# link_tx_ser

link_tx_ser, sequential cells coloured by netlist name:
(4 px per um) Other sequential cells in the stronger grey, the rest of the logic in the fainter grey.
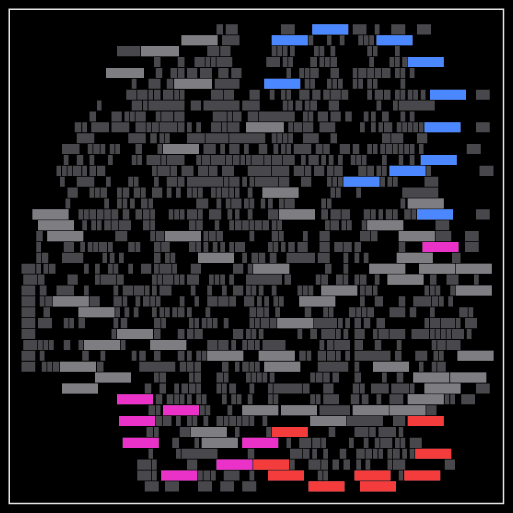

--- config.mk ---
export PLATFORM = sky130hd
export DESIGN_NAME = link_tx_ser
export DESIGN_NICKNAME = d
export VERILOG_FILES = /design/src/rtl/link_pkg.sv /design/src/rtl/link_crc16_byte.sv /design/src/rtl/link_tx_ser.sv
export SDC_FILE = /design/constraint.sdc
export NUM_CORES = 1
export LEC_CHECK = 0
export ABC_AREA = 1
export CAP_MARGIN = 0
export CORE_MARGIN = 2
export CORE_UTILIZATION = 40
export DETAILED_ROUTE_END_ITERATION = 16
export PLACE_DENSITY = 0.62
export SLEW_MARGIN = 20
export SYNTH_ARGS = -nofsm -noshare
export SYNTH_HDL_FRONTEND = slang
export SYNTH_SLANG_ARGS = --single-unit
--- constraint.sdc ---
create_clock -name sys_clk -period 2.6 [get_ports sys_clk]
set_input_delay 0.78 -clock sys_clk [delete_from_list [all_inputs] [get_ports sys_clk]]
set_output_delay 0.78 -clock sys_clk [all_outputs]
set_load 0.01 [all_outputs]
--- src/rtl/link_pkg.sv ---
// Shared link-layer types and constants for the serial link transmitter/receiver.
// The CRC state only exists when LINK_TX_CRC_EN is defined.
package link_pkg;
  localparam int          LEN_W         = 11;
  localparam logic [7:0]  PREAMBLE_BYTE = 8'h55;
  localparam logic [15:0] CRC16_POLY    = 16'h1021;
  localparam logic [15:0] CRC16_INIT    = 16'hFFFF;

  typedef enum logic [2:0] {
    ST_IDLE,
    ST_PRE,
    ST_SFD,
    ST_LEN,
    ST_PAY,
`ifdef LINK_TX_CRC_EN
    ST_CRC,
`endif
    ST_GAP
  } state_t;
endpackage

--- src/rtl/link_crc16_byte.sv ---
// Combinational CRC-16/CCITT-FALSE update over one byte, MSB first.
// Shared by the link transmitter and receiver.
module link_crc16_byte
  import link_pkg::*;
(
  input  logic [15:0] crc_in,
  input  logic [7:0]  data,
  output logic [15:0] crc_out
);
  logic [15:0] c;

  always_comb begin
    c = crc_in ^ {data, 8'h00};
    for (int i = 0; i < 8; i++) begin
      if (c[15]) c = {c[14:0], 1'b0} ^ CRC16_POLY;
      else       c = {c[14:0], 1'b0};
    end
    crc_out = c;
  end
endmodule

--- src/rtl/link_tx_ser.sv ---
// Serial link transmitter: preamble, SFD, length, payload, optional CRC-16.
// Define LINK_TX_CRC_EN to append the CRC-16 bytes after the payload.
module link_tx_ser
  import link_pkg::*;
#(
  parameter int         PRE_BYTES = 7,
  parameter logic [7:0] SFD_BYTE  = 8'hD5,
  parameter int         BIT_DIV   = 4,
  parameter int         IFG_BITS  = 96
) (
  input  logic             sys_clk,
  input  logic             rst,
  input  logic             tx_start,
  input  logic [LEN_W-1:0] tx_data_len,
  output logic             tx_buf_rden,
  output logic [LEN_W-1:0] tx_buf_raddr,
  input  logic [7:0]       tx_buf_rdata,
  output logic             lb_txd,
  output logic             lb_txen,
  output logic             tx_busy,
  output logic             tx_done
);
  localparam int GAP_CYC = IFG_BITS * BIT_DIV;
  localparam int GAP_W   = $clog2(GAP_CYC);
  localparam logic [GAP_W-1:0] GAP_LAST = GAP_W'(GAP_CYC - 1);
  localparam logic [7:0] DIV_LAST = 8'(BIT_DIV - 1);
  localparam logic [LEN_W-1:0] PRE_LAST = LEN_W'(PRE_BYTES - 1);

  state_t           state;
  logic [LEN_W-1:0] len_q;
  logic [LEN_W-1:0] byte_cnt;
  logic [7:0]       div_cnt;
  logic [2:0]       bit_cnt;
  logic [7:0]       sh;
  logic [7:0]       nxt_byte;
  logic             rd_q;
  logic [GAP_W-1:0] gap_cnt;
  logic [LEN_W:0]   cnt_p2;
  logic             bit_end;
  logic             byte_end;
  logic             tx_on;
  logic             len_zero;

`ifdef LINK_TX_CRC_EN
  logic [15:0] crc;
  logic [15:0] crc_nxt;

  link_crc16_byte u_crc (
    .crc_in  (crc),
    .data    (nxt_byte),
    .crc_out (crc_nxt)
  );
`endif

  assign cnt_p2   = {1'b0, byte_cnt} + (LEN_W+1)'(2);
  assign bit_end  = (div_cnt == DIV_LAST);
  assign byte_end = bit_end && (bit_cnt == 3'd7);
  assign tx_on    = (state != ST_IDLE) && (state != ST_GAP);
  assign len_zero = (len_q == '0);

  always_ff @(posedge sys_clk or negedge rst) begin
    if (!rst) begin
      state        <= ST_IDLE;
      len_q        <= '0;
      byte_cnt     <= '0;
      div_cnt      <= '0;
      bit_cnt      <= '0;
      sh           <= '0;
      nxt_byte     <= '0;
      rd_q         <= 1'b0;
      gap_cnt      <= '0;
      tx_buf_rden  <= 1'b0;
      tx_buf_raddr <= '0;
      lb_txd       <= 1'b0;
      lb_txen      <= 1'b0;
      tx_busy      <= 1'b0;
      tx_done      <= 1'b0;
`ifdef LINK_TX_CRC_EN
      crc          <= CRC16_INIT;
`endif
    end else begin
      tx_buf_rden <= 1'b0;
      tx_done     <= 1'b0;
      rd_q        <= tx_buf_rden;
      if (rd_q) nxt_byte <= tx_buf_rdata;

      unique case (state)
        ST_IDLE: begin
          lb_txen <= 1'b0;
          lb_txd  <= 1'b0;
          if (tx_start) begin
            len_q    <= tx_data_len;
            tx_busy  <= 1'b1;
            state    <= ST_PRE;
            sh       <= PREAMBLE_BYTE;
            div_cnt  <= '0;
            bit_cnt  <= '0;
            byte_cnt <= '0;
`ifdef LINK_TX_CRC_EN
            crc      <= CRC16_INIT;
`endif
            if (tx_data_len != '0) begin
              tx_buf_rden  <= 1'b1;
              tx_buf_raddr <= '0;
            end
          end
        end
        ST_GAP: begin
          lb_txen <= 1'b0;
          lb_txd  <= 1'b0;
          tx_done <= lb_txen;
          gap_cnt <= gap_cnt + 1'b1;
          if (gap_cnt == GAP_LAST) begin
            state   <= ST_IDLE;
            tx_busy <= 1'b0;
          end
        end
        default: begin
          lb_txen <= 1'b1;
          lb_txd  <= sh[7];
          if (bit_end) begin
            div_cnt <= '0;
            bit_cnt <= bit_cnt + 1'b1;
            sh      <= {sh[6:0], 1'b0};
          end else begin
            div_cnt <= div_cnt + 1'b1;
          end
        end
      endcase

      // Byte boundary: reload the shifter and advance the frame field.
      if (tx_on && byte_end) begin
        unique case (state)
          ST_PRE: begin
            if (byte_cnt == PRE_LAST) begin
              state    <= ST_SFD;
              sh       <= SFD_BYTE;
              byte_cnt <= '0;
            end else begin
              sh       <= PREAMBLE_BYTE;
              byte_cnt <= byte_cnt + 1'b1;
            end
          end
          ST_SFD: begin
            state    <= ST_LEN;
            sh       <= {5'b0, len_q[10:8]};
            byte_cnt <= '0;
          end
          ST_LEN: begin
            if (byte_cnt == '0) begin
              sh       <= len_q[7:0];
              byte_cnt <= LEN_W'(1);
            end else if (!len_zero) begin
              state    <= ST_PAY;
              sh       <= nxt_byte;
              byte_cnt <= '0;
`ifdef LINK_TX_CRC_EN
              crc      <= crc_nxt;
`endif
              if (len_q > LEN_W'(1)) begin
                tx_buf_rden  <= 1'b1;
                tx_buf_raddr <= LEN_W'(1);
              end
            end else begin
`ifdef LINK_TX_CRC_EN
              state    <= ST_CRC;
              sh       <= crc[15:8];
              byte_cnt <= '0;
`else
              state    <= ST_GAP;
              gap_cnt  <= '0;
`endif
            end
          end
          ST_PAY: begin
            if (byte_cnt == len_q - LEN_W'(1)) begin
`ifdef LINK_TX_CRC_EN
              state    <= ST_CRC;
              sh       <= crc[15:8];
              byte_cnt <= '0;
`else
              state    <= ST_GAP;
              gap_cnt  <= '0;
`endif
            end else begin
              sh       <= nxt_byte;
              byte_cnt <= byte_cnt + 1'b1;
`ifdef LINK_TX_CRC_EN
              crc      <= crc_nxt;
`endif
              if (cnt_p2 < {1'b0, len_q}) begin
                tx_buf_rden  <= 1'b1;
                tx_buf_raddr <= cnt_p2[LEN_W-1:0];
              end
            end
          end
`ifdef LINK_TX_CRC_EN
          ST_CRC: begin
            if (byte_cnt == '0) begin
              sh       <= crc[7:0];
              byte_cnt <= LEN_W'(1);
            end else begin
              state    <= ST_GAP;
              gap_cnt  <= '0;
            end
          end
`endif
          default: ;
        endcase
      end
    end
  end
endmodule

# alu_exec_unit

**src/rtl/alu_pkg.sv**
```systemverilog
// Shared ALU definitions: control codes common with the ALU control decoder,
// and the execute-unit FSM state encoding.
package alu_pkg;

  localparam logic [3:0] ALU_AND = 4'd0;
  localparam logic [3:0] ALU_OR  = 4'd1;
  localparam logic [3:0] ALU_ADD = 4'd2;
  localparam logic [3:0] ALU_MUL = 4'd3;
  localparam logic [3:0] ALU_SUB = 4'd6;
  localparam logic [3:0] ALU_SLT = 4'd7;

  typedef enum logic {
    ST_IDLE = 1'b0,
    ST_MUL  = 1'b1
  } alu_state_e;

endpackage

```
**src/rtl/mul_shift_add.sv**
```systemverilog
// Iterative unsigned shift-add multiplier core; one partial product per step.
// Sequencing (start/step/clear) is owned by the enclosing FSM.
module mul_shift_add
  import alu_pkg::*;
#(
  parameter int WIDTH = 32,
  parameter int CNT_W = $clog2(WIDTH) + 1
) (
  input  logic             clk_i,
  input  logic             rst_i,
  input  logic             clear_i,
  input  logic             start_i,
  input  logic             step_i,
  input  logic [WIDTH-1:0] mcand_i,
  input  logic [WIDTH-1:0] mplier_i,
  output logic             last_o,
  output logic [WIDTH-1:0] product_o
);

  logic [WIDTH-1:0] acc_q,    acc_d;
  logic [WIDTH-1:0] mcand_q,  mcand_d;
  logic [WIDTH-1:0] mplier_q, mplier_d;
  logic [CNT_W-1:0] cnt_q,    cnt_d;
  logic [WIDTH-1:0] acc_next;

  // Accumulator value after the current step; on the last step this is the product.
  assign acc_next  = acc_q + (mplier_q[0] ? mcand_q : '0);
  assign product_o = acc_next;
  assign last_o    = step_i && (cnt_q == CNT_W'(WIDTH - 1));

  always_comb begin
    acc_d    = acc_q;
    mcand_d  = mcand_q;
    mplier_d = mplier_q;
    cnt_d    = cnt_q;
    if (clear_i) begin
      acc_d    = '0;
      mcand_d  = '0;
      mplier_d = '0;
      cnt_d    = '0;
    end else if (start_i) begin
      acc_d    = '0;
      mcand_d  = mcand_i;
      mplier_d = mplier_i;
      cnt_d    = '0;
    end else if (step_i) begin
      acc_d    = acc_next;
      mcand_d  = mcand_q << 1;
      mplier_d = mplier_q >> 1;
      cnt_d    = cnt_q + 1'b1;
    end
  end

  always_ff @(posedge clk_i or negedge rst_i) begin
    if (!rst_i) begin
      acc_q    <= '0;
      mcand_q  <= '0;
      mplier_q <= '0;
      cnt_q    <= '0;
    end else begin
      acc_q    <= acc_d;
      mcand_q  <= mcand_d;
      mplier_q <= mplier_d;
      cnt_q    <= cnt_d;
    end
  end

endmodule

```
**src/rtl/alu_exec_unit.sv**
```systemverilog
// Execute-stage ALU: single-cycle logic/add/sub/slt, multi-cycle multiply,
// valid/ready issue handshake and a one-cycle done pulse per result.
module alu_exec_unit
  import alu_pkg::*;
#(
  parameter int WIDTH = 32,
  parameter int CNT_W = $clog2(WIDTH) + 1
) (
  input  logic             clk_i,
  input  logic             rst_i,
  input  logic             valid_i,
  output logic             ready_o,
  input  logic             flush_i,
  input  logic [3:0]       ctrl_i,
  input  logic [WIDTH-1:0] src1_i,
  input  logic [WIDTH-1:0] src2_i,
  output logic [WIDTH-1:0] result_o,
  output logic             zero_o,
  output logic             done_o
);

  alu_state_e       state_q, state_d;
  logic [WIDTH-1:0] result_q, result_d;
  logic             zero_q,   zero_d;
  logic             done_q,   done_d;
  logic             mul_start, mul_step, mul_last;
  logic [WIDTH-1:0] mul_product;
  logic [WIDTH-1:0] alu_res;

  function automatic logic [WIDTH-1:0] slt_fn(input logic [WIDTH-1:0] a,
                                               input logic [WIDTH-1:0] b);
    logic signed [WIDTH-1:0] sa;
    logic signed [WIDTH-1:0] sb;
    sa = a;
    sb = b;
    return {{(WIDTH-1){1'b0}}, (sa < sb)};
  endfunction

  // Single-cycle datapath; unknown codes (and MUL, which never uses it) give 0.
  always_comb begin
    alu_res = '0;
    case (ctrl_i)
      ALU_AND: alu_res = src1_i & src2_i;
      ALU_OR:  alu_res = src1_i | src2_i;
      ALU_ADD: alu_res = src1_i + src2_i;
      ALU_SUB: alu_res = src1_i - src2_i;
      ALU_SLT: alu_res = slt_fn(src1_i, src2_i);
      default: alu_res = '0;
    endcase
  end

  assign ready_o = (state_q == ST_IDLE);

  always_comb begin
    state_d   = state_q;
    result_d  = result_q;
    zero_d    = zero_q;
    done_d    = 1'b0;
    mul_start = 1'b0;
    mul_step  = 1'b0;
    if (flush_i) begin
      state_d = ST_IDLE;
    end else begin
      case (state_q)
        ST_IDLE: begin
          if (valid_i) begin
            if (ctrl_i == ALU_MUL) begin
              mul_start = 1'b1;
              state_d   = ST_MUL;
            end else begin
              result_d = alu_res;
              zero_d   = (alu_res == '0);
              done_d   = 1'b1;
            end
          end
        end
        ST_MUL: begin
          mul_step = 1'b1;
          if (mul_last) begin
            result_d = mul_product;
            zero_d   = (mul_product == '0);
            done_d   = 1'b1;
            state_d  = ST_IDLE;
          end
        end
        default: state_d = ST_IDLE;
      endcase
    end
  end

  always_ff @(posedge clk_i or negedge rst_i) begin
    if (!rst_i) begin
      state_q  <= ST_IDLE;
      result_q <= '0;
      zero_q   <= 1'b0;
      done_q   <= 1'b0;
    end else begin
      state_q  <= state_d;
      result_q <= result_d;
      zero_q   <= zero_d;
      done_q   <= done_d;
    end
  end

  mul_shift_add #(
    .WIDTH (WIDTH),
    .CNT_W (CNT_W)
  ) u_mul (
    .clk_i     (clk_i),
    .rst_i     (rst_i),
    .clear_i   (flush_i),
    .start_i   (mul_start),
    .step_i    (mul_step),
    .mcand_i   (src1_i),
    .mplier_i  (src2_i),
    .last_o    (mul_last),
    .product_o (mul_product)
  );

  assign result_o = result_q;
  assign zero_o   = zero_q;
  assign done_o   = done_q;

endmodule

```
**config.mk**
```make
export PLATFORM = sky130hd
export DESIGN_NAME = alu_exec_unit
export DESIGN_NICKNAME = d
export VERILOG_FILES = /design/src/rtl/alu_pkg.sv /design/src/rtl/mul_shift_add.sv /design/src/rtl/alu_exec_unit.sv
export SDC_FILE = /design/constraint.sdc
export NUM_CORES = 1
export LEC_CHECK = 0
export CELL_PAD_IN_SITES_DETAIL_PLACEMENT = 1
export CELL_PAD_IN_SITES_GLOBAL_PLACEMENT = 1
export CORE_MARGIN = 4
export CORE_UTILIZATION = 48
export CTS_CLUSTER_DIAMETER = 100
export DETAILED_ROUTE_END_ITERATION = 8
export HOLD_SLACK_MARGIN = 0.05
export MAX_ROUTING_LAYER = met4
export PLACE_DENSITY_LB_ADDON = 0.3
export SLEW_MARGIN = 20
export SYNTH_ARGS = -nofsm -noshare
export SYNTH_HDL_FRONTEND = slang
export SYNTH_SLANG_ARGS = --single-unit
```
**constraint.sdc**
```tcl
create_clock -name clk_i -period 11.85 [get_ports clk_i]
set_clock_uncertainty 0.05 [all_clocks]
set_input_delay 1.185 -clock clk_i [delete_from_list [all_inputs] [get_ports clk_i]]
set_output_delay 1.185 -clock clk_i [all_outputs]
set_load 0.02 [all_outputs]
```
# fp_divide32_seq

--- config.mk ---
export PLATFORM = sky130hd
export DESIGN_NAME = fp_divide32_seq
export DESIGN_NICKNAME = d
export VERILOG_FILES = /design/src/rtl/fp_divide32_pkg.sv /design/src/rtl/fp_div_core.sv /design/src/rtl/fp_divide32_seq.sv
export SDC_FILE = /design/constraint.sdc
export NUM_CORES = 1
export LEC_CHECK = 0
export CORE_ASPECT_RATIO = 0.8
export CORE_UTILIZATION = 58
export CTS_CLUSTER_SIZE = 8
export DETAILED_ROUTE_END_ITERATION = 8
export DONT_BUFFER_PORTS = 1
export PLACE_DENSITY = 0.85
export SETUP_SLACK_MARGIN = 0.15
export SYNTH_ARGS = -nofsm -noshare
export SYNTH_HDL_FRONTEND = slang
export SYNTH_SLANG_ARGS = --single-unit
export TNS_END_PERCENT = 20
--- constraint.sdc ---
create_clock -name clk -period 3.3 [get_ports clk]
set_input_delay 0.99 -clock clk [delete_from_list [all_inputs] [get_ports clk]]
set_output_delay 0.99 -clock clk [all_outputs]
set_load 0.005 [all_outputs]
--- src/rtl/fp_divide32_pkg.sv ---
// Shared FP32 divider types and constants.
// Operand/result layouts, qNaN template and the mantissa decomposer.
package fp_divide32_pkg;

  localparam int EMSB  = 7;
  localparam int FMSB  = 22;
  localparam int FX    = 47;
  localparam int EX    = 56;
  localparam int BIAS  = 127;
  localparam int DELAY = 47;

  typedef struct packed {
    logic            sign;
    logic [EMSB:0]   exp;
    logic [FMSB:0]   frac;
  } fp32_t;

  typedef struct packed {
    logic            sign;
    logic [EMSB:0]   exp;
    logic [FX:0]     sig;
  } fpx_t;

  localparam logic [FX:0] QNAN_SIG =
    {1'b1, 23'h400004, 24'h0};

  // Denormals flush to zero, so the hidden bit
  // only exists for a non-zero exponent.
  function automatic logic [FMSB+1:0] fp_mant(
    input fp32_t x
  );
    return (x.exp == '0) ? '0 : {1'b1, x.frac};
  endfunction

endpackage

--- src/rtl/fp_div_core.sv ---
// Restoring radix-2 significand divider, one quotient bit per clock.
// Ports: load/step control, fa/fb mantissas, q quotient, rem_nz, last.
module fp_div_core
  import fp_divide32_pkg::*;
(
  input  logic            clk,
  input  logic            rst_n,
  input  logic            ce,
  input  logic            load,
  input  logic            step,
  input  logic [FMSB+1:0] fa,
  input  logic [FMSB+1:0] fb,
  output logic [FX-1:0]   q,
  output logic            rem_nz,
  output logic            last
);

  logic [FMSB+2:0] rem;
  logic [FMSB+3:0] trial;
  logic [5:0]      cnt;
  logic            ge;

  // The remainder starts as fa itself (fa < 2*fb), so
  // the first trial yields the integer quotient bit.
  assign trial  = {1'b0, rem} - {2'b00, fb};
  assign ge     = ~trial[FMSB+3];
  assign last   = (cnt == '0);
  assign rem_nz = |rem;

  always_ff @(posedge clk or negedge rst_n) begin
    if (!rst_n) begin
      rem <= '0;
      q   <= '0;
      cnt <= '0;
    end else if (ce) begin
      if (load) begin
        rem <= {1'b0, fa};
        q   <= '0;
        cnt <= 6'(DELAY - 1);
      end else if (step) begin
        if (ge) rem <= {trial[FMSB+1:0], 1'b0};
        else    rem <= {rem[FMSB+1:0], 1'b0};
        q   <= {q[FX-2:0], ge};
        cnt <= cnt - 6'd1;
      end
    end
  end

endmodule

--- src/rtl/fp_divide32_seq.sv ---
// Iterative FP32 divider producing the expanded {sign,exp,sig48} format.
// Ports: clk, rst_n, ce, ld, a, b in; o, busy, done, inf/overflow/underflow/dbz out.
module fp_divide32_seq
  import fp_divide32_pkg::*;
(
  input  logic        clk,
  input  logic        rst_n,
  input  logic        ce,
  input  logic        ld,
  input  logic [31:0] a,
  input  logic [31:0] b,
  output logic [EX:0] o,
  output logic        busy,
  output logic        done,
  output logic        inf,
  output logic        overflow,
  output logic        underflow,
  output logic        dbz
);

  localparam logic [1:0] S_IDLE  = 2'd0;
  localparam logic [1:0] S_DIV   = 2'd1;
  localparam logic [1:0] S_FINAL = 2'd2;
  localparam logic [1:0] S_DONE  = 2'd3;

  logic [1:0]       state;
  fp32_t            a_r, b_r;
  logic             accept, step;
  logic             last, rem_nz;
  logic [FX-1:0]    q;
  logic [FMSB+1:0]  ma_in, mb;
  logic signed [9:0] ex;

  logic a_zero, a_inf, a_nan;
  logic b_zero, b_inf, b_nan;

  fpx_t res;
  logic r_inf, r_ovf, r_unf, r_dbz;

  assign accept = ld &&
    (state == S_IDLE || state == S_DONE);
  assign step   = (state == S_DIV);
  assign ma_in  = fp_mant(fp32_t'(a));
  assign mb     = fp_mant(b_r);

  fp_div_core u_core (
    .clk    (clk),
    .rst_n  (rst_n),
    .ce     (ce),
    .load   (accept),
    .step   (step),
    .fa     (ma_in),
    .fb     (mb),
    .q      (q),
    .rem_nz (rem_nz),
    .last   (last)
  );

  assign a_zero = (a_r.exp == '0);
  assign a_inf  = (&a_r.exp) && (a_r.frac == '0);
  assign a_nan  = (&a_r.exp) && (a_r.frac != '0);
  assign b_zero = (b_r.exp == '0);
  assign b_inf  = (&b_r.exp) && (b_r.frac == '0);
  assign b_nan  = (&b_r.exp) && (b_r.frac != '0);

  assign ex = $signed({2'b00, a_r.exp})
            - $signed({2'b00, b_r.exp})
            + 10'sd127;

  // Special cases are checked in priority order;
  // the iteration result is used only when none hit.
  always_comb begin
    res.sign = a_r.sign ^ b_r.sign;
    res.exp  = ex[7:0];
    res.sig  = {1'b0, q[FX-1:1], q[0] | rem_nz};
    r_inf    = 1'b0;
    r_ovf    = 1'b0;
    r_unf    = 1'b0;
    r_dbz    = 1'b0;
    if (a_nan) begin
      res.exp = '1;
      res.sig = {1'b1, 1'b1, a_r.frac[FMSB-1:0], 24'h0};
    end else if (b_nan) begin
      res.exp = '1;
      res.sig = {1'b1, 1'b1, b_r.frac[FMSB-1:0], 24'h0};
    end else if ((a_inf && b_inf) ||
                 (a_zero && b_zero)) begin
      res.exp = '1;
      res.sig = QNAN_SIG;
    end else if (a_inf) begin
      res.exp = '1;
      res.sig = '0;
      r_inf   = 1'b1;
    end else if (b_zero) begin
      res.exp = '1;
      res.sig = '0;
      r_inf   = 1'b1;
      r_dbz   = 1'b1;
    end else if (a_zero || b_inf) begin
      res.exp = '0;
      res.sig = '0;
    end else if (ex >= 10'sd255) begin
      res.exp = '1;
      res.sig = '0;
      r_ovf   = 1'b1;
      r_inf   = 1'b1;
    end else if (ex[9]) begin
      res.exp = '0;
      res.sig = '0;
      r_unf   = 1'b1;
    end
  end

  always_ff @(posedge clk or negedge rst_n) begin
    if (!rst_n) begin
      state     <= S_IDLE;
      a_r       <= '0;
      b_r       <= '0;
      o         <= '0;
      busy      <= 1'b0;
      done      <= 1'b0;
      inf       <= 1'b0;
      overflow  <= 1'b0;
      underflow <= 1'b0;
      dbz       <= 1'b0;
    end else if (ce) begin
      unique case (state)
        S_IDLE, S_DONE: begin
          if (ld) begin
            state     <= S_DIV;
            a_r       <= a;
            b_r       <= b;
            o         <= '0;
            busy      <= 1'b1;
            done      <= 1'b0;
            inf       <= 1'b0;
            overflow  <= 1'b0;
            underflow <= 1'b0;
            dbz       <= 1'b0;
          end
        end
        S_DIV: begin
          if (last) state <= S_FINAL;
        end
        S_FINAL: begin
          state     <= S_DONE;
          o         <= res;
          busy      <= 1'b0;
          done      <= 1'b1;
          inf       <= r_inf;
          overflow  <= r_ovf;
          underflow <= r_unf;
          dbz       <= r_dbz;
        end
        default: state <= S_IDLE;
      endcase
    end
  end

endmodule

link_tx_ser, signal wires by layer:
(4 px per um) Two of the layers only.
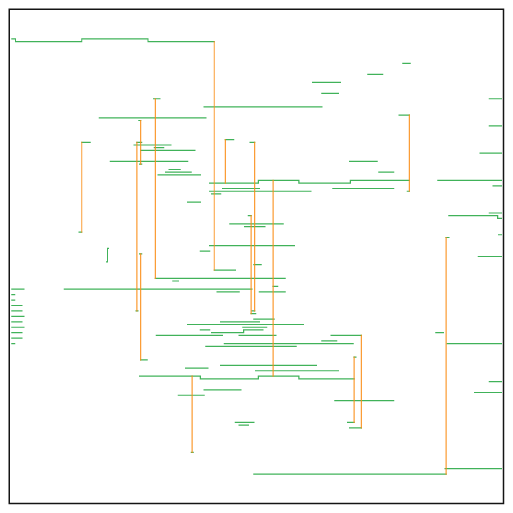
metal 3 -> green  # wire length 940 um
metal 4 -> orange  # wire length 467 um

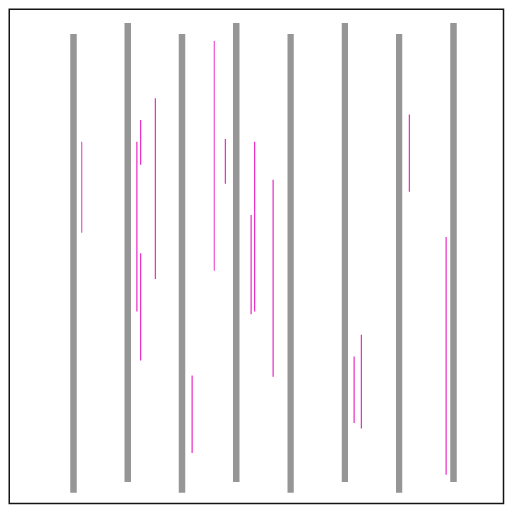
link_tx_ser: M4 wires
(4 px per um) Supply wires on this layer in grey.
wire length on this layer = 467 um
share of all routed wire = 2.8%
nets with wire on the layer = 10
main direction = vertical
longest straight run = 59.2 um

## Picture notes: 'sequential cells coloured by netlist name' of link_tx_ser
nxt_byte -> magenta  # flops 8
gap_cnt -> red  # flops 9
tx_buf_raddr -> blue  # flops 11, where top right
P_seq: 1.22 mW
Seq/total area: 27.55%

==> results.toml, link_tx_ser <==
# flow metrics
[floorplanning]
die_h_um = 123.2
nWellTaps = 180
num_io_pins = 38
fp.coreArea_mm2 = 0.01388

[cells_and_area]
lay_top_count = "nand2_1"
n_antenna_cell = 0
nNonClkBuffers = 104
buffer_area_share_pct = 12.72
drive_gt1_share_pct = 15.27
area_growth_pct = 25.04

[power]
switching_share_pct = 23.95
p_clk_share_pct = 48.2

[placement]
gp_congestion = 0.9376
dp_slack_ns = -0.008895
dp_hpwl_mm = 12.60

[setup_path]
crit_fanout = 5
worst_setup_path_start_kind = "flip-flop"
end_kind = "flip-flop"

[sta]
fin_crit_sh_pct = 96.38
tns_ns = 0

[synth]
synthCells = 842
ys_sh_mux_pct = 0.3965
synth-edff-count = 0
adder_share_pct = 4.846

[outcome]
outcome = "finished clean"

[routing]
wirelength_met1_mm = 7.718
routed.top_layer = "met4"

[min_path]
hold-path-cell-count = 0

[cts]
cts_root_buffer = "clkbuf_16"

[run]
drv_cap = 0
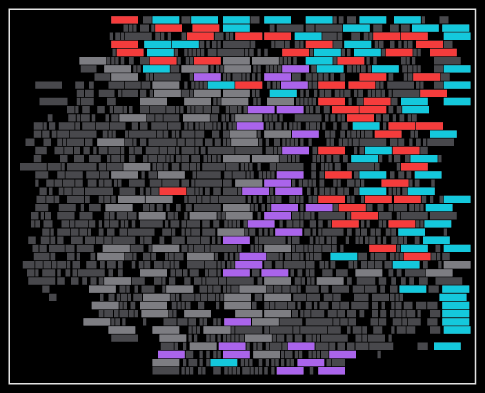
fp_divide32_seq: sequential cells coloured by netlist name
(3 px per um) Other sequential cells in the stronger grey, the rest of the logic in the fainter grey.
o -> cyan  # flops 57
a_r -> purple  # flops 32, where a column down the middle
u_core.q -> red  # flops 47

==> results.toml, fp_divide32_seq <==
# flow metrics
[outcome]
outcome = "finished with violations"
violations = "setup timing"

[grt]
antenna_found_initial = 2

[sta]
finalSetupViolCount = 20
setup_ws_ns = -0.2095

[floorplanning]
die_x_um = 154.9
floorplan.core_util_pct = 59.55

[power]
p_clk_share_pct = 16.7

[setup_path]
max_stage_delay_ns = 0.42
r2r-end = "u_core.rem[21]"
critPathRequiredTime_ns = 3.70

[cts]
cts_hold_buf = 0
cts_root_buffer = "clkbuf_16"

[cells_and_area]
largest_class = "combinational gates"
ff_count = 207
lay_top_count = "nand2_1"

[synth]
yosysTopAreaCell = "dfrtp_1"
synthesis.area_mm2 = 0.01085
syn_nets = 1369
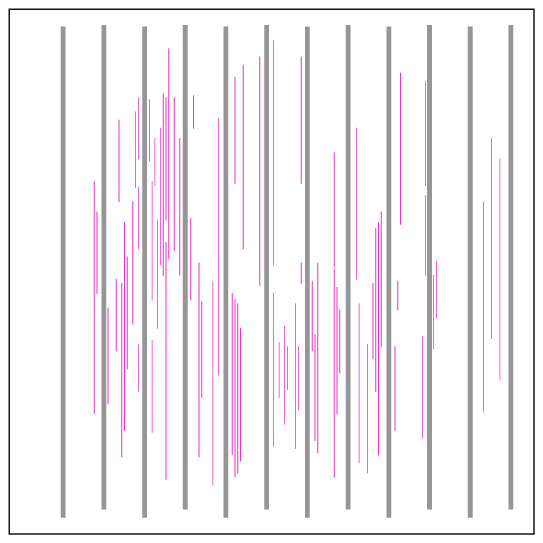
alu_exec_unit: M4 wires
(3 px per um) Supply wires on this layer in grey.
main direction = vertical
longest straight run = 85.7 um
wire length on this layer = 3,070 um
via count: 14,034
drt total wl: 51.50 mm

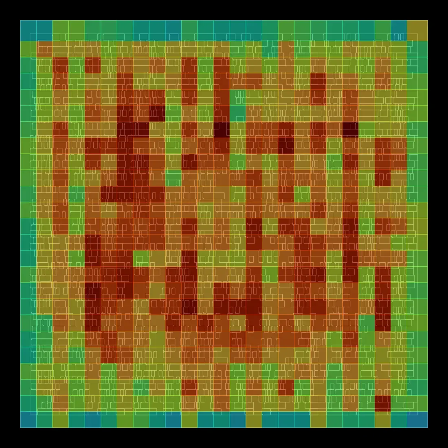
alu_exec_unit: track usage over the die
GR Util All Layers: 34.41%
global routing's busiest layer: met2
routed wire length per instance: 23.35 um
GR Util met1: 41.43%
met2 usage: 56.85%

==> results.toml, alu_exec_unit <==
# flow metrics
[setup_path]
crit_arrival_ns = 5.92

[synth]
synth-edff-count = 0
synth-main-ff-cell = "dfrtp_1"
yosysWarnings = 0
synth_area_per_cell_um2 = 7.427
syn_nets = 1996
synthesis.area_mm2 = 0.01329
ys_top_cells_by_count = "nor2_1 (304), a21oi_1 (240), dfrtp_1 (137)"
synthCells = 1790

[placement]
io_buffers = 106
dp_cells = 2174

[power]
power-top-group = "clock"
total_power_mw = 1.484
powerDensity_mw_per_mm2 = 98.16
p_leak_nw = 6.931

[floorplanning]
floorplan.core_util_pct = 49.05
std_cell_rows = 60

[sta]
setup_ws_ns = 6.259
period_needed_ns = 5.591
maxSlewViolCount = 0
max_slew_margin_pct = 26.85

[cts]
cts_root_buffer = "clkbuf_16"
cts-buffers-inserted = 17
htreeDepth = 4

[min_path]
hold_start = "result_o[10]"

[cells_and_area]
n_antenna_cell = 0
area.combinational_mm2 = 0.009059
drive_gt1_share_pct = 4.907
fillers = 3407

[outcome]
outcome = "finished clean"

==> screenshots <==
Signal wires on met1.
panel A
(4 px per um) Supply wires on this layer in grey. Cells faint in the background.
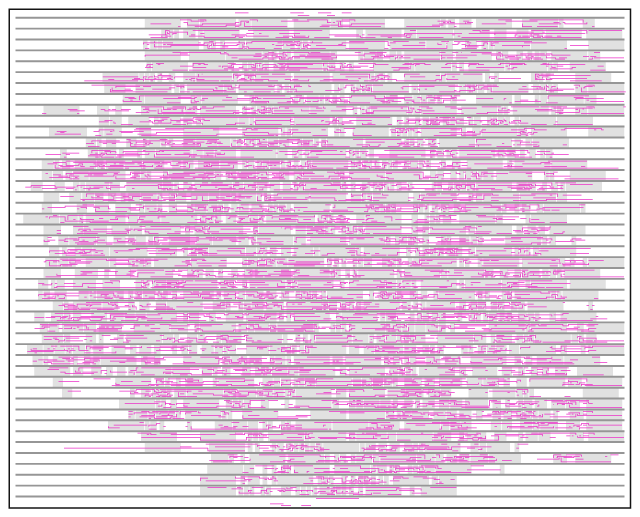
panel B
(4 px per um) Supply wires on this layer in grey. Cells faint in the background.
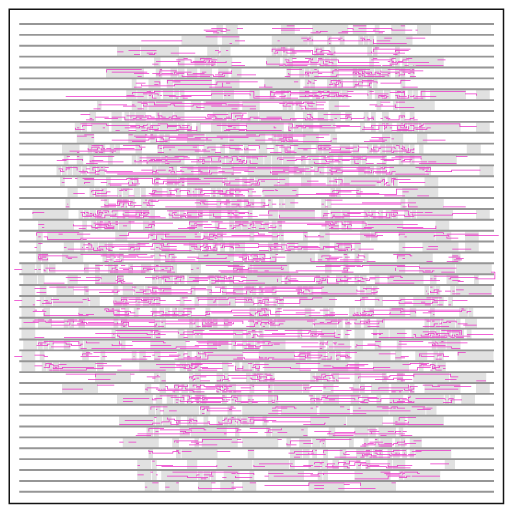
panel C
(3 px per um) Supply wires on this layer in grey. Cells faint in the background.
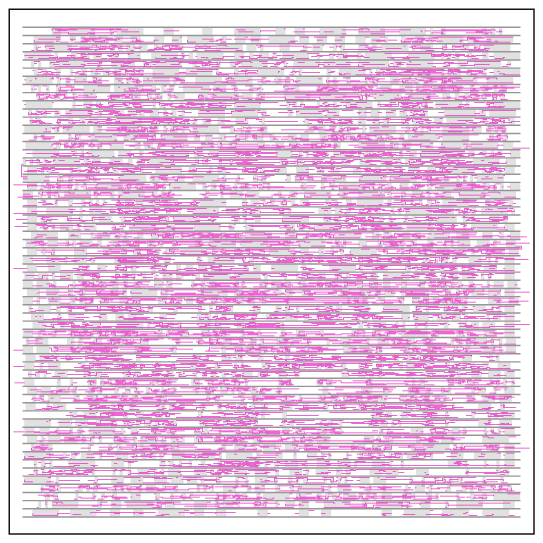
alu_exec_unit: panel C
link_tx_ser: panel B
fp_divide32_seq: panel A


# mem_arbiter

--- src/rtl/mem_arbiter_pkg.sv ---
// -----------------------------------------------------------------------------
// mem_arbiter_pkg
// Shared definitions for the memory arbiter slice.
//   arb_state_e : arbiter FSM states (IDLE / ISSUE / RESP)
//   owner_e     : which port owns the access in flight (CPU / LDR)
//   rr_pick     : two-way round-robin winner selection
// -----------------------------------------------------------------------------
package mem_arbiter_pkg;

  typedef enum logic [1:0] {
    ST_IDLE  = 2'd0,
    ST_ISSUE = 2'd1,
    ST_RESP  = 2'd2
  } arb_state_e;

  typedef enum logic {
    OWN_CPU = 1'b0,
    OWN_LDR = 1'b1
  } owner_e;

  // After reset the loader counts as last granted, so the CPU wins the first tie.
  localparam owner_e RST_LAST_GNT = OWN_LDR;

  // Winner of a two-way request: on a tie the port that was NOT granted last
  // wins; a single requester always wins. Result is only meaningful when at
  // least one request is present.
  function automatic owner_e rr_pick(input logic   req_cpu,
                                     input logic   req_ldr,
                                     input owner_e last_gnt);
    owner_e win;
    if (req_cpu && req_ldr) begin
      win = (last_gnt == OWN_CPU) ? OWN_LDR : OWN_CPU;
    end else if (req_ldr) begin
      win = OWN_LDR;
    end else begin
      win = OWN_CPU;
    end
    return win;
  endfunction

endpackage

--- src/rtl/mem_arbiter_rr_arb2.sv ---
// -----------------------------------------------------------------------------
// rr_arb2
// Two-input round-robin arbiter: combinational pick plus a registered
// last-granted flag.
//   clk, rst_n  : clock, synchronous active-low reset
//   i_en        : grant allowed this cycle (arbiter idle and out of reset)
//   i_req_cpu   : CPU eligible request
//   i_req_ldr   : loader eligible request
//   o_gnt_cpu   : CPU granted this cycle
//   o_gnt_ldr   : loader granted this cycle
// -----------------------------------------------------------------------------
module rr_arb2
  import mem_arbiter_pkg::*;
(
  input  logic clk,
  input  logic rst_n,
  input  logic i_en,
  input  logic i_req_cpu,
  input  logic i_req_ldr,
  output logic o_gnt_cpu,
  output logic o_gnt_ldr
);

  owner_e r_last;
  owner_e w_pick;
  logic   w_any;

  // Combinational winner selection, gated by the enable
  always_comb begin
    w_any     = i_en & (i_req_cpu | i_req_ldr);
    w_pick    = rr_pick(i_req_cpu, i_req_ldr, r_last);
    o_gnt_cpu = w_any & (w_pick == OWN_CPU);
    o_gnt_ldr = w_any & (w_pick == OWN_LDR);
  end

  // Last-granted flag: updates on every grant, loader after reset
  always_ff @(posedge clk) begin
    if (!rst_n) begin
      r_last <= RST_LAST_GNT;
    end else if (w_any) begin
      r_last <= w_pick;
    end else begin
      r_last <= r_last;
    end
  end

endmodule

--- src/rtl/mem_arbiter.sv ---
// -----------------------------------------------------------------------------
// mem_arbiter
// Arbitrates a CPU port and a program-loader/debug port onto one single-port
// synchronous memory. One access in flight at a time: grant in IDLE, memory
// command in ISSUE, read data returned in RESP.
//   clk, rst_n                      : clock, synchronous active-low reset
//   i_cpu_req/we/addr/wdata         : CPU request (held until o_cpu_gnt)
//   o_cpu_gnt/rvalid/rdata/stall    : CPU grant pulse, read data, stall
//   i_ldr_req/we/addr/wdata         : loader request (held until o_ldr_gnt)
//   o_ldr_gnt/rvalid/rdata          : loader grant pulse and read data
//   i_ldr_lock                      : loader exclusive use (CPU ineligible)
//   o_mem_en/we/addr/wdata          : memory command
//   i_mem_rdata                     : memory read data, one cycle after read
// -----------------------------------------------------------------------------
module mem_arbiter
  import mem_arbiter_pkg::*;
#(
  parameter int AW = 16,
  parameter int DW = 16
) (
  input  logic          clk,
  input  logic          rst_n,
  input  logic          i_cpu_req,
  input  logic          i_cpu_we,
  input  logic [AW-1:0] i_cpu_addr,
  input  logic [DW-1:0] i_cpu_wdata,
  output logic          o_cpu_gnt,
  output logic          o_cpu_rvalid,
  output logic [DW-1:0] o_cpu_rdata,
  output logic          o_cpu_stall,
  input  logic          i_ldr_req,
  input  logic          i_ldr_we,
  input  logic [AW-1:0] i_ldr_addr,
  input  logic [DW-1:0] i_ldr_wdata,
  output logic          o_ldr_gnt,
  output logic          o_ldr_rvalid,
  output logic [DW-1:0] o_ldr_rdata,
  input  logic          i_ldr_lock,
  output logic          o_mem_en,
  output logic          o_mem_we,
  output logic [AW-1:0] o_mem_addr,
  output logic [DW-1:0] o_mem_wdata,
  input  logic [DW-1:0] i_mem_rdata
);

  arb_state_e    r_state;
  arb_state_e    w_state_nxt;
  owner_e        r_owner;
  logic          r_cmd_we;
  logic [AW-1:0] r_cmd_addr;
  logic [DW-1:0] r_cmd_wdata;
  logic [DW-1:0] r_cpu_rdata;
  logic [DW-1:0] r_ldr_rdata;

  logic w_cpu_elig;
  logic w_ldr_elig;
  logic w_arb_en;
  logic w_gnt_cpu;
  logic w_gnt_ldr;
  logic w_grant;
  logic w_resp_cpu;
  logic w_resp_ldr;
  logic w_cpu_rd_busy;

  // Request eligibility; grants only in IDLE and never while reset is held
  always_comb begin
    w_cpu_elig = i_cpu_req & ~i_ldr_lock;
    w_ldr_elig = i_ldr_req;
    w_arb_en   = rst_n & (r_state == ST_IDLE);
    w_grant    = w_gnt_cpu | w_gnt_ldr;
  end

  rr_arb2 u_rr_arb2 (
    .clk       (clk),
    .rst_n     (rst_n),
    .i_en      (w_arb_en),
    .i_req_cpu (w_cpu_elig),
    .i_req_ldr (w_ldr_elig),
    .o_gnt_cpu (w_gnt_cpu),
    .o_gnt_ldr (w_gnt_ldr)
  );

  // FSM state register
  always_ff @(posedge clk) begin
    if (!rst_n) begin
      r_state <= ST_IDLE;
    end else begin
      r_state <= w_state_nxt;
    end
  end

  // FSM next state and per-state strobes. Strobes are also gated by rst_n so
  // that an access caught by reset produces no enable or response.
  always_comb begin
    w_state_nxt   = r_state;
    o_mem_en      = 1'b0;
    o_mem_we      = 1'b0;
    w_resp_cpu    = 1'b0;
    w_resp_ldr    = 1'b0;
    w_cpu_rd_busy = 1'b0;
    case (r_state)
      ST_IDLE: begin
        if (w_grant) begin
          w_state_nxt = ST_ISSUE;
        end else begin
          w_state_nxt = ST_IDLE;
        end
      end
      ST_ISSUE: begin
        o_mem_en      = rst_n;
        o_mem_we      = rst_n & r_cmd_we;
        w_cpu_rd_busy = (r_owner == OWN_CPU) & ~r_cmd_we;
        if (r_cmd_we) begin
          w_state_nxt = ST_IDLE;
        end else begin
          w_state_nxt = ST_RESP;
        end
      end
      ST_RESP: begin
        w_resp_cpu    = rst_n & (r_owner == OWN_CPU);
        w_resp_ldr    = rst_n & (r_owner == OWN_LDR);
        w_cpu_rd_busy = (r_owner == OWN_CPU);
        w_state_nxt   = ST_IDLE;
      end
      default: begin
        w_state_nxt = ST_IDLE;
      end
    endcase
  end

  // Command latch: owner and command captured on the grant cycle
  always_ff @(posedge clk) begin
    if (!rst_n) begin
      r_owner     <= OWN_CPU;
      r_cmd_we    <= 1'b0;
      r_cmd_addr  <= {AW{1'b0}};
      r_cmd_wdata <= {DW{1'b0}};
    end else if (w_gnt_ldr) begin
      r_owner     <= OWN_LDR;
      r_cmd_we    <= i_ldr_we;
      r_cmd_addr  <= i_ldr_addr;
      r_cmd_wdata <= i_ldr_wdata;
    end else if (w_gnt_cpu) begin
      r_owner     <= OWN_CPU;
      r_cmd_we    <= i_cpu_we;
      r_cmd_addr  <= i_cpu_addr;
      r_cmd_wdata <= i_cpu_wdata;
    end else begin
      r_owner     <= r_owner;
      r_cmd_we    <= r_cmd_we;
      r_cmd_addr  <= r_cmd_addr;
      r_cmd_wdata <= r_cmd_wdata;
    end
  end

  // Read-data hold registers so rdata keeps the last returned word after RESP
  always_ff @(posedge clk) begin
    if (!rst_n) begin
      r_cpu_rdata <= {DW{1'b0}};
      r_ldr_rdata <= {DW{1'b0}};
    end else begin
      r_cpu_rdata <= w_resp_cpu ? i_mem_rdata : r_cpu_rdata;
      r_ldr_rdata <= w_resp_ldr ? i_mem_rdata : r_ldr_rdata;
    end
  end

  // Port outputs. Read data passes straight through during RESP because the
  // memory word only becomes valid in that cycle.
  always_comb begin
    o_cpu_gnt    = w_gnt_cpu;
    o_ldr_gnt    = w_gnt_ldr;
    o_cpu_rvalid = w_resp_cpu;
    o_ldr_rvalid = w_resp_ldr;
    o_cpu_rdata  = w_resp_cpu ? i_mem_rdata : r_cpu_rdata;
    o_ldr_rdata  = w_resp_ldr ? i_mem_rdata : r_ldr_rdata;
    o_cpu_stall  = (i_cpu_req & ~w_gnt_cpu) | w_cpu_rd_busy;
    o_mem_addr   = r_cmd_addr;
    o_mem_wdata  = r_cmd_wdata;
  end

endmodule

--- config.mk ---
export PLATFORM = sky130hd
export DESIGN_NAME = mem_arbiter
export DESIGN_NICKNAME = d
export VERILOG_FILES = /design/src/rtl/mem_arbiter_pkg.sv /design/src/rtl/mem_arbiter_rr_arb2.sv /design/src/rtl/mem_arbiter.sv
export SDC_FILE = /design/constraint.sdc
export NUM_CORES = 1
export LEC_CHECK = 0
export CORE_MARGIN = 8
export CORE_UTILIZATION = 46
export CTS_BUF_LIST = sky130_fd_sc_hd__clkbuf_2
export CTS_CLUSTER_DIAMETER = 30
export DETAILED_ROUTE_END_ITERATION = 10
export PLACE_DENSITY_LB_ADDON = 0.2
export SLEW_MARGIN = 5
export SYNTH_ARGS = -nofsm -noshare
export SYNTH_HDL_FRONTEND = slang
export SYNTH_HIERARCHICAL = 1
export SYNTH_SLANG_ARGS = --single-unit
--- constraint.sdc ---
create_clock -name clk -period 3.3 [get_ports clk]
set_clock_uncertainty 0.15 [all_clocks]
set_input_delay 0.33 -clock clk [delete_from_list [all_inputs] [get_ports clk]]
set_output_delay 0.33 -clock clk [all_outputs]
set_load 0.01 [all_outputs]
# x_ram16_fifo_ctrl_flat

--- config.mk ---
export PLATFORM = sky130hd
export DESIGN_NAME = x_ram16_fifo_ctrl_flat
export DESIGN_NICKNAME = d
export VERILOG_FILES = /design/src/rtl/x_ram16_fifo_ctrl_if.sv /design/src/rtl/x_ram16_fifo_ctrl.sv /design/src/flat_wrapper.sv
export SDC_FILE = /design/constraint.sdc
export NUM_CORES = 1
export LEC_CHECK = 0
export CORE_AREA = 3 3 59 74
export DETAILED_ROUTE_END_ITERATION = 16
export DIE_AREA = 0 0 62 77
export HOLD_SLACK_MARGIN = 0.02
export PLACE_DENSITY = 0.81
export REMOVE_ABC_BUFFERS = 1
export SKIP_CTS_REPAIR_TIMING = 1
export SLEW_MARGIN = 40
export SYNTH_ARGS = -nofsm -noshare
export SYNTH_HDL_FRONTEND = slang
export SYNTH_SLANG_ARGS = --single-unit
--- constraint.sdc ---
create_clock -name clk -period 4.8 [get_ports clk]
set_input_delay 1.2 -clock clk [delete_from_list [all_inputs] [get_ports clk]]
set_output_delay 1.2 -clock clk [all_outputs]
set_load 0.03 [all_outputs]
--- src/rtl/x_ram16_fifo_ctrl_if.sv ---
// ---------------------------------------------------------------------------
// x_ram16_fifo_ctrl_if
// Bundles the push/pop handshakes, the RAM-bank signals and the fill count
// of the x_ram16_fifo_ctrl FIFO controller.
//   slave  : the controller itself
//   master : the environment (producer, consumer and the X_RAM16 bank)
// Signals:
//   in_valid/in_ready/in_data      push handshake
//   out_valid/out_ready/out_data   pop handshake (out_data is the output reg)
//   ram_adr/ram_we/ram_di          registered controls shared by every cell
//   ram_do                         async-read data from the cells
//   count                          words held, 0..17
// ---------------------------------------------------------------------------
interface x_ram16_fifo_ctrl_if #(
  parameter int WIDTH = 8
);
  logic             in_valid;
  logic             in_ready;
  logic [WIDTH-1:0] in_data;
  logic             out_valid;
  logic             out_ready;
  logic [WIDTH-1:0] out_data;
  logic [3:0]       ram_adr;
  logic             ram_we;
  logic [WIDTH-1:0] ram_di;
  logic [WIDTH-1:0] ram_do;
  logic [4:0]       count;

  modport slave (
    input  in_valid, in_data, out_ready, ram_do,
    output in_ready, out_valid, out_data, ram_adr, ram_we, ram_di, count
  );

  modport master (
    output in_valid, in_data, out_ready, ram_do,
    input  in_ready, out_valid, out_data, ram_adr, ram_we, ram_di, count
  );
endinterface

--- src/rtl/x_ram16_fifo_ctrl.sv ---
// ---------------------------------------------------------------------------
// x_ram16_fifo_ctrl
// FIFO controller in front of a WIDTH-bit bank of 16x1 single-port,
// async-read distributed RAM cells that share ADR/WE. Push/pop valid/ready
// traffic becomes one registered RAM operation per cycle (IDLE, WRITE or
// READ). Read data lands in an output register, so capacity is 16 RAM
// words plus the output word = 17.
// Ports:
//   clk    in   rising-edge clock
//   rst_n  in   asynchronous active-low reset (drops contents, RAM untouched)
//   bus    slave side of x_ram16_fifo_ctrl_if (handshakes, RAM, count)
// ---------------------------------------------------------------------------
module x_ram16_fifo_ctrl #(
  parameter int WIDTH = 8
) (
  input  logic                 clk,
  input  logic                 rst_n,
  x_ram16_fifo_ctrl_if.slave   bus
);

  typedef enum logic [1:0] {
    OP_IDLE  = 2'd0,
    OP_WRITE = 2'd1,
    OP_READ  = 2'd2
  } op_e;

  // Registered state
  op_e              op_r;
  logic [3:0]       wptr_r;
  logic [3:0]       rptr_r;
  logic [4:0]       ram_cnt_r;      // includes a write still in flight
  logic             out_valid_r;
  logic [WIDTH-1:0] out_data_r;
  logic [3:0]       ram_adr_r;
  logic             ram_we_r;
  logic [WIDTH-1:0] ram_di_r;
  logic [4:0]       count_r;
  logic             run_r;          // holds in_ready low until the first edge after reset

  // Decisions for the current cycle
  logic             out_free_s;
  logic             read_done_s;
  logic             issue_read_s;
  logic             bypass_s;
  logic             wr_ok_s;
  logic             in_ready_s;
  logic             push_s;
  logic             bypass_push_s;
  logic             write_push_s;

  // Next-state values
  op_e              op_nxt_s;
  logic [3:0]       wptr_nxt_s;
  logic [3:0]       rptr_nxt_s;
  logic [4:0]       ram_cnt_nxt_s;
  logic             out_valid_nxt_s;
  logic [WIDTH-1:0] out_data_nxt_s;
  logic [3:0]       ram_adr_nxt_s;
  logic             ram_we_nxt_s;
  logic [WIDTH-1:0] ram_di_nxt_s;
  logic [4:0]       count_nxt_s;

  // Per-cycle arbitration: READ beats a RAM write, bypass only when nothing is in RAM
  always_comb begin
    out_free_s    = !out_valid_r || bus.out_ready;
    // A READ issued last edge completes at this edge; the next READ waits one slot.
    read_done_s   = (op_r == OP_READ);
    issue_read_s  = run_r && (ram_cnt_r != 5'd0) && out_free_s && !read_done_s;
    bypass_s      = run_r && (ram_cnt_r == 5'd0) && out_free_s && !read_done_s;
    wr_ok_s       = run_r && !bypass_s && (ram_cnt_r < 5'd16) && !issue_read_s;
    in_ready_s    = bypass_s || wr_ok_s;
    push_s        = bus.in_valid && in_ready_s;
    bypass_push_s = push_s && bypass_s;
    write_push_s  = push_s && !bypass_s;
  end

  // Next RAM operation and its registered address/data
  always_comb begin
    op_nxt_s      = OP_IDLE;
    ram_adr_nxt_s = ram_adr_r;
    ram_we_nxt_s  = 1'b0;
    ram_di_nxt_s  = ram_di_r;
    if (issue_read_s) begin
      op_nxt_s      = OP_READ;
      ram_adr_nxt_s = rptr_r;
    end else if (write_push_s) begin
      op_nxt_s      = OP_WRITE;
      ram_adr_nxt_s = wptr_r;
      ram_we_nxt_s  = 1'b1;
      ram_di_nxt_s  = bus.in_data;
    end else begin
      op_nxt_s      = OP_IDLE;
    end
  end

  // Pointer and RAM occupancy updates
  always_comb begin
    wptr_nxt_s = write_push_s ? (wptr_r + 4'd1) : wptr_r;
    // rptr advances when the read completes, not when it is issued
    rptr_nxt_s = read_done_s ? (rptr_r + 4'd1) : rptr_r;
    if (write_push_s && !read_done_s) begin
      ram_cnt_nxt_s = ram_cnt_r + 5'd1;
    end else if (read_done_s && !write_push_s) begin
      ram_cnt_nxt_s = ram_cnt_r - 5'd1;
    end else begin
      ram_cnt_nxt_s = ram_cnt_r;
    end
  end

  // Output register: RAM load, bypass load, plain pop or hold
  always_comb begin
    out_valid_nxt_s = out_valid_r;
    out_data_nxt_s  = out_data_r;
    if (read_done_s) begin
      // The slot was freed when the READ was issued, so the load is unconditional.
      out_valid_nxt_s = 1'b1;
      out_data_nxt_s  = bus.ram_do;
    end else if (bypass_push_s) begin
      out_valid_nxt_s = 1'b1;
      out_data_nxt_s  = bus.in_data;
    end else if (out_valid_r && bus.out_ready) begin
      out_valid_nxt_s = 1'b0;
    end else begin
      out_valid_nxt_s = out_valid_r;
    end
    count_nxt_s = ram_cnt_nxt_s + {4'd0, out_valid_nxt_s};
  end

  // State registers with asynchronous reset
  always_ff @(posedge clk or negedge rst_n) begin
    if (!rst_n) begin
      op_r        <= OP_IDLE;
      wptr_r      <= 4'd0;
      rptr_r      <= 4'd0;
      ram_cnt_r   <= 5'd0;
      out_valid_r <= 1'b0;
      out_data_r  <= '0;
      ram_adr_r   <= 4'd0;
      ram_we_r    <= 1'b0;
      ram_di_r    <= '0;
      count_r     <= 5'd0;
      run_r       <= 1'b0;
    end else begin
      op_r        <= op_nxt_s;
      wptr_r      <= wptr_nxt_s;
      rptr_r      <= rptr_nxt_s;
      ram_cnt_r   <= ram_cnt_nxt_s;
      out_valid_r <= out_valid_nxt_s;
      out_data_r  <= out_data_nxt_s;
      ram_adr_r   <= ram_adr_nxt_s;
      ram_we_r    <= ram_we_nxt_s;
      ram_di_r    <= ram_di_nxt_s;
      count_r     <= count_nxt_s;
      run_r       <= 1'b1;
    end
  end

  assign bus.in_ready  = in_ready_s;
  assign bus.out_valid = out_valid_r;
  assign bus.out_data  = out_data_r;
  assign bus.ram_adr   = ram_adr_r;
  assign bus.ram_we    = ram_we_r;
  assign bus.ram_di    = ram_di_r;
  assign bus.count     = count_r;

endmodule
--- src/flat_wrapper.sv ---
// flat-port wrapper written by rule: the top's interface ports become plain ports
module x_ram16_fifo_ctrl_flat 
#(
  parameter int WIDTH = 8
)
  (clk, rst_n, bus_in_valid, bus_in_data, bus_out_ready, bus_ram_do, bus_in_ready, bus_out_valid, bus_out_data, bus_ram_adr, bus_ram_we, bus_ram_di, bus_count);
  x_ram16_fifo_ctrl_if #(.WIDTH(WIDTH)) bus_i ();
  input  logic clk;
  input  logic rst_n;
  input wire logic [$bits(bus_i.in_valid)-1:0] bus_in_valid;
  input wire logic [$bits(bus_i.in_data)-1:0] bus_in_data;
  input wire logic [$bits(bus_i.out_ready)-1:0] bus_out_ready;
  input wire logic [$bits(bus_i.ram_do)-1:0] bus_ram_do;
  output wire logic [$bits(bus_i.in_ready)-1:0] bus_in_ready;
  output wire logic [$bits(bus_i.out_valid)-1:0] bus_out_valid;
  output wire logic [$bits(bus_i.out_data)-1:0] bus_out_data;
  output wire logic [$bits(bus_i.ram_adr)-1:0] bus_ram_adr;
  output wire logic [$bits(bus_i.ram_we)-1:0] bus_ram_we;
  output wire logic [$bits(bus_i.ram_di)-1:0] bus_ram_di;
  output wire logic [$bits(bus_i.count)-1:0] bus_count;
  assign bus_i.in_valid = bus_in_valid;
  assign bus_i.in_data = bus_in_data;
  assign bus_i.out_ready = bus_out_ready;
  assign bus_i.ram_do = bus_ram_do;
  assign bus_in_ready = bus_i.in_ready;
  assign bus_out_valid = bus_i.out_valid;
  assign bus_out_data = bus_i.out_data;
  assign bus_ram_adr = bus_i.ram_adr;
  assign bus_ram_we = bus_i.ram_we;
  assign bus_ram_di = bus_i.ram_di;
  assign bus_count = bus_i.count;
  x_ram16_fifo_ctrl #(.WIDTH(WIDTH)) u_core (.clk(clk), .rst_n(rst_n), .bus(bus_i));
endmodule
# memory_arbiter_flat

==> src/rtl/memory_arbiter_if.sv <==
// memory_arbiter_if: fetch, data and unified-memory buses around the memory arbiter.
interface memory_arbiter_if #(
   parameter int ADDR_WIDTH = 32,
   parameter int DATA_WIDTH = 32
);
   logic                  if_read;
   logic [ADDR_WIDTH-1:0] if_address;
   logic [DATA_WIDTH-1:0] if_readdata;
   logic                  if_busywait;
   logic                  dm_read;
   logic                  dm_write;
   logic [ADDR_WIDTH-1:0] dm_address;
   logic [DATA_WIDTH-1:0] dm_writedata;
   logic [DATA_WIDTH-1:0] dm_readdata;
   logic                  dm_busywait;
   logic                  mem_read;
   logic                  mem_write;
   logic [ADDR_WIDTH-1:0] mem_address;
   logic [DATA_WIDTH-1:0] mem_writedata;
   logic [DATA_WIDTH-1:0] mem_readdata;
   logic                  mem_busywait;
   modport master (
      output if_read, if_address, dm_read, dm_write, dm_address, dm_writedata, mem_readdata, mem_busywait,
      input  if_readdata, if_busywait, dm_readdata, dm_busywait, mem_read, mem_write, mem_address, mem_writedata
   );
   modport slave (
      input  if_read, if_address, dm_read, dm_write, dm_address, dm_writedata, mem_readdata, mem_busywait,
      output if_readdata, if_busywait, dm_readdata, dm_busywait, mem_read, mem_write, mem_address, mem_writedata
   );
endinterface

==> src/rtl/memory_arbiter.sv <==
// memory_arbiter: shares one memory between fetch and data ports, data-first with a fetch starvation guard.
module memory_arbiter #(
   parameter int STARVE_LIMIT = 4
) (
   input logic             clk,
   input logic             reset,
   memory_arbiter_if.slave bus
);
   localparam int CW = $clog2(STARVE_LIMIT + 1);
   typedef enum logic [1:0] {IDLE, SERVE_IF, SERVE_DM} state_t;
   state_t        state;
   state_t        state_nxt;
   logic [CW-1:0] starve_cnt;
   logic          dm_both;
   logic          dm_req;
   logic          grant_if;
   logic          grant_dm;
   logic          done;
   always_comb begin
      dm_req   = bus.dm_read | bus.dm_write;
      grant_if = bus.if_read && (!dm_req || starve_cnt == CW'(STARVE_LIMIT));
      grant_dm = dm_req && !grant_if;
      done     = state != IDLE && !bus.mem_busywait;
   end
   always_comb
      state_nxt = state == IDLE ? (grant_if ? SERVE_IF : (grant_dm ? SERVE_DM : IDLE)) : (done ? IDLE : state);
   always_ff @(posedge clk)
      if (reset) begin
         state             <= IDLE;
         starve_cnt        <= '0;
         dm_both           <= 1'b0;
         bus.mem_read      <= 1'b0;
         bus.mem_write     <= 1'b0;
         bus.mem_address   <= '0;
         bus.mem_writedata <= '0;
      end else begin
         state <= state_nxt;
         if (state == IDLE) begin
            starve_cnt <= (grant_if || !bus.if_read) ? '0 :
                          (grant_dm && starve_cnt != CW'(STARVE_LIMIT)) ? starve_cnt + 1'b1 : starve_cnt;
            if (grant_if || grant_dm) begin
               bus.mem_address <= grant_if ? bus.if_address : bus.dm_address;
               bus.mem_read    <= grant_if || !bus.dm_write;
               bus.mem_write   <= grant_dm && bus.dm_write;
               dm_both         <= grant_dm && bus.dm_read && bus.dm_write;
            end
            if (grant_dm)
               bus.mem_writedata <= bus.dm_writedata;
         end else if (done) begin
            bus.mem_read  <= 1'b0;
            bus.mem_write <= 1'b0;
         end
      end
   // A read-and-write request is served as a write, so it must not leak memory data back as load data.
   always_comb begin
      bus.if_busywait = bus.if_read && !(!reset && state == SERVE_IF && !bus.mem_busywait);
      bus.dm_busywait = dm_req && !(!reset && state == SERVE_DM && !bus.mem_busywait);
      bus.if_readdata = (!reset && state == SERVE_IF) ? bus.mem_readdata : '0;
      bus.dm_readdata = (!reset && state == SERVE_DM && !dm_both) ? bus.mem_readdata : '0;
   end
endmodule

==> src/flat_wrapper.sv <==
// flat-port wrapper written by rule: the top's interface ports become plain ports
module memory_arbiter_flat 
#(
   parameter int STARVE_LIMIT = 4
)
  (clk, reset, bus_if_read, bus_if_address, bus_dm_read, bus_dm_write, bus_dm_address, bus_dm_writedata, bus_mem_readdata, bus_mem_busywait, bus_if_readdata, bus_if_busywait, bus_dm_readdata, bus_dm_busywait, bus_mem_read, bus_mem_write, bus_mem_address, bus_mem_writedata);
  memory_arbiter_if #(.ADDR_WIDTH(32), .DATA_WIDTH(32)) bus_i ();
  input logic clk;
  input logic reset;
  input wire logic [$bits(bus_i.if_read)-1:0] bus_if_read;
  input wire logic [$bits(bus_i.if_address)-1:0] bus_if_address;
  input wire logic [$bits(bus_i.dm_read)-1:0] bus_dm_read;
  input wire logic [$bits(bus_i.dm_write)-1:0] bus_dm_write;
  input wire logic [$bits(bus_i.dm_address)-1:0] bus_dm_address;
  input wire logic [$bits(bus_i.dm_writedata)-1:0] bus_dm_writedata;
  input wire logic [$bits(bus_i.mem_readdata)-1:0] bus_mem_readdata;
  input wire logic [$bits(bus_i.mem_busywait)-1:0] bus_mem_busywait;
  output wire logic [$bits(bus_i.if_readdata)-1:0] bus_if_readdata;
  output wire logic [$bits(bus_i.if_busywait)-1:0] bus_if_busywait;
  output wire logic [$bits(bus_i.dm_readdata)-1:0] bus_dm_readdata;
  output wire logic [$bits(bus_i.dm_busywait)-1:0] bus_dm_busywait;
  output wire logic [$bits(bus_i.mem_read)-1:0] bus_mem_read;
  output wire logic [$bits(bus_i.mem_write)-1:0] bus_mem_write;
  output wire logic [$bits(bus_i.mem_address)-1:0] bus_mem_address;
  output wire logic [$bits(bus_i.mem_writedata)-1:0] bus_mem_writedata;
  assign bus_i.if_read = bus_if_read;
  assign bus_i.if_address = bus_if_address;
  assign bus_i.dm_read = bus_dm_read;
  assign bus_i.dm_write = bus_dm_write;
  assign bus_i.dm_address = bus_dm_address;
  assign bus_i.dm_writedata = bus_dm_writedata;
  assign bus_i.mem_readdata = bus_mem_readdata;
  assign bus_i.mem_busywait = bus_mem_busywait;
  assign bus_if_readdata = bus_i.if_readdata;
  assign bus_if_busywait = bus_i.if_busywait;
  assign bus_dm_readdata = bus_i.dm_readdata;
  assign bus_dm_busywait = bus_i.dm_busywait;
  assign bus_mem_read = bus_i.mem_read;
  assign bus_mem_write = bus_i.mem_write;
  assign bus_mem_address = bus_i.mem_address;
  assign bus_mem_writedata = bus_i.mem_writedata;
  memory_arbiter #(.STARVE_LIMIT(STARVE_LIMIT)) u_core (.clk(clk), .reset(reset), .bus(bus_i));
endmodule
==> config.mk <==
export PLATFORM = sky130hd
export DESIGN_NAME = memory_arbiter_flat
export DESIGN_NICKNAME = d
export VERILOG_FILES = /design/src/rtl/memory_arbiter_if.sv /design/src/rtl/memory_arbiter.sv /design/src/flat_wrapper.sv
export SDC_FILE = /design/constraint.sdc
export NUM_CORES = 1
export LEC_CHECK = 0
export CAP_MARGIN = 20
export CORE_MARGIN = 3
export CORE_UTILIZATION = 34
export DETAILED_ROUTE_END_ITERATION = 10
export PLACE_DENSITY = 0.81
export SETUP_SLACK_MARGIN = 0.15
export SLEW_MARGIN = 0
export SYNTH_ARGS = -nofsm -noshare
export SYNTH_HDL_FRONTEND = slang
export SYNTH_SLANG_ARGS = --single-unit
==> constraint.sdc <==
create_clock -name clk -period 3.65 [get_ports clk]
set_clock_uncertainty 0.05 [all_clocks]
set_input_delay 0.73 -clock clk [delete_from_list [all_inputs] [get_ports clk]]
set_output_delay 0.73 -clock clk [all_outputs]
set_load 0.05 [all_outputs]

==> layout pictures side by side <==
Sequential cells coloured by netlist name.
picture 1
(4 px per um) Other sequential cells in the stronger grey, the rest of the logic in the fainter grey.
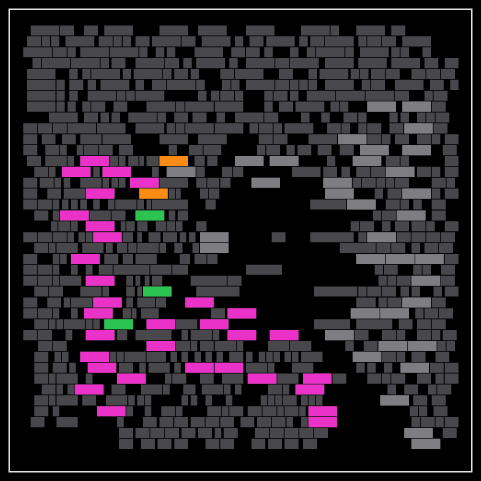
picture 2
(6 px per um) Other sequential cells in the stronger grey, the rest of the logic in the fainter grey.
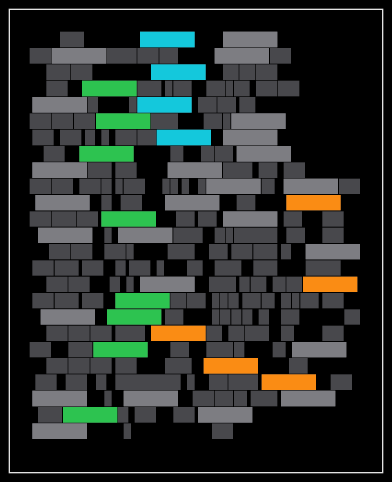
picture 3
(4 px per um) Other sequential cells in the stronger grey, the rest of the logic in the fainter grey.
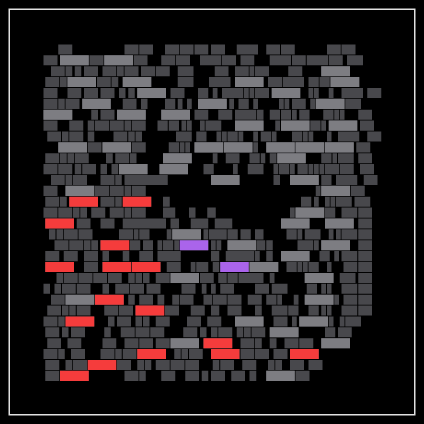
picture 3 -> mem_arbiter
picture 1 -> memory_arbiter_flat
picture 2 -> x_ram16_fifo_ctrl_flat

mem_arbiter, signal wires by layer:
(4 px per um) Two of the layers only.
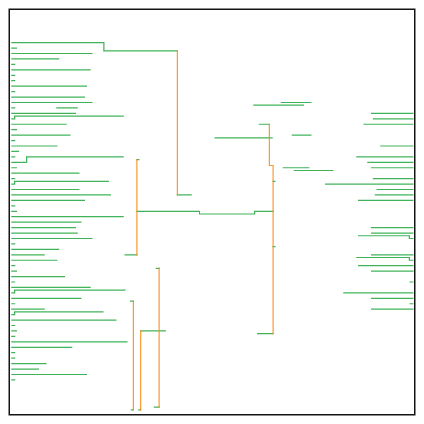
metal 4 -> orange  # wire length 195 um
metal 3 -> green  # wire length 1,110 um

==> results.toml, mem_arbiter <==
# flow metrics
[synth]
synth.top_cell.area_share_pct = 41.58
synth-main-ff-cell = "dfxtp_1"
syn_nets = 449
synthCells = 359
most_common_cell = "dfxtp_1"

[power]
p_clk_mw = 0.550

[grt]
grt-ovfl-total = 0

[placement]
dp_slack_ns = 0.8030
gp_congestion = 0.7670

[cells_and_area]
lay_top_count = "clkdlybuf4s50_1"
fin_cells = 608
nNonClkBuffers = 163
drive_gt1_share_pct = 11.39

[cts]
cts_buffer_depth = 2
clkTransAtPathRegs_ns = 0.20
cts-buffers-inserted = 9

[floorplanning]
std_cell_rows = 31
die-area_mm2 = 0.01020
die_h_um = 101.0

[setup_path]
worst_setup_path_start_kind = "flip-flop"
critPathCapture = "o_ldr_rdata[10]"
crit_fanout = 17

[routing]
post-route-drc-count = 0
wirelength_met1_mm = 3.744
vias = 3060

[outcome]
outcome = "finished clean"
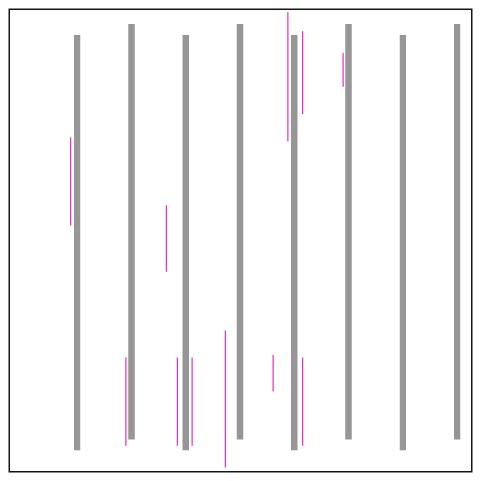
memory_arbiter_flat: M4 wires
(4 px per um) Supply wires on this layer in grey.
main direction = vertical
nets with wire on the layer = 11
share of all routed wire = 1.6%
wire length on this layer = 229 um

==> results.toml, memory_arbiter_flat <==
# flow metrics
[cells_and_area]
regArea_mm2 = 0.001441
area.combinational_mm2 = 0.002370

[power]
total_power_mw = 2.990
powerComb_mw = 1.05

[setup_path]
path_class = "in2out"
worst_setup_path_start_kind = "input pin"
cp.depth = 4
crit_arrival_ns = 1.97
crit_start = "bus_dm_write"

[synth]
ys_sh_simple_pct = 27.27

[min_path]
hold_path_class = "reg2reg"
whs_endpoint = "u_core.bus.mem_writedata[26]"

[outcome]
outcome = "finished clean"

[floorplanning]
die_h_um = 115.3
die-area_mm2 = 0.01329

[sta]
fin_crit_sh_pct = 75.37

[cts]
clock-sinks = 72
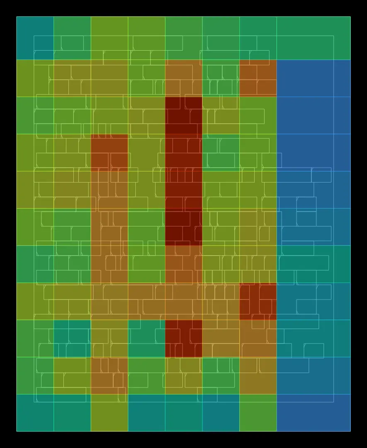
x_ram16_fifo_ctrl_flat: track usage over the die
Core Util, Final: 67.17%
global routing's busiest layer: met2
routed wire length per instance: 14.44 um

==> results.toml, x_ram16_fifo_ctrl_flat <==
# flow metrics
[cts]
cts_tree = "yes"
htreeDepth = 2
cts_buffer_depth = 2
clock-sinks = 42

[floorplanning]
floorplan.core_util_pct = 50.48

[outcome]
outcome = "finished clean"

[sta]
setup_ws_ns = 0.8341
period_needed_ns = 3.966
rsz0062_at_grt = "false"

[setup_path]
cp.buffers_inverters = 2
slowest_stage = "clkdlybuf4s50_1"

[cells_and_area]
finalNetCount = 233
n_all_inverters = 3
fillers = 290
comb-cell-share_pct = 32.23

[synth]
synth_area_per_cell_um2 = 12.33
synth.distinct_cells = 42
yosysChipArea_mm2 = 0.001911
xor_share_pct = 5.894

[placement]
io_buffers = 47

[power]
p_clk_mw = 0.275

[routing]
first_pass_iters = 4
dr_wl_met2_mm = 1.832

[grt]
grt_use_met2_pct = 27.59

# mode_key_capture

mode_key_capture, sequential cells coloured by netlist name:
(10 px per um) Other sequential cells in the stronger grey, the rest of the logic in the fainter grey.
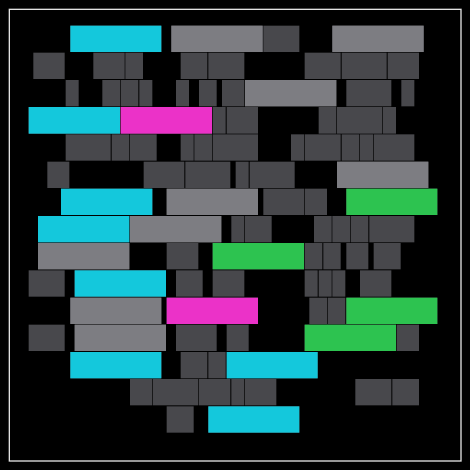

==> config.mk <==
export PLATFORM = sky130hd
export DESIGN_NAME = mode_key_capture
export DESIGN_NICKNAME = d
export VERILOG_FILES = /design/src/rtl/mode_key_capture.sv
export SDC_FILE = /design/constraint.sdc
export NUM_CORES = 1
export LEC_CHECK = 0
export CORE_MARGIN = 1
export CORE_UTILIZATION = 55
export DETAILED_ROUTE_END_ITERATION = 10
export PLACE_DENSITY = 0.76
export SLEW_MARGIN = 0
export SYNTH_ARGS = -nofsm -noshare
export SYNTH_HDL_FRONTEND = slang
export SYNTH_SLANG_ARGS = --single-unit
==> constraint.sdc <==
create_clock -name clk -period 2.05 [get_ports clk]
set_clock_uncertainty 0.05 [all_clocks]
set_input_delay 0.3075 -clock clk [delete_from_list [all_inputs] [get_ports clk]]
set_output_delay 0.3075 -clock clk [all_outputs]
set_load 0.03 [all_outputs]
==> src/rtl/mode_key_capture.sv <==
`default_nettype none
// ============================================================================
// Module   : mode_key_capture
// Purpose  : Synchronizes and debounces the Guest/Auth pushbuttons and turns
//            one clean press into a single-cycle load_input strobe carrying the
//            selected mode on usr_ip. Simultaneous presses raise a one-cycle
//            conflict pulse. Keys held through reset are ignored until they
//            have been released.
// Revision : 1.0 - initial release
// ============================================================================
module mode_key_capture #(
    parameter int DEBOUNCE_CYCLES = 16
) (
    input  logic clk,
    input  logic rst,
    input  logic btn_guest,
    input  logic btn_auth,
    output logic load_input,
    output logic usr_ip,
    output logic conflict,
    output logic key_ready
);

    // Debounce and quiet-period counters share one width: both count 0..D-1.
    localparam int                c_cnt_w   = $clog2(DEBOUNCE_CYCLES);
    localparam logic [c_cnt_w-1:0] c_cnt_max = c_cnt_w'(DEBOUNCE_CYCLES - 1);
    localparam logic [c_cnt_w-1:0] c_cnt_one = c_cnt_w'(1);

    // Key vectors: bit 0 = guest, bit 1 = auth.
    localparam int c_guest = 0;
    localparam int c_auth  = 1;

    typedef enum logic [1:0] {
        ST_WAIT_REL = 2'd0,
        ST_READY    = 2'd1,
        ST_HOLD     = 2'd2
    } state_t;

    logic [1:0]              s1_d, s1_q;
    logic [1:0]              s2_d, s2_q;
    logic [1:0]              db_d, db_q;
    logic [1:0][c_cnt_w-1:0] cnt_d, cnt_q;
    logic [c_cnt_w-1:0]      quiet_d, quiet_q;
    state_t                  state_d, state_q;
    logic                    load_d, load_q;
    logic                    usr_d, usr_q;
    logic                    conflict_d, conflict_q;

    // Two-flop synchronizer stage for both raw keys.
    always_comb begin
        s1_d = {btn_auth, btn_guest};
        s2_d = s1_q;
    end

    // Per-key debouncer: accept a new level only after D consecutive differing samples.
    always_comb begin
        db_d  = db_q;
        cnt_d = cnt_q;
        for (int k = 0; k < 2; k++) begin
            if (s2_q[k] == db_q[k]) begin
                cnt_d[k] = '0;
            end else if (cnt_q[k] == c_cnt_max) begin
                db_d[k]  = s2_q[k];
                cnt_d[k] = '0;
            end else begin
                cnt_d[k] = cnt_q[k] + c_cnt_one;
            end
        end
    end

    // Mode-select FSM: wait for a quiet period, then emit one event per press.
    always_comb begin
        state_d    = state_q;
        quiet_d    = quiet_q;
        usr_d      = usr_q;
        load_d     = 1'b0;
        conflict_d = 1'b0;
        case (state_q)
            ST_WAIT_REL: begin
                // Both synchronized levels and both debounced levels must be idle.
                if ((s2_q == 2'b00) && (db_q == 2'b00)) begin
                    if (quiet_q == c_cnt_max) begin
                        state_d = ST_READY;
                        quiet_d = '0;
                    end else begin
                        quiet_d = quiet_q + c_cnt_one;
                    end
                end else begin
                    quiet_d = '0;
                end
            end
            ST_READY: begin
                // READY is only entered with both keys released, so any level here is a new press.
                if (db_q[c_guest] && db_q[c_auth]) begin
                    conflict_d = 1'b1;
                    state_d    = ST_HOLD;
                end else if (db_q[c_guest]) begin
                    usr_d   = 1'b0;
                    load_d  = 1'b1;
                    state_d = ST_HOLD;
                end else if (db_q[c_auth]) begin
                    usr_d   = 1'b1;
                    load_d  = 1'b1;
                    state_d = ST_HOLD;
                end
            end
            ST_HOLD: begin
                // Anything pressed while holding is ignored until both keys are released.
                if (db_q == 2'b00) begin
                    state_d = ST_READY;
                end
            end
            default: begin
                state_d = ST_WAIT_REL;
                quiet_d = '0;
            end
        endcase
    end

    // State register with asynchronous active-low reset; truncates any strobe in flight.
    always_ff @(posedge clk or negedge rst) begin
        if (!rst) begin
            s1_q       <= '0;
            s2_q       <= '0;
            db_q       <= '0;
            cnt_q      <= '0;
            quiet_q    <= '0;
            state_q    <= ST_WAIT_REL;
            load_q     <= 1'b0;
            usr_q      <= 1'b0;
            conflict_q <= 1'b0;
        end else begin
            s1_q       <= s1_d;
            s2_q       <= s2_d;
            db_q       <= db_d;
            cnt_q      <= cnt_d;
            quiet_q    <= quiet_d;
            state_q    <= state_d;
            load_q     <= load_d;
            usr_q      <= usr_d;
            conflict_q <= conflict_d;
        end
    end

    assign load_input = load_q;
    assign usr_ip     = usr_q;
    assign conflict   = conflict_q;
    assign key_ready  = (state_q == ST_READY);

endmodule
`default_nettype wire
# hv_bist_ctrl

<file path="src/rtl/hv_bist_pkg.sv">
// Shared types and sizing helpers for the HV-side BIST sequencer and scan arbiter.
package hv_bist_pkg;

  // Sequencer states.
  typedef enum logic [2:0] {
    IDLE = 3'd0,
    RUN  = 3'd1,
    EVAL = 3'd2,
    GAP  = 3'd3,
    DONE = 3'd4
  } bist_st_e;

  // Result flags captured from the checker when it reports done.
  typedef struct packed {
    logic owt;
    logic scan;
  } att_flags_t;

  // Counter width for a counter that must hold values up to n-1 (at least 1 bit).
  function automatic int cnt_w(input int n);
    return (n < 2) ? 1 : $clog2(n);
  endfunction

  // Default thresholds and the counter widths they imply.
  localparam int BIST_WDG_TH_DFLT = 4096;
  localparam int BIST_GAP_TH_DFLT = 16;
  localparam int WDG_CNT_W        = cnt_w(BIST_WDG_TH_DFLT);
  localparam int GAP_CNT_W        = cnt_w(BIST_GAP_TH_DFLT + 1);
  localparam int RETRY_CNT_W      = 3;

endpackage

</file>
<file path="src/rtl/hv_bist_ctrl_scan_arb.sv">
// Scan-register engine arbiter: locks the engine to the BIST checker or the
// functional requester and routes the engine ack to the locked owner only.
module hv_scan_arb (
  input  logic i_clk,
  input  logic i_rst_n,
  input  logic bist_en,
  input  logic lbist_scan_req,
  input  logic func_scan_req,
  input  logic scan_ack,
  output logic lbist_scan_ack,
  output logic func_scan_ack,
  output logic scan_req,
  output logic scan_sel
);

  logic lock_vld;
  logic lock_own;   // 1 = BIST checker, 0 = functional requester
  logic owner_req;

  assign owner_req = lock_own ? lbist_scan_req : func_scan_req;

  // Lock acquisition gives BIST exclusive ownership while enabled; the lock is
  // dropped on ack or when the owner withdraws its request.
  always_ff @(posedge i_clk or negedge i_rst_n) begin
    if (!i_rst_n) begin
      lock_vld <= 1'b0;
      lock_own <= 1'b0;
    end else if (!lock_vld) begin
      // NOTE: non-blocking assignments keep every flop sampling pre-edge values,
      // regardless of the order these statements are evaluated in.
      if (bist_en && lbist_scan_req) begin
        lock_vld <= 1'b1;
        lock_own <= 1'b1;
      end else if (!bist_en && func_scan_req) begin
        lock_vld <= 1'b1;
        lock_own <= 1'b0;
      end
    end else if (scan_ack || !owner_req) begin
      lock_vld <= 1'b0;
    end
  end

  // Request forwarding and ack routing; stray acks with no lock go nowhere.
  always_comb begin
    // NOTE: defaults first so no path through this block leaves an output
    // unassigned, which would otherwise infer a latch.
    lbist_scan_ack = 1'b0;
    func_scan_ack  = 1'b0;
    scan_req       = lock_vld & owner_req;
    if (lock_vld) begin
      lbist_scan_ack = lock_own & scan_ack;
      func_scan_ack  = ~lock_own & scan_ack;
    end
  end

  assign scan_sel = lock_own;

endmodule

</file>
<file path="src/rtl/hv_bist_ctrl.sv">
// HV BIST sequencer: starts a logic-BIST run on POR/software request, retries
// failed attempts with an enable-low gap, guards each attempt with a watchdog,
// and reports a held pass/fail verdict. Scan arbitration lives in hv_scan_arb.
module hv_bist_ctrl
  import hv_bist_pkg::*;
#(
  parameter int BIST_RETRY_NUM = 2,
  parameter int BIST_GAP_TH    = 16,
  parameter int BIST_WDG_TH    = 4096
) (
  input  logic       i_clk,
  input  logic       i_rst_n,
  input  logic       i_por_bist_req,
  input  logic       i_sw_bist_req,
  input  logic       i_bist_abort,
  output logic       o_bist_en,
  input  logic       i_hv_bist_done,
  input  logic       i_hv_owt_bist_rult,
  input  logic       i_hv_scan_bist_rult,
  output logic       o_bist_busy,
  output logic       o_bist_cmplt,
  output logic       o_bist_pass,
  output logic       o_bist_fail,
  output logic       o_owt_fail,
  output logic       o_scan_fail,
  output logic       o_wdg_fail,
  output logic       o_bist_aborted,
  output logic       o_bist_src_por,
  output logic [2:0] o_retry_cnt,
  input  logic       i_lbist_scan_req,
  output logic       o_lbist_scan_ack,
  input  logic       i_func_scan_req,
  output logic       o_func_scan_ack,
  output logic       o_scan_req,
  output logic       o_scan_sel,
  input  logic       i_scan_ack
);

  localparam int WDG_W = cnt_w(BIST_WDG_TH);
  localparam int GAP_W = cnt_w(BIST_GAP_TH + 1);

  localparam logic [WDG_W-1:0]       WDG_LAST  = WDG_W'(BIST_WDG_TH - 1);
  localparam logic [GAP_W-1:0]       GAP_LAST  = GAP_W'(BIST_GAP_TH - 1);
  localparam logic [RETRY_CNT_W-1:0] RETRY_MAX = RETRY_CNT_W'(BIST_RETRY_NUM);

  bist_st_e         state;
  logic [WDG_W-1:0] wdg_cnt;
  logic [GAP_W-1:0] gap_cnt;
  att_flags_t       att;
  logic             start;

  // Simultaneous POR and software requests start one sequence; abort blocks both.
  assign start = (i_por_bist_req | i_sw_bist_req) & ~i_bist_abort;

  // Sequencer with all status outputs registered alongside the state.
  always_ff @(posedge i_clk or negedge i_rst_n) begin
    if (!i_rst_n) begin
      state          <= IDLE;
      wdg_cnt        <= '0;
      gap_cnt        <= '0;
      att            <= '0;
      o_bist_en      <= 1'b0;
      o_bist_busy    <= 1'b0;
      o_bist_cmplt   <= 1'b0;
      o_bist_pass    <= 1'b0;
      o_bist_fail    <= 1'b0;
      o_owt_fail     <= 1'b0;
      o_scan_fail    <= 1'b0;
      o_wdg_fail     <= 1'b0;
      o_bist_aborted <= 1'b0;
      o_bist_src_por <= 1'b0;
      o_retry_cnt    <= '0;
    end else begin
      o_bist_cmplt <= 1'b0;
      if (state != IDLE && i_bist_abort) begin
        // Abort exits without a verdict and without the completion pulse.
        state          <= IDLE;
        o_bist_en      <= 1'b0;
        o_bist_busy    <= 1'b0;
        o_bist_pass    <= 1'b0;
        o_bist_fail    <= 1'b0;
        o_bist_aborted <= 1'b1;
      end else begin
        unique case (state)
          IDLE: begin
            if (start) begin
              state          <= RUN;
              o_bist_en      <= 1'b1;
              o_bist_busy    <= 1'b1;
              wdg_cnt        <= '0;
              o_bist_pass    <= 1'b0;
              o_bist_fail    <= 1'b0;
              o_owt_fail     <= 1'b0;
              o_scan_fail    <= 1'b0;
              o_wdg_fail     <= 1'b0;
              o_bist_aborted <= 1'b0;
              o_retry_cnt    <= '0;
              o_bist_src_por <= i_por_bist_req;
            end
          end
          RUN: begin
            if (i_hv_bist_done) begin
              state     <= EVAL;
              o_bist_en <= 1'b0;
              att       <= '{owt: i_hv_owt_bist_rult, scan: i_hv_scan_bist_rult};
            end else if (wdg_cnt == WDG_LAST) begin
              state        <= DONE;
              o_bist_en    <= 1'b0;
              o_wdg_fail   <= 1'b1;
              o_bist_fail  <= 1'b1;
              o_bist_cmplt <= 1'b1;
            end else begin
              wdg_cnt <= wdg_cnt + 1'b1;
            end
          end
          EVAL: begin
            if (!att.owt && !att.scan) begin
              state        <= DONE;
              o_bist_pass  <= 1'b1;
              o_bist_cmplt <= 1'b1;
            end else if (o_retry_cnt < RETRY_MAX) begin
              state       <= GAP;
              gap_cnt     <= '0;
              o_retry_cnt <= o_retry_cnt + 1'b1;
            end else begin
              state        <= DONE;
              o_bist_fail  <= 1'b1;
              o_owt_fail   <= att.owt;
              o_scan_fail  <= att.scan;
              o_bist_cmplt <= 1'b1;
            end
          end
          GAP: begin
            // Enable held low here lets the checker clear its internal counters.
            if (gap_cnt == GAP_LAST) begin
              state     <= RUN;
              o_bist_en <= 1'b1;
              wdg_cnt   <= '0;
            end else begin
              gap_cnt <= gap_cnt + 1'b1;
            end
          end
          DONE: begin
            state       <= IDLE;
            o_bist_busy <= 1'b0;
          end
          default: begin
            state       <= IDLE;
            o_bist_en   <= 1'b0;
            o_bist_busy <= 1'b0;
          end
        endcase
      end
    end
  end

  hv_scan_arb u_scan_arb (
    .i_clk          (i_clk),
    .i_rst_n        (i_rst_n),
    .bist_en        (o_bist_en),
    .lbist_scan_req (i_lbist_scan_req),
    .func_scan_req  (i_func_scan_req),
    .scan_ack       (i_scan_ack),
    .lbist_scan_ack (o_lbist_scan_ack),
    .func_scan_ack  (o_func_scan_ack),
    .scan_req       (o_scan_req),
    .scan_sel       (o_scan_sel)
  );

endmodule
</file>
<file path="config.mk">
export PLATFORM = sky130hd
export DESIGN_NAME = hv_bist_ctrl
export DESIGN_NICKNAME = d
export VERILOG_FILES = /design/src/rtl/hv_bist_pkg.sv /design/src/rtl/hv_bist_ctrl_scan_arb.sv /design/src/rtl/hv_bist_ctrl.sv
export SDC_FILE = /design/constraint.sdc
export NUM_CORES = 1
export LEC_CHECK = 0
export CAP_MARGIN = 20
export CORE_ASPECT_RATIO = 0.8
export CORE_MARGIN = 10
export CORE_UTILIZATION = 55
export DETAILED_ROUTE_END_ITERATION = 6
export GPL_TIMING_DRIVEN = 0
export PLACE_DENSITY = 0.8
export SLEW_MARGIN = 20
export SYNTH_ARGS = -nofsm -noshare
export SYNTH_HDL_FRONTEND = slang
export SYNTH_SLANG_ARGS = --single-unit
</file>
<file path="constraint.sdc">
create_clock -name i_clk -period 2 [get_ports i_clk]
set_input_delay 0.2 -clock i_clk [delete_from_list [all_inputs] [get_ports i_clk]]
set_output_delay 0.2 -clock i_clk [all_outputs]
set_load 0.01 [all_outputs]
</file>
# cu_cmd_issuer

File: config.mk
export PLATFORM = sky130hd
export DESIGN_NAME = cu_cmd_issuer
export DESIGN_NICKNAME = d
export VERILOG_FILES = /design/src/rtl/cu_cmd_issuer.sv
export SDC_FILE = /design/constraint.sdc
export NUM_CORES = 1
export LEC_CHECK = 0
export CAP_MARGIN = 5
export CORE_MARGIN = 2
export CORE_UTILIZATION = 53
export CTS_CLUSTER_DIAMETER = 120
export DETAILED_ROUTE_END_ITERATION = 10
export PLACE_DENSITY = 0.78
export SETUP_SLACK_MARGIN = 0.05
export SYNTH_ARGS = -nofsm -noshare
export SYNTH_HDL_FRONTEND = slang
export SYNTH_SLANG_ARGS = --single-unit
File: constraint.sdc
create_clock -name clock -period 3.2 [get_ports clock]
set_input_delay 0.48 -clock clock [delete_from_list [all_inputs] [get_ports clock]]
set_output_delay 0.48 -clock clock [all_outputs]
set_load 0.02 [all_outputs]
File: src/rtl/cu_cmd_issuer.sv
// Command issuer for the cu control-unit decoder: buffers 2-bit channel requests
// and serialises each one into a select-setup / mode-strobe / recovery frame.
module cu_cmd_issuer #(
   parameter int DEPTH = 4,
   parameter int HOLD  = 2,
   parameter int GAP   = 1,
   parameter int CNT_W = 8
) (
   input  logic             clock,
   input  logic             reset,
   input  logic             req_valid,
   input  logic [1:0]       req_chan,
   output logic             req_ready,
   output logic [3:0]       cmd_sel,
   output logic             cmd_m4,
   output logic             cmd_m5,
   output logic             cmd_m13,
   output logic             cmd_busy,
   output logic [CNT_W-1:0] issued_count,
   output logic             overflow
);

   localparam int PW   = $clog2(DEPTH);
   localparam int CW   = PW + 1;
   localparam int TMAX = (HOLD > GAP) ? HOLD : GAP;
   localparam int TW   = (TMAX > 1) ? $clog2(TMAX) : 1;

   typedef enum logic [1:0] {IDLE, SETUP, STROBE, RECOVER} state_t;

   state_t           state_q, state_d;
   logic [PW-1:0]    wr_ptr_q, wr_ptr_d;
   logic [PW-1:0]    rd_ptr_q, rd_ptr_d;
   logic [CW-1:0]    count_q, count_d;
   logic [1:0]       mem_q [DEPTH];
   logic [1:0]       chan_q, chan_d;
   logic [TW-1:0]    tmr_q, tmr_d;
   logic [CNT_W-1:0] issued_q, issued_d;
   logic             ready_q, ready_d;
   logic             ovf_q, ovf_d;
   logic             busy_q, busy_d;
   logic [3:0]       sel_q, sel_d;
   logic             m5_q, m5_d;
   logic             m13_q, m13_d;
   logic             push, pop, empty, frame_done;

   always_comb begin
      // NOTE: every signal written here gets a default first, so no path can infer a latch.
      empty      = (count_q == '0);
      push       = req_valid & ready_q;
      pop        = 1'b0;
      frame_done = 1'b0;
      state_d    = state_q;
      chan_d     = chan_q;
      tmr_d      = tmr_q;
      issued_d   = issued_q;

      case (state_q)
         IDLE:    frame_done = 1'b1;
         SETUP: begin
            state_d = STROBE;
            tmr_d   = TW'(HOLD - 1);
         end
         STROBE: begin
            if (tmr_q != '0) begin
               tmr_d = tmr_q - TW'(1);
            end else begin
               issued_d = issued_q + CNT_W'(1);
               if (GAP > 0) begin
                  state_d = RECOVER;
                  tmr_d   = TW'(GAP - 1);
               end else begin
                  frame_done = 1'b1;
               end
            end
         end
         RECOVER: begin
            if (tmr_q != '0) tmr_d = tmr_q - TW'(1);
            else             frame_done = 1'b1;
         end
         default: state_d = IDLE;
      endcase

      // Frame boundary: start the next queued request back-to-back, or fall idle.
      if (frame_done) begin
         if (!empty) begin
            pop     = 1'b1;
            chan_d  = mem_q[rd_ptr_q];
            state_d = SETUP;
         end else begin
            state_d = IDLE;
         end
      end

      wr_ptr_d = push ? wr_ptr_q + PW'(1) : wr_ptr_q;
      rd_ptr_d = pop  ? rd_ptr_q + PW'(1) : rd_ptr_q;
      case ({push, pop})
         2'b10:   count_d = count_q + CW'(1);
         2'b01:   count_d = count_q - CW'(1);
         default: count_d = count_q;
      endcase

      // A pop at the same edge frees space only for the following cycle.
      ready_d = (count_d != CW'(DEPTH));
      ovf_d   = ovf_q | (req_valid & ~ready_q);
      busy_d  = (state_q != IDLE) | ~empty;

      sel_d = 4'b1100;
      m5_d  = 1'b0;
      m13_d = 1'b1;
      if (state_q != IDLE) begin
         sel_d = {2'b00, chan_q};
         m13_d = 1'b0;
         m5_d  = (state_q == STROBE);
      end
   end

   // NOTE: sequential state uses non-blocking assignments only; the FIFO storage is
   // deliberately left out of reset since its contents are never read while empty.
   always_ff @(posedge clock) begin
      if (push) mem_q[wr_ptr_q] <= req_chan;
   end

   always_ff @(posedge clock or posedge reset) begin
      if (reset) begin
         state_q  <= IDLE;
         wr_ptr_q <= '0;
         rd_ptr_q <= '0;
         count_q  <= '0;
         chan_q   <= '0;
         tmr_q    <= '0;
         issued_q <= '0;
         ready_q  <= 1'b1;
         ovf_q    <= 1'b0;
         busy_q   <= 1'b0;
         sel_q    <= 4'b1100;
         m5_q     <= 1'b0;
         m13_q    <= 1'b1;
      end else begin
         state_q  <= state_d;
         wr_ptr_q <= wr_ptr_d;
         rd_ptr_q <= rd_ptr_d;
         count_q  <= count_d;
         chan_q   <= chan_d;
         tmr_q    <= tmr_d;
         issued_q <= issued_d;
         ready_q  <= ready_d;
         ovf_q    <= ovf_d;
         busy_q   <= busy_d;
         sel_q    <= sel_d;
         m5_q     <= m5_d;
         m13_q    <= m13_d;
      end
   end

   assign req_ready    = ready_q;
   assign cmd_sel      = sel_q;
   assign cmd_m4       = 1'b0;
   assign cmd_m5       = m5_q;
   assign cmd_m13      = m13_q;
   assign cmd_busy     = busy_q;
   assign issued_count = issued_q;
   assign overflow     = ovf_q;

endmodule

# fifo_rd_stream

[src/rtl/fifo_rd_stream.sv]
// Converts a FIFO read port (1 or 2 cycle read latency) into a registered valid/ready stream via a small skid buffer.
// Optional beat counter enabled by defining FIFO_RD_STREAM_BEAT_CNT_EN; otherwise beat_cnt is tied to 0.
module fifo_rd_stream #(
    parameter int DATA_WIDTH = 32,
    parameter int RD_LATENCY = 1
) (
    input  logic                  rd_clk,
    input  logic                  rd_rst_n,
    output logic                  fifo_rd_en,
    output logic                  fifo_rd_oce,
    input  logic [DATA_WIDTH-1:0] fifo_rd_data,
    input  logic                  fifo_rd_empty,
    output logic                  m_valid,
    input  logic                  m_ready,
    output logic [DATA_WIDTH-1:0] m_data,
    output logic [1:0]            buf_level,
    output logic [31:0]           beat_cnt
);

    localparam logic [1:0] DEPTH = 2'(RD_LATENCY + 1);

    logic [DATA_WIDTH-1:0] mem [0:3];
    logic [1:0]            wr_ptr, rd_ptr, level;
    logic [RD_LATENCY-1:0] rd_sr;
    logic                  active;
    logic                  push, pop;
    logic [2:0]            inflight, occ;

    function automatic logic [1:0] ptr_inc(input logic [1:0] p);
        return (p == DEPTH - 2'd1) ? 2'd0 : p + 2'd1;
    endfunction

    assign push      = rd_sr[RD_LATENCY-1];
    assign pop       = m_valid && m_ready;
    assign m_valid   = (level != 2'd0);
    assign m_data    = mem[rd_ptr];
    assign buf_level = level;

    // rd_sr already includes the word landing this cycle, so no separate push term
    always_comb begin
        inflight = '0;
        for (int i = 0; i < RD_LATENCY; i++)
            inflight = inflight + {2'b0, rd_sr[i]};
        occ = {1'b0, level} + inflight - {2'b0, pop};
    end

    assign fifo_rd_en = active && !fifo_rd_empty && (occ < {1'b0, DEPTH});

    generate
        if (RD_LATENCY == 2) begin : g_oce_reg
            assign fifo_rd_oce = rd_sr[0];
        end else begin : g_oce_const
            assign fifo_rd_oce = rd_rst_n;
        end
    endgenerate

    // active holds off reads until the first edge after reset release
    always_ff @(posedge rd_clk or negedge rd_rst_n) begin
        if (!rd_rst_n) begin
            active <= 1'b0;
            rd_sr  <= '0;
            wr_ptr <= '0;
            rd_ptr <= '0;
            level  <= '0;
            for (int i = 0; i < 4; i++)
                mem[i] <= '0;
        end else begin
            active <= 1'b1;
            rd_sr  <= (rd_sr << 1) | RD_LATENCY'(fifo_rd_en);
            if (push) begin
                mem[wr_ptr] <= fifo_rd_data;
                wr_ptr      <= ptr_inc(wr_ptr);
            end
            if (pop)
                rd_ptr <= ptr_inc(rd_ptr);
            if (push && !pop)
                level <= level + 2'd1;
            else if (!push && pop)
                level <= level - 2'd1;
        end
    end

`ifdef FIFO_RD_STREAM_BEAT_CNT_EN
    logic [31:0] beat_cnt_r;

    always_ff @(posedge rd_clk or negedge rd_rst_n) begin
        if (!rd_rst_n)
            beat_cnt_r <= '0;
        else if (pop)
            beat_cnt_r <= beat_cnt_r + 32'd1;
    end

    assign beat_cnt = beat_cnt_r;
`else
    assign beat_cnt = '0;
`endif

`ifndef SYNTHESIS
    always @(posedge rd_clk) begin
        if (rd_rst_n)
            assert (!(push && !pop && level == DEPTH))
                else $error("fifo_rd_stream: push into full skid buffer");
    end
`endif

endmodule

[config.mk]
export PLATFORM = sky130hd
export DESIGN_NAME = fifo_rd_stream
export DESIGN_NICKNAME = d
export VERILOG_FILES = /design/src/rtl/fifo_rd_stream.sv
export SDC_FILE = /design/constraint.sdc
export NUM_CORES = 1
export LEC_CHECK = 0
export CAP_MARGIN = 10
export CORE_AREA = 2 2 109 111
export CTS_BUF_LIST = sky130_fd_sc_hd__clkbuf_8
export DETAILED_ROUTE_END_ITERATION = 10
export DIE_AREA = 0 0 111 113
export PLACE_DENSITY = 0.87
export SETUP_SLACK_MARGIN = 0.5
export SLEW_MARGIN = 20
export SYNTH_ARGS = -nofsm -noshare
export SYNTH_HDL_FRONTEND = slang
export SYNTH_SLANG_ARGS = --single-unit
[constraint.sdc]
create_clock -name rd_clk -period 6.7 [get_ports rd_clk]
set_input_delay 1.34 -clock rd_clk [delete_from_list [all_inputs] [get_ports rd_clk]]
set_output_delay 1.34 -clock rd_clk [all_outputs]
set_load 0.1 [all_outputs]

==> screenshots <==
Signal wires by layer.
Plate I
(8 px per um) Two of the layers only.
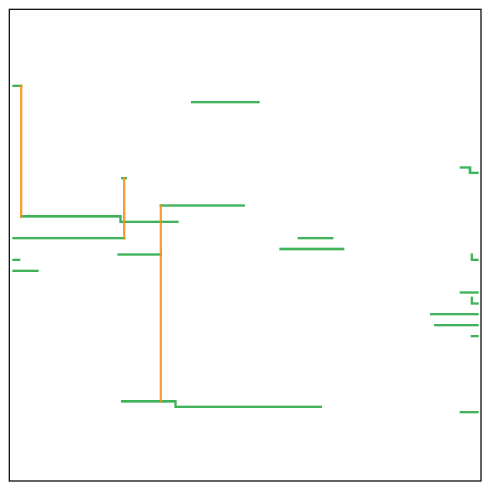
Plate II
(4 px per um) Two of the layers only.
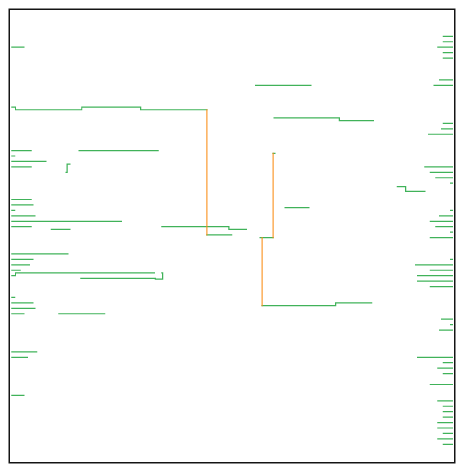
Plate III
(10 px per um) Two of the layers only.
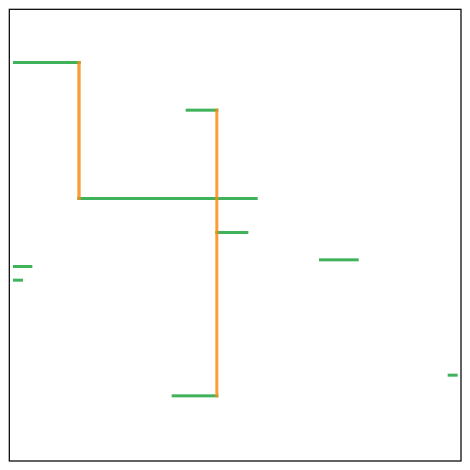
Plate IV
(6 px per um) Two of the layers only.
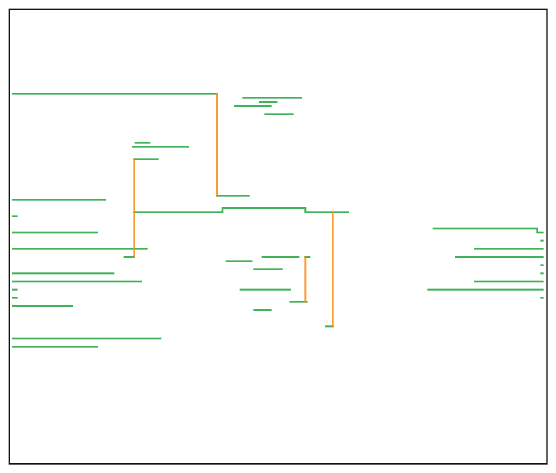
fifo_rd_stream -> Plate II
hv_bist_ctrl -> Plate IV
mode_key_capture -> Plate III
cu_cmd_issuer -> Plate I

Key to Plate IV:
metal 4 -> orange  # wire length 59.8 um
metal 3 -> green  # wire length 363 um

hv_bist_ctrl, sequential cells coloured by netlist name:
(6 px per um) Other sequential cells in the stronger grey, the rest of the logic in the fainter grey.
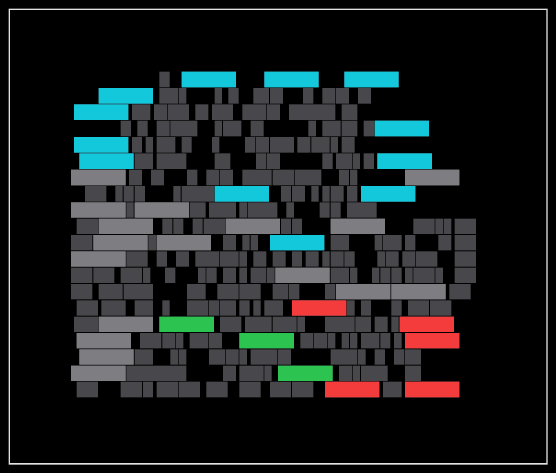
gap_cnt -> red  # flops 5, where bottom right
wdg_cnt -> cyan  # flops 12
o_retry_cnt -> green  # flops 3

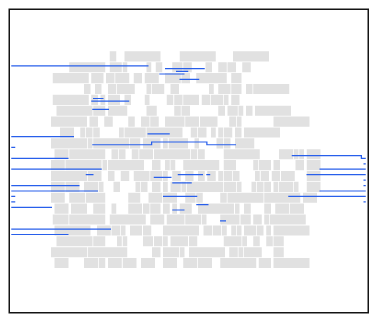
hv_bist_ctrl: the metal 3 layer
(4 px per um) Cells faint in the background.
wire length on this layer = 363 um
nets with wire on the layer = 34
via count: 1,834
drt total wl: 4.939 mm
global routing usage on met3: 5.769%

==> results.toml, hv_bist_ctrl <==
# flow metrics
[outcome]
outcome = "finished clean"

[synth]
topCellsByArea = "dfrtp_1 (44%), nor2_1 (3.2%), a21oi_1 (3.1%)"

[cells_and_area]
clock_cell_area_share_pct = 3.229
seq_share_pct = 36.20
postLayoutCoreUtil_pct = 68.13
ff_count = 37
area_growth_pct = 20.73
regArea_um2 = 925.9

[placement]
dp_cells = 292

[sta]
tightest_slew_ns = 0.7499
finalHoldViolations = 0

[floorplanning]
std_cell_rows = 20
floorplan.core_util_pct = 56.43

[setup_path]
critPathRequiredTime_ns = 2.18

[run]
warning_count = 27

[cts]
cts_buffer_depth = 2

[min_path]
hold-path-cell-count = 2

[grt]
grt_pass1_wl_mm = 8.259

[routing]
avgRoutedWirePerCell_um = 16.35
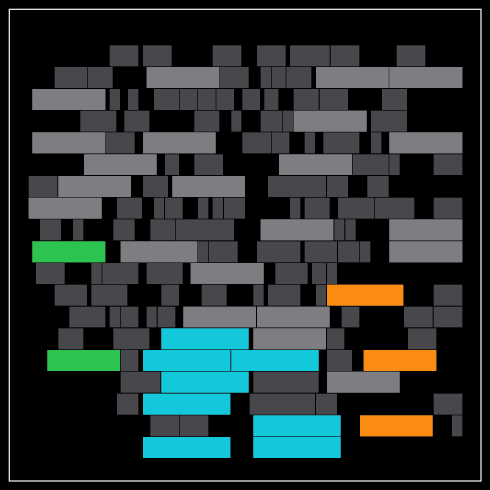
cu_cmd_issuer: sequential cells coloured by netlist name
(8 px per um) Other sequential cells in the stronger grey, the rest of the logic in the fainter grey.
cmd_sel -> orange  # flops 3
wr_ptr_q -> green  # flops 2
mem_q -> cyan  # flops 8, where bottom middle

==> results.toml, cu_cmd_issuer <==
# flow metrics
[sta]
fmax_ghz = 0.3594
fin_worst_skew_ns = 0.01175
finalHoldViolations = 0
max_slew_margin_pct = 32.97

[synth]
ys.flops = 35
topCellsByArea = "dfrtp_1 (39%), edfxtp_1 (15%), ha_1 (7.9%)"
yosysChipArea_mm2 = 0.001590
synth-main-ff-cell = "dfrtp_1"
async_flop_share_pct = 77.14

[floorplanning]
die_h_um = 58.78

[routing]
post-route-drc-count = 3

[grt]
track_usage_pct = 16.60

[cells_and_area]
comb-cell-share_pct = 32.25
buffer_area_share_pct = 11.15
postLayoutCoreUtil_pct = 67.22

[cts]
cts_tree = "yes"

[outcome]
violations = "DRC"
outcome = "finished with violations"

[min_path]
hold_start = "overflow"

[setup_path]
critPathRequiredTime_ns = 3.46
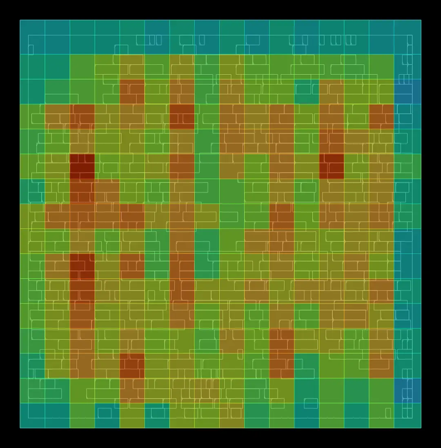
fifo_rd_stream: track usage over the die
Core Util, Final: 63.96%
GR Util met1: 24.44%

==> results.toml, fifo_rd_stream <==
# flow metrics
[synth]
async_flop_share_pct = 100.0
synth.top_cell.area_share_pct = 55.03
ys.flops = 136

[setup_path]
crit_arrival_ns = 3.44
crit_start = "m_ready"

[routing]
routed_wl_mm = 11.09
wl_met3_um = 545

[min_path]
hold-path-cell-count = 1

[placement]
io_buffers = 72

[grt]
globalRoute.busiestLayer = "met2"
grt_max_degree = 70

[outcome]
outcome = "finished clean"

[sta]
tns_ns = 0
fmax_ghz = 0.2093

[cells_and_area]
n_all_inverters = 2
buffer_area_share_pct = 10.40
comb-cell-share_pct = 34.54
regArea_mm2 = 0.003405

[cts]
htreeDepth = 4
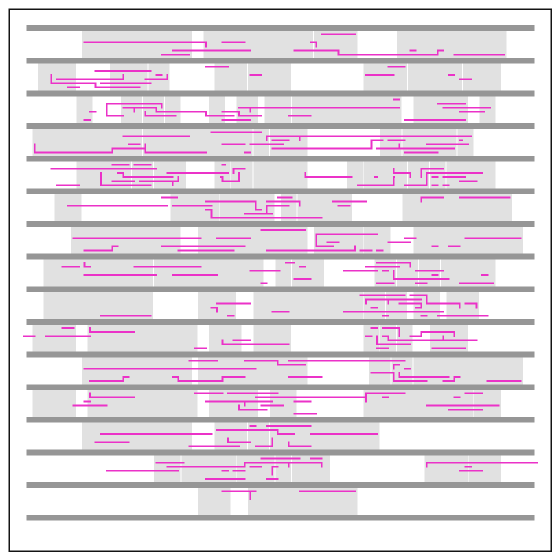
mode_key_capture: signal wires on met1
(12 px per um) Supply wires on this layer in grey. Cells faint in the background.
longest straight run = 17.0 um
nets with wire on the layer = 99
share of all routed wire = 46%
main direction = horizontal
GR Util met1: 22.34%
drt total wl: 1.538 mm
via count: 661

## Picture notes: 'sequential cells coloured by netlist name' of mode_key_capture
db_q -> magenta  # flops 2
cnt_q -> cyan  # flops 8
quiet_q -> green  # flops 4, where right middle
not coloured = 9
register area: 575.6 um^2

==> results.toml, mode_key_capture <==
# flow metrics
[outcome]
outcome = "finished clean"

[cells_and_area]
area.combinational_um2 = 416.7
finalInstanceArea_mm2 = 0.001154

[setup_path]
timing.rr.start = "db_q[0]"
critPathCapture = "state_q[1]"
cp.buffers_inverters = 1

[synth]
yosysTopAreaCell = "dfrtp_1"
yosys_cells = 86
ys_seq_share_pct = 56.51

[sta]
period_needed_ns = 1.814
finalHoldViolations = 0

[grt]
globalRoute.busiestLayer = "met2"
grt_pass1_vias = 609

[floorplanning]
nWellTaps = 25

[min_path]
hold_path_class = "in2async"

# mem_cycle_ctl

mem_cycle_ctl, sequential cells coloured by netlist name:
(4 px per um) Other sequential cells in the stronger grey, the rest of the logic in the fainter grey.
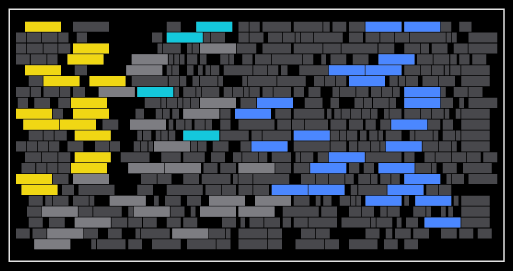

File: config.mk
export PLATFORM = sky130hd
export DESIGN_NAME = mem_cycle_ctl
export DESIGN_NICKNAME = d
export VERILOG_FILES = /design/src/rtl/mem_cycle_ctl.sv
export SDC_FILE = /design/constraint.sdc
export NUM_CORES = 1
export LEC_CHECK = 0
export ABC_AREA = 0
export CAP_MARGIN = 0
export CORE_ASPECT_RATIO = 0.5
export CORE_UTILIZATION = 47
export CTS_CLUSTER_DIAMETER = 30
export DETAILED_ROUTE_END_ITERATION = 16
export PLACE_DENSITY_LB_ADDON = 0.12
export REMOVE_ABC_BUFFERS = 1
export SETUP_SLACK_MARGIN = 0.02
export SLEW_MARGIN = 20
export SYNTH_ARGS = -nofsm -noshare
export SYNTH_HDL_FRONTEND = slang
export SYNTH_SLANG_ARGS = --single-unit
File: constraint.sdc
create_clock -name clk -period 2.95 [get_ports clk]
set_input_delay 0.59 -clock clk [delete_from_list [all_inputs] [get_ports clk]]
set_output_delay 0.59 -clock clk [all_outputs]
set_load 0.1 [all_outputs]
File: src/rtl/mem_cycle_ctl.sv
// Purpose : sequences 8/16-bit core memory requests as one or two byte cycles on an 8-bit bus,
//           with region decode (ROM/device/RAM), active-low selects, wait states and RAM write strobe.
// Latency : done pulses N+3 cycles after acceptance (8-bit), N0+N1+5 (16-bit); no backpressure,
//           start is only sampled in IDLE and requests arriving while busy or during done are dropped.
//
// Ports:
//   clk, _reset                 clock, asynchronous active-low reset
//   start, write, op_16bit      request strobe and attributes (sampled in IDLE only)
//   addr, wdata                 byte address of the low byte, write data
//   bus_data_in                 read data from the bus
//   busy, done, err, rdata      handshake, sticky ROM-write error, assembled read data
//   bus_addr, bus_data_out,
//   bus_data_oe                 byte address and write byte driven to the bus
//   _sel_rom/_sel_dev/_sel_ram  active-low chip selects
//   ram__w                      active-low write strobe
module mem_cycle_ctl #(
    parameter int ADDR_W   = 24,
    parameter int ROM_WAIT = 2,
    parameter int DEV_WAIT = 3,
    parameter int RAM_WAIT = 1
) (
    input  logic              clk,
    input  logic              _reset,
    input  logic              start,
    input  logic              write,
    input  logic              op_16bit,
    input  logic [ADDR_W-1:0] addr,
    input  logic [15:0]       wdata,
    input  logic [7:0]        bus_data_in,
    output logic              busy,
    output logic              done,
    output logic              err,
    output logic [15:0]       rdata,
    output logic [ADDR_W-1:0] bus_addr,
    output logic [7:0]        bus_data_out,
    output logic              bus_data_oe,
    output logic              _sel_rom,
    output logic              _sel_dev,
    output logic              _sel_ram,
    output logic              ram__w
);

    typedef enum logic [2:0] {
        S_IDLE,
        S_SETUP,
        S_WAIT,
        S_XFER,
        S_DONE
    } state_t;

    typedef enum logic [1:0] {
        R_ROM,
        R_DEV,
        R_RAM
    } region_t;

    state_t              state_q;
    state_t              state_d;
    logic [ADDR_W-1:0]   base_addr_q;
    logic [15:0]         wdata_q;
    logic                write_q;
    logic                op16_q;
    logic                byte_hi_q;
    logic [3:0]          cnt_q;

    logic [ADDR_W-1:0]   cur_addr;
    region_t             region;
    logic [3:0]          n_wait;

    // Address of the byte currently on the bus; the +1 wraps naturally at ADDR_W bits.
    assign cur_addr = base_addr_q + ADDR_W'(byte_hi_q);

    // Region and wait count are decoded per byte, so the second byte may land in another region.
    always_comb begin
        region = R_RAM;
        n_wait = 4'(RAM_WAIT);
        if (cur_addr[23:20] == 4'h0) begin
            region = R_ROM;
            n_wait = 4'(ROM_WAIT);
        end else if (cur_addr[23:20] == 4'h7) begin
            region = R_DEV;
            n_wait = 4'(DEV_WAIT);
        end
    end

    always_ff @(posedge clk or negedge _reset) begin
        if (!_reset) begin
            state_q <= S_IDLE;
        end else begin
            state_q <= state_d;
        end
    end

    always_comb begin
        state_d      = state_q;
        busy         = 1'b0;
        done         = 1'b0;
        bus_addr     = '0;
        bus_data_out = 8'h00;
        bus_data_oe  = 1'b0;
        _sel_rom     = 1'b1;
        _sel_dev     = 1'b1;
        _sel_ram     = 1'b1;
        ram__w       = 1'b1;

        // Address, select and write data stay stable from SETUP through XFER of each byte.
        if (state_q == S_SETUP || state_q == S_WAIT || state_q == S_XFER) begin
            busy     = 1'b1;
            bus_addr = cur_addr;
            _sel_rom = (region != R_ROM);
            _sel_dev = (region != R_DEV);
            _sel_ram = (region != R_RAM);
            if (write_q) begin
                bus_data_oe  = 1'b1;
                bus_data_out = byte_hi_q ? wdata_q[15:8] : wdata_q[7:0];
            end
        end

        unique case (state_q)
            S_IDLE: begin
                if (start) begin
                    state_d = S_SETUP;
                end
            end
            S_SETUP: begin
                state_d = (n_wait == 4'd0) ? S_XFER : S_WAIT;
            end
            S_WAIT: begin
                // Counter holds the remaining wait cycles including this one.
                if (cnt_q <= 4'd1) begin
                    state_d = S_XFER;
                end
            end
            S_XFER: begin
                // ROM is never strobed; the attempt is flagged through err instead.
                if (write_q && region != R_ROM) begin
                    ram__w = 1'b0;
                end
                state_d = (op16_q && !byte_hi_q) ? S_SETUP : S_DONE;
            end
            S_DONE: begin
                done    = 1'b1;
                state_d = S_IDLE;
            end
            default: begin
                state_d = S_IDLE;
            end
        endcase
    end

    always_ff @(posedge clk or negedge _reset) begin
        if (!_reset) begin
            base_addr_q <= '0;
            wdata_q     <= 16'h0000;
            write_q     <= 1'b0;
            op16_q      <= 1'b0;
            byte_hi_q   <= 1'b0;
            cnt_q       <= 4'd0;
            rdata       <= 16'h0000;
            err         <= 1'b0;
        end else begin
            unique case (state_q)
                S_IDLE: begin
                    if (start) begin
                        base_addr_q <= addr;
                        wdata_q     <= wdata;
                        write_q     <= write;
                        op16_q      <= op_16bit;
                        byte_hi_q   <= 1'b0;
                        err         <= 1'b0;
                    end
                end
                S_SETUP: begin
                    cnt_q <= n_wait;
                end
                S_WAIT: begin
                    cnt_q <= cnt_q - 4'd1;
                end
                S_XFER: begin
                    if (write_q) begin
                        if (region == R_ROM) begin
                            err <= 1'b1;
                        end
                    end else if (byte_hi_q) begin
                        rdata[15:8] <= bus_data_in;
                    end else begin
                        // Low byte of a 16-bit read keeps the upper half; it is overwritten next.
                        rdata <= {(op16_q ? rdata[15:8] : 8'h00), bus_data_in};
                    end
                    if (op16_q && !byte_hi_q) begin
                        byte_hi_q <= 1'b1;
                    end
                end
                default: begin
                end
            endcase
        end
    end

endmodule

# regfile_wb_arbiter

## config.mk

```make
export PLATFORM = sky130hd
export DESIGN_NAME = regfile_wb_arbiter
export DESIGN_NICKNAME = d
export VERILOG_FILES = /design/src/rtl/regfile_wb_arbiter.sv
export SDC_FILE = /design/constraint.sdc
export NUM_CORES = 1
export LEC_CHECK = 0
export CORE_UTILIZATION = 35
export DETAILED_ROUTE_END_ITERATION = 12
export PLACE_DENSITY = 0.74
export RECOVER_POWER = 100
export SKIP_CTS_REPAIR_TIMING = 1
export SYNTH_ARGS = -nofsm -noshare
export SYNTH_HDL_FRONTEND = slang
export SYNTH_SLANG_ARGS = --single-unit
```

## constraint.sdc

```tcl
create_clock -name clk -period 4.35 [get_ports clk]
set_clock_uncertainty 0.1 [all_clocks]
set_input_delay 0.435 -clock clk [delete_from_list [all_inputs] [get_ports clk]]
set_output_delay 0.435 -clock clk [all_outputs]
set_load 0.05 [all_outputs]
```

## src/rtl/regfile_wb_arbiter.sv

```systemverilog
// Write-back arbiter for the register file's single write port, plus the
// pending-register scoreboard that decode uses for claims and RAW stalls.
module regfile_wb_arbiter #(
   parameter int N_REQ  = 3,
   parameter int DATA_W = 64,
   parameter int ADDR_W = 5
) (
   input  logic                      clk,
   input  logic                      rst,
   input  logic [N_REQ-1:0]          req_valid,
   output logic [N_REQ-1:0]          req_ready,
   input  logic [N_REQ*ADDR_W-1:0]   req_addr,
   input  logic [N_REQ*DATA_W-1:0]   req_data,
   input  logic                      claim_valid,
   input  logic [ADDR_W-1:0]         claim_addr,
   output logic                      claim_ready,
   input  logic [ADDR_W-1:0]         rs_addr,
   input  logic [ADDR_W-1:0]         rt_addr,
   output logic                      stall,
   output logic                      wr_en,
   output logic [ADDR_W-1:0]         wr_addr,
   output logic [DATA_W-1:0]         wr_data,
   output logic [31:0]               busy
);

   localparam int PTR_W = (N_REQ > 1) ? $clog2(N_REQ) : 1;

   logic [PTR_W-1:0]  ptr_r;
   logic [PTR_W-1:0]  cand_s;
   logic [PTR_W-1:0]  gnt_idx_s;
   logic              found_s;
   logic [N_REQ-1:0]  grant_s;
   logic [ADDR_W-1:0] sel_addr_s;
   logic [DATA_W-1:0] sel_data_s;
   logic [31:0]       busy_r;
   logic [31:0]       set_mask_s;
   logic [31:0]       clr_mask_s;
   logic [31:0]       busy_next_s;

   // Round-robin search from ptr with wrap; the first valid requester wins.
   always_comb begin
      found_s   = 1'b0;
      gnt_idx_s = '0;
      cand_s    = '0;
      grant_s   = '0;
      for (int k = 0; k < N_REQ; k++) begin
         cand_s = PTR_W'((32'(ptr_r) + 32'(k)) % 32'(N_REQ));
         if (!found_s && req_valid[cand_s]) begin
            found_s   = 1'b1;
            gnt_idx_s = cand_s;
         end else begin
            found_s   = found_s;
         end
      end
      if (found_s) begin
         grant_s[gnt_idx_s] = 1'b1;
      end else begin
         grant_s = '0;
      end
   end

   // One-hot AND-OR mux of the granted requester's address and data.
   always_comb begin
      sel_addr_s = '0;
      sel_data_s = '0;
      for (int i = 0; i < N_REQ; i++) begin
         sel_addr_s = sel_addr_s | ({ADDR_W{grant_s[i]}} & req_addr[i*ADDR_W +: ADDR_W]);
         sel_data_s = sel_data_s | ({DATA_W{grant_s[i]}} & req_data[i*DATA_W +: DATA_W]);
      end
   end

   assign req_ready = grant_s;

   // Pointer moves past the winner; it holds when nobody is granted.
   always_ff @(posedge clk or posedge rst) begin
      if (rst) begin
         ptr_r <= '0;
      end else if (found_s) begin
         ptr_r <= (gnt_idx_s == PTR_W'(N_REQ - 1)) ? '0 : gnt_idx_s + PTR_W'(1);
      end
   end

   // Registered write port; r0 handshakes are consumed without a write.
   always_ff @(posedge clk or posedge rst) begin
      if (rst) begin
         wr_en   <= 1'b0;
         wr_addr <= '0;
         wr_data <= '0;
      end else if (found_s && (sel_addr_s != '0)) begin
         wr_en   <= 1'b1;
         wr_addr <= sel_addr_s;
         wr_data <= sel_data_s;
      end else begin
         wr_en   <= 1'b0;
      end
   end

   assign claim_ready = claim_valid & ~busy_r[claim_addr];

   // Scoreboard update: a claim on the clearing edge re-sets the bit (set wins).
   always_comb begin
      set_mask_s  = 32'h0000_0000;
      clr_mask_s  = 32'h0000_0000;
      if (claim_ready && (claim_addr != '0)) begin
         set_mask_s = 32'd1 << claim_addr;
      end else begin
         set_mask_s = 32'h0000_0000;
      end
      if (wr_en) begin
         clr_mask_s = 32'd1 << wr_addr;
      end else begin
         clr_mask_s = 32'h0000_0000;
      end
      busy_next_s = ((busy_r & ~clr_mask_s) | set_mask_s) & 32'hFFFF_FFFE;
   end

   // Pending-register vector.
   always_ff @(posedge clk or posedge rst) begin
      if (rst) begin
         busy_r <= 32'h0000_0000;
      end else begin
         busy_r <= busy_next_s;
      end
   end

   assign busy  = busy_r;
   assign stall = ((rs_addr != '0) & busy_r[rs_addr]) | ((rt_addr != '0) & busy_r[rt_addr]);

endmodule

```

mem_cycle_ctl, signal wires by layer:
(4 px per um) Two of the layers only.
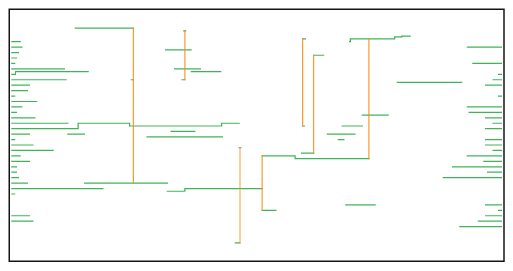
metal 4 -> orange  # wire length 165 um
metal 3 -> green  # wire length 556 um

Notes on 'sequential cells coloured by netlist name' of mem_cycle_ctl above:
rdata -> yellow  # flops 16
cnt_q -> cyan  # flops 4
base_addr_q -> blue  # flops 24
not coloured = 23
register area: 0.001677 mm^2
Core Util, Final: 81.84%
Seq/total area: 29.76%

==> results.toml, mem_cycle_ctl <==
# flow metrics
[cells_and_area]
clock_cell_area_share_pct = 4.974
fillers = 392
finalNetCount = 517

[sta]
setup_ws_ns = -0.1596
finalSetupViolCount = 7
fin_worst_skew_ns = 0.007050

[grt]
grt_max_degree = 38

[outcome]
violations = "setup timing"
outcome = "finished with violations"

[setup_path]
end_kind = "primary output"
r2r-end = "cnt_q[0]"

[cts]
cts_hold_buf = 0

[placement]
io_buffers = 108

[synth]
ys_sh_mux_pct = 18.60
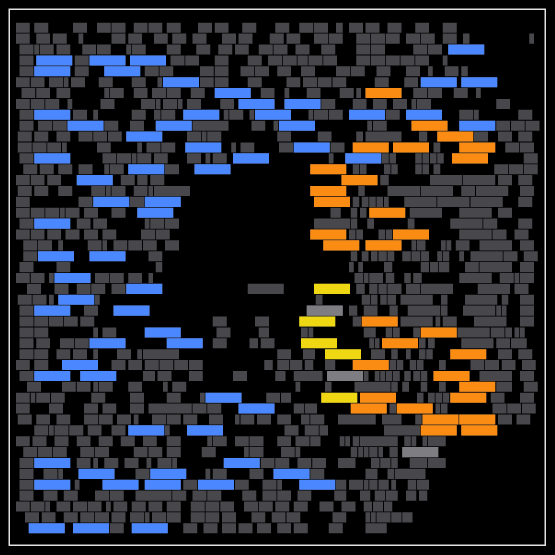
regfile_wb_arbiter: sequential cells coloured by netlist name
(4 px per um) Other sequential cells in the stronger grey, the rest of the logic in the fainter grey.
busy -> orange  # flops 31
wr_addr -> yellow  # flops 5
wr_data -> blue  # flops 64

==> results.toml, regfile_wb_arbiter <==
# flow metrics
[cells_and_area]
clock_cell_area_share_pct = 3.109
largest_reg_flops = 64
final_cell_mix = "clkdlybuf4s50_1 (225), dlygate4sd3_1 (106), dfrtp_1 (103)"

[run]
drv_cap = 1

[setup_path]
crit_start = "ptr_r[0]"
crit_arrival_ns = 3.46
timing.rr.start = "ptr_r[0]"

[synth]
aoi_share_pct = 20.94
xor_share_pct = 0
synthCells = 550

[sta]
finalSetupViolCount = 0
maxSlewViolCount = 99
fin_crit_sh_pct = 91.91

[outcome]
violations = "capacitance limit, slew limit"
outcome = "finished with violations"

[routing]
avgRoutedWirePerCell_um = 20.76

==> gallery <==
Signal wires on met1.
image #1
(6 px per um) Supply wires on this layer in grey. Cells faint in the background.
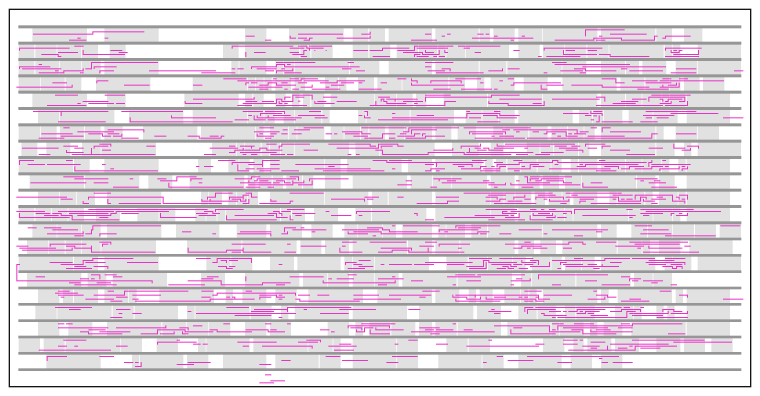
image #2
(4 px per um) Supply wires on this layer in grey. Cells faint in the background.
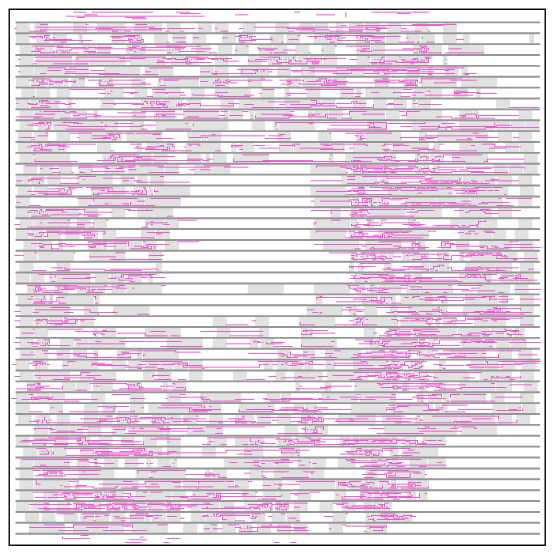
- regfile_wb_arbiter = image #2
- mem_cycle_ctl = image #1
- largest die: image #2



==> screenshots <==
Signal wires by layer.
(a)
(4 px per um) Two of the layers only.
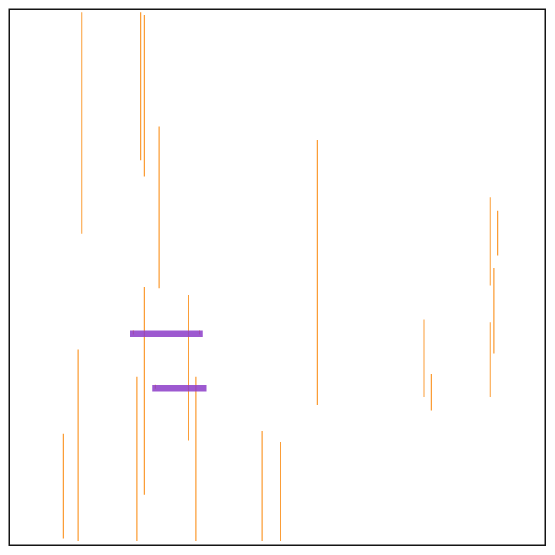
(b)
(3 px per um) Two of the layers only.
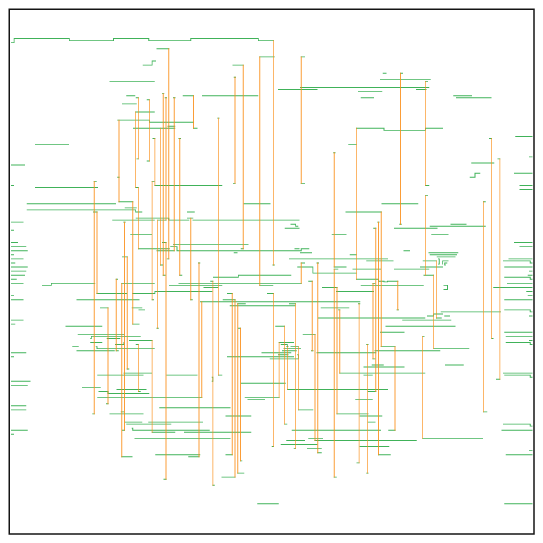
(c)
(4 px per um) Two of the layers only.
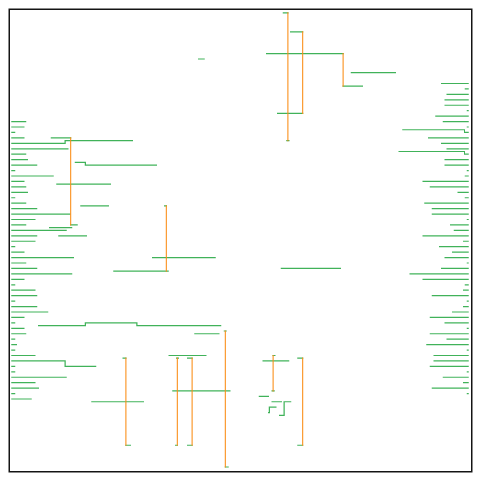
(d)
(3 px per um) Two of the layers only.
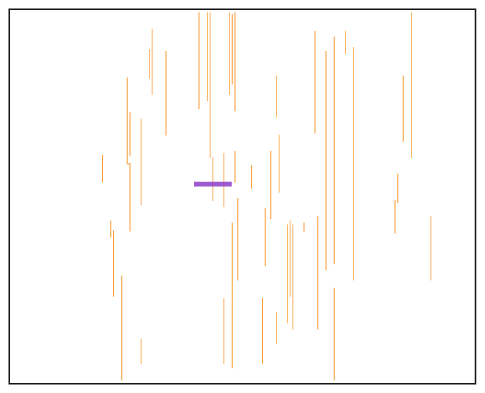
(e)
(6 px per um) Two of the layers only.
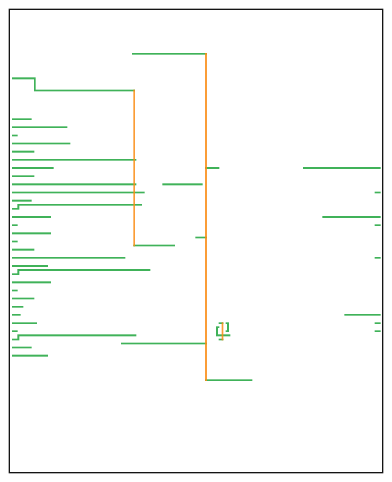
| picture | from |
|---|---|
| (e) | x_ram16_fifo_ctrl_flat |
| (a) | regfile_wb_arbiter |
| (c) | memory_arbiter_flat |
| (b) | alu_exec_unit |
| (d) | fp_divide32_seq |

Key to (d):
metal 5 -> purple  # wire length 11.0 um
metal 4 -> orange  # wire length 1,220 um


==> gallery <==
M4 wires.
shot_01.png
(4 px per um) Supply wires on this layer in grey.
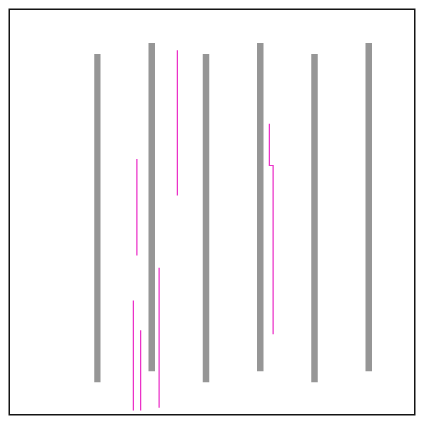
shot_02.png
(4 px per um) Supply wires on this layer in grey.
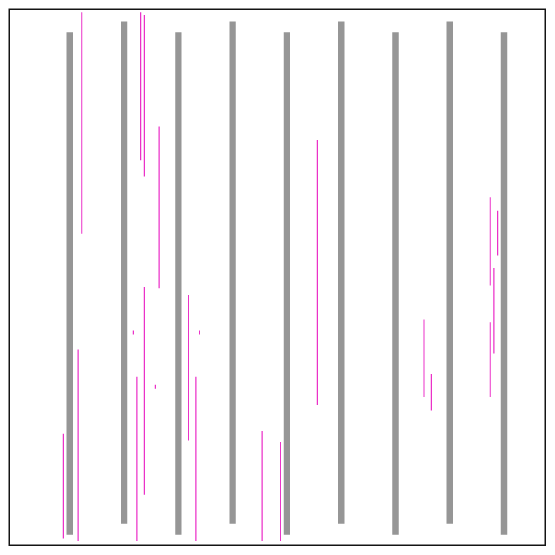
shot_03.png
(3 px per um) Supply wires on this layer in grey.
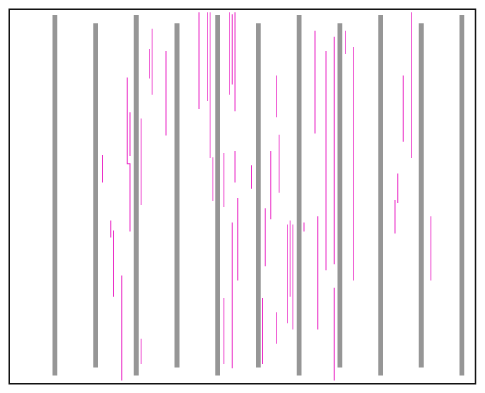
shot_04.png
(4 px per um) Supply wires on this layer in grey.
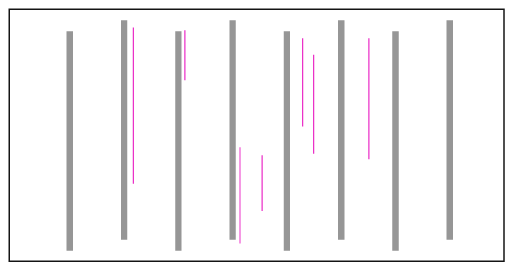
- smallest die: shot_04.png
shot_04.png -> mem_cycle_ctl
shot_01.png -> mem_arbiter
shot_02.png -> regfile_wb_arbiter
shot_03.png -> fp_divide32_seq

Key to shot_02.png:
longest straight run = 66.0 um
main direction = vertical

No activity file was given, so power comes from the tool's default toggle rates.
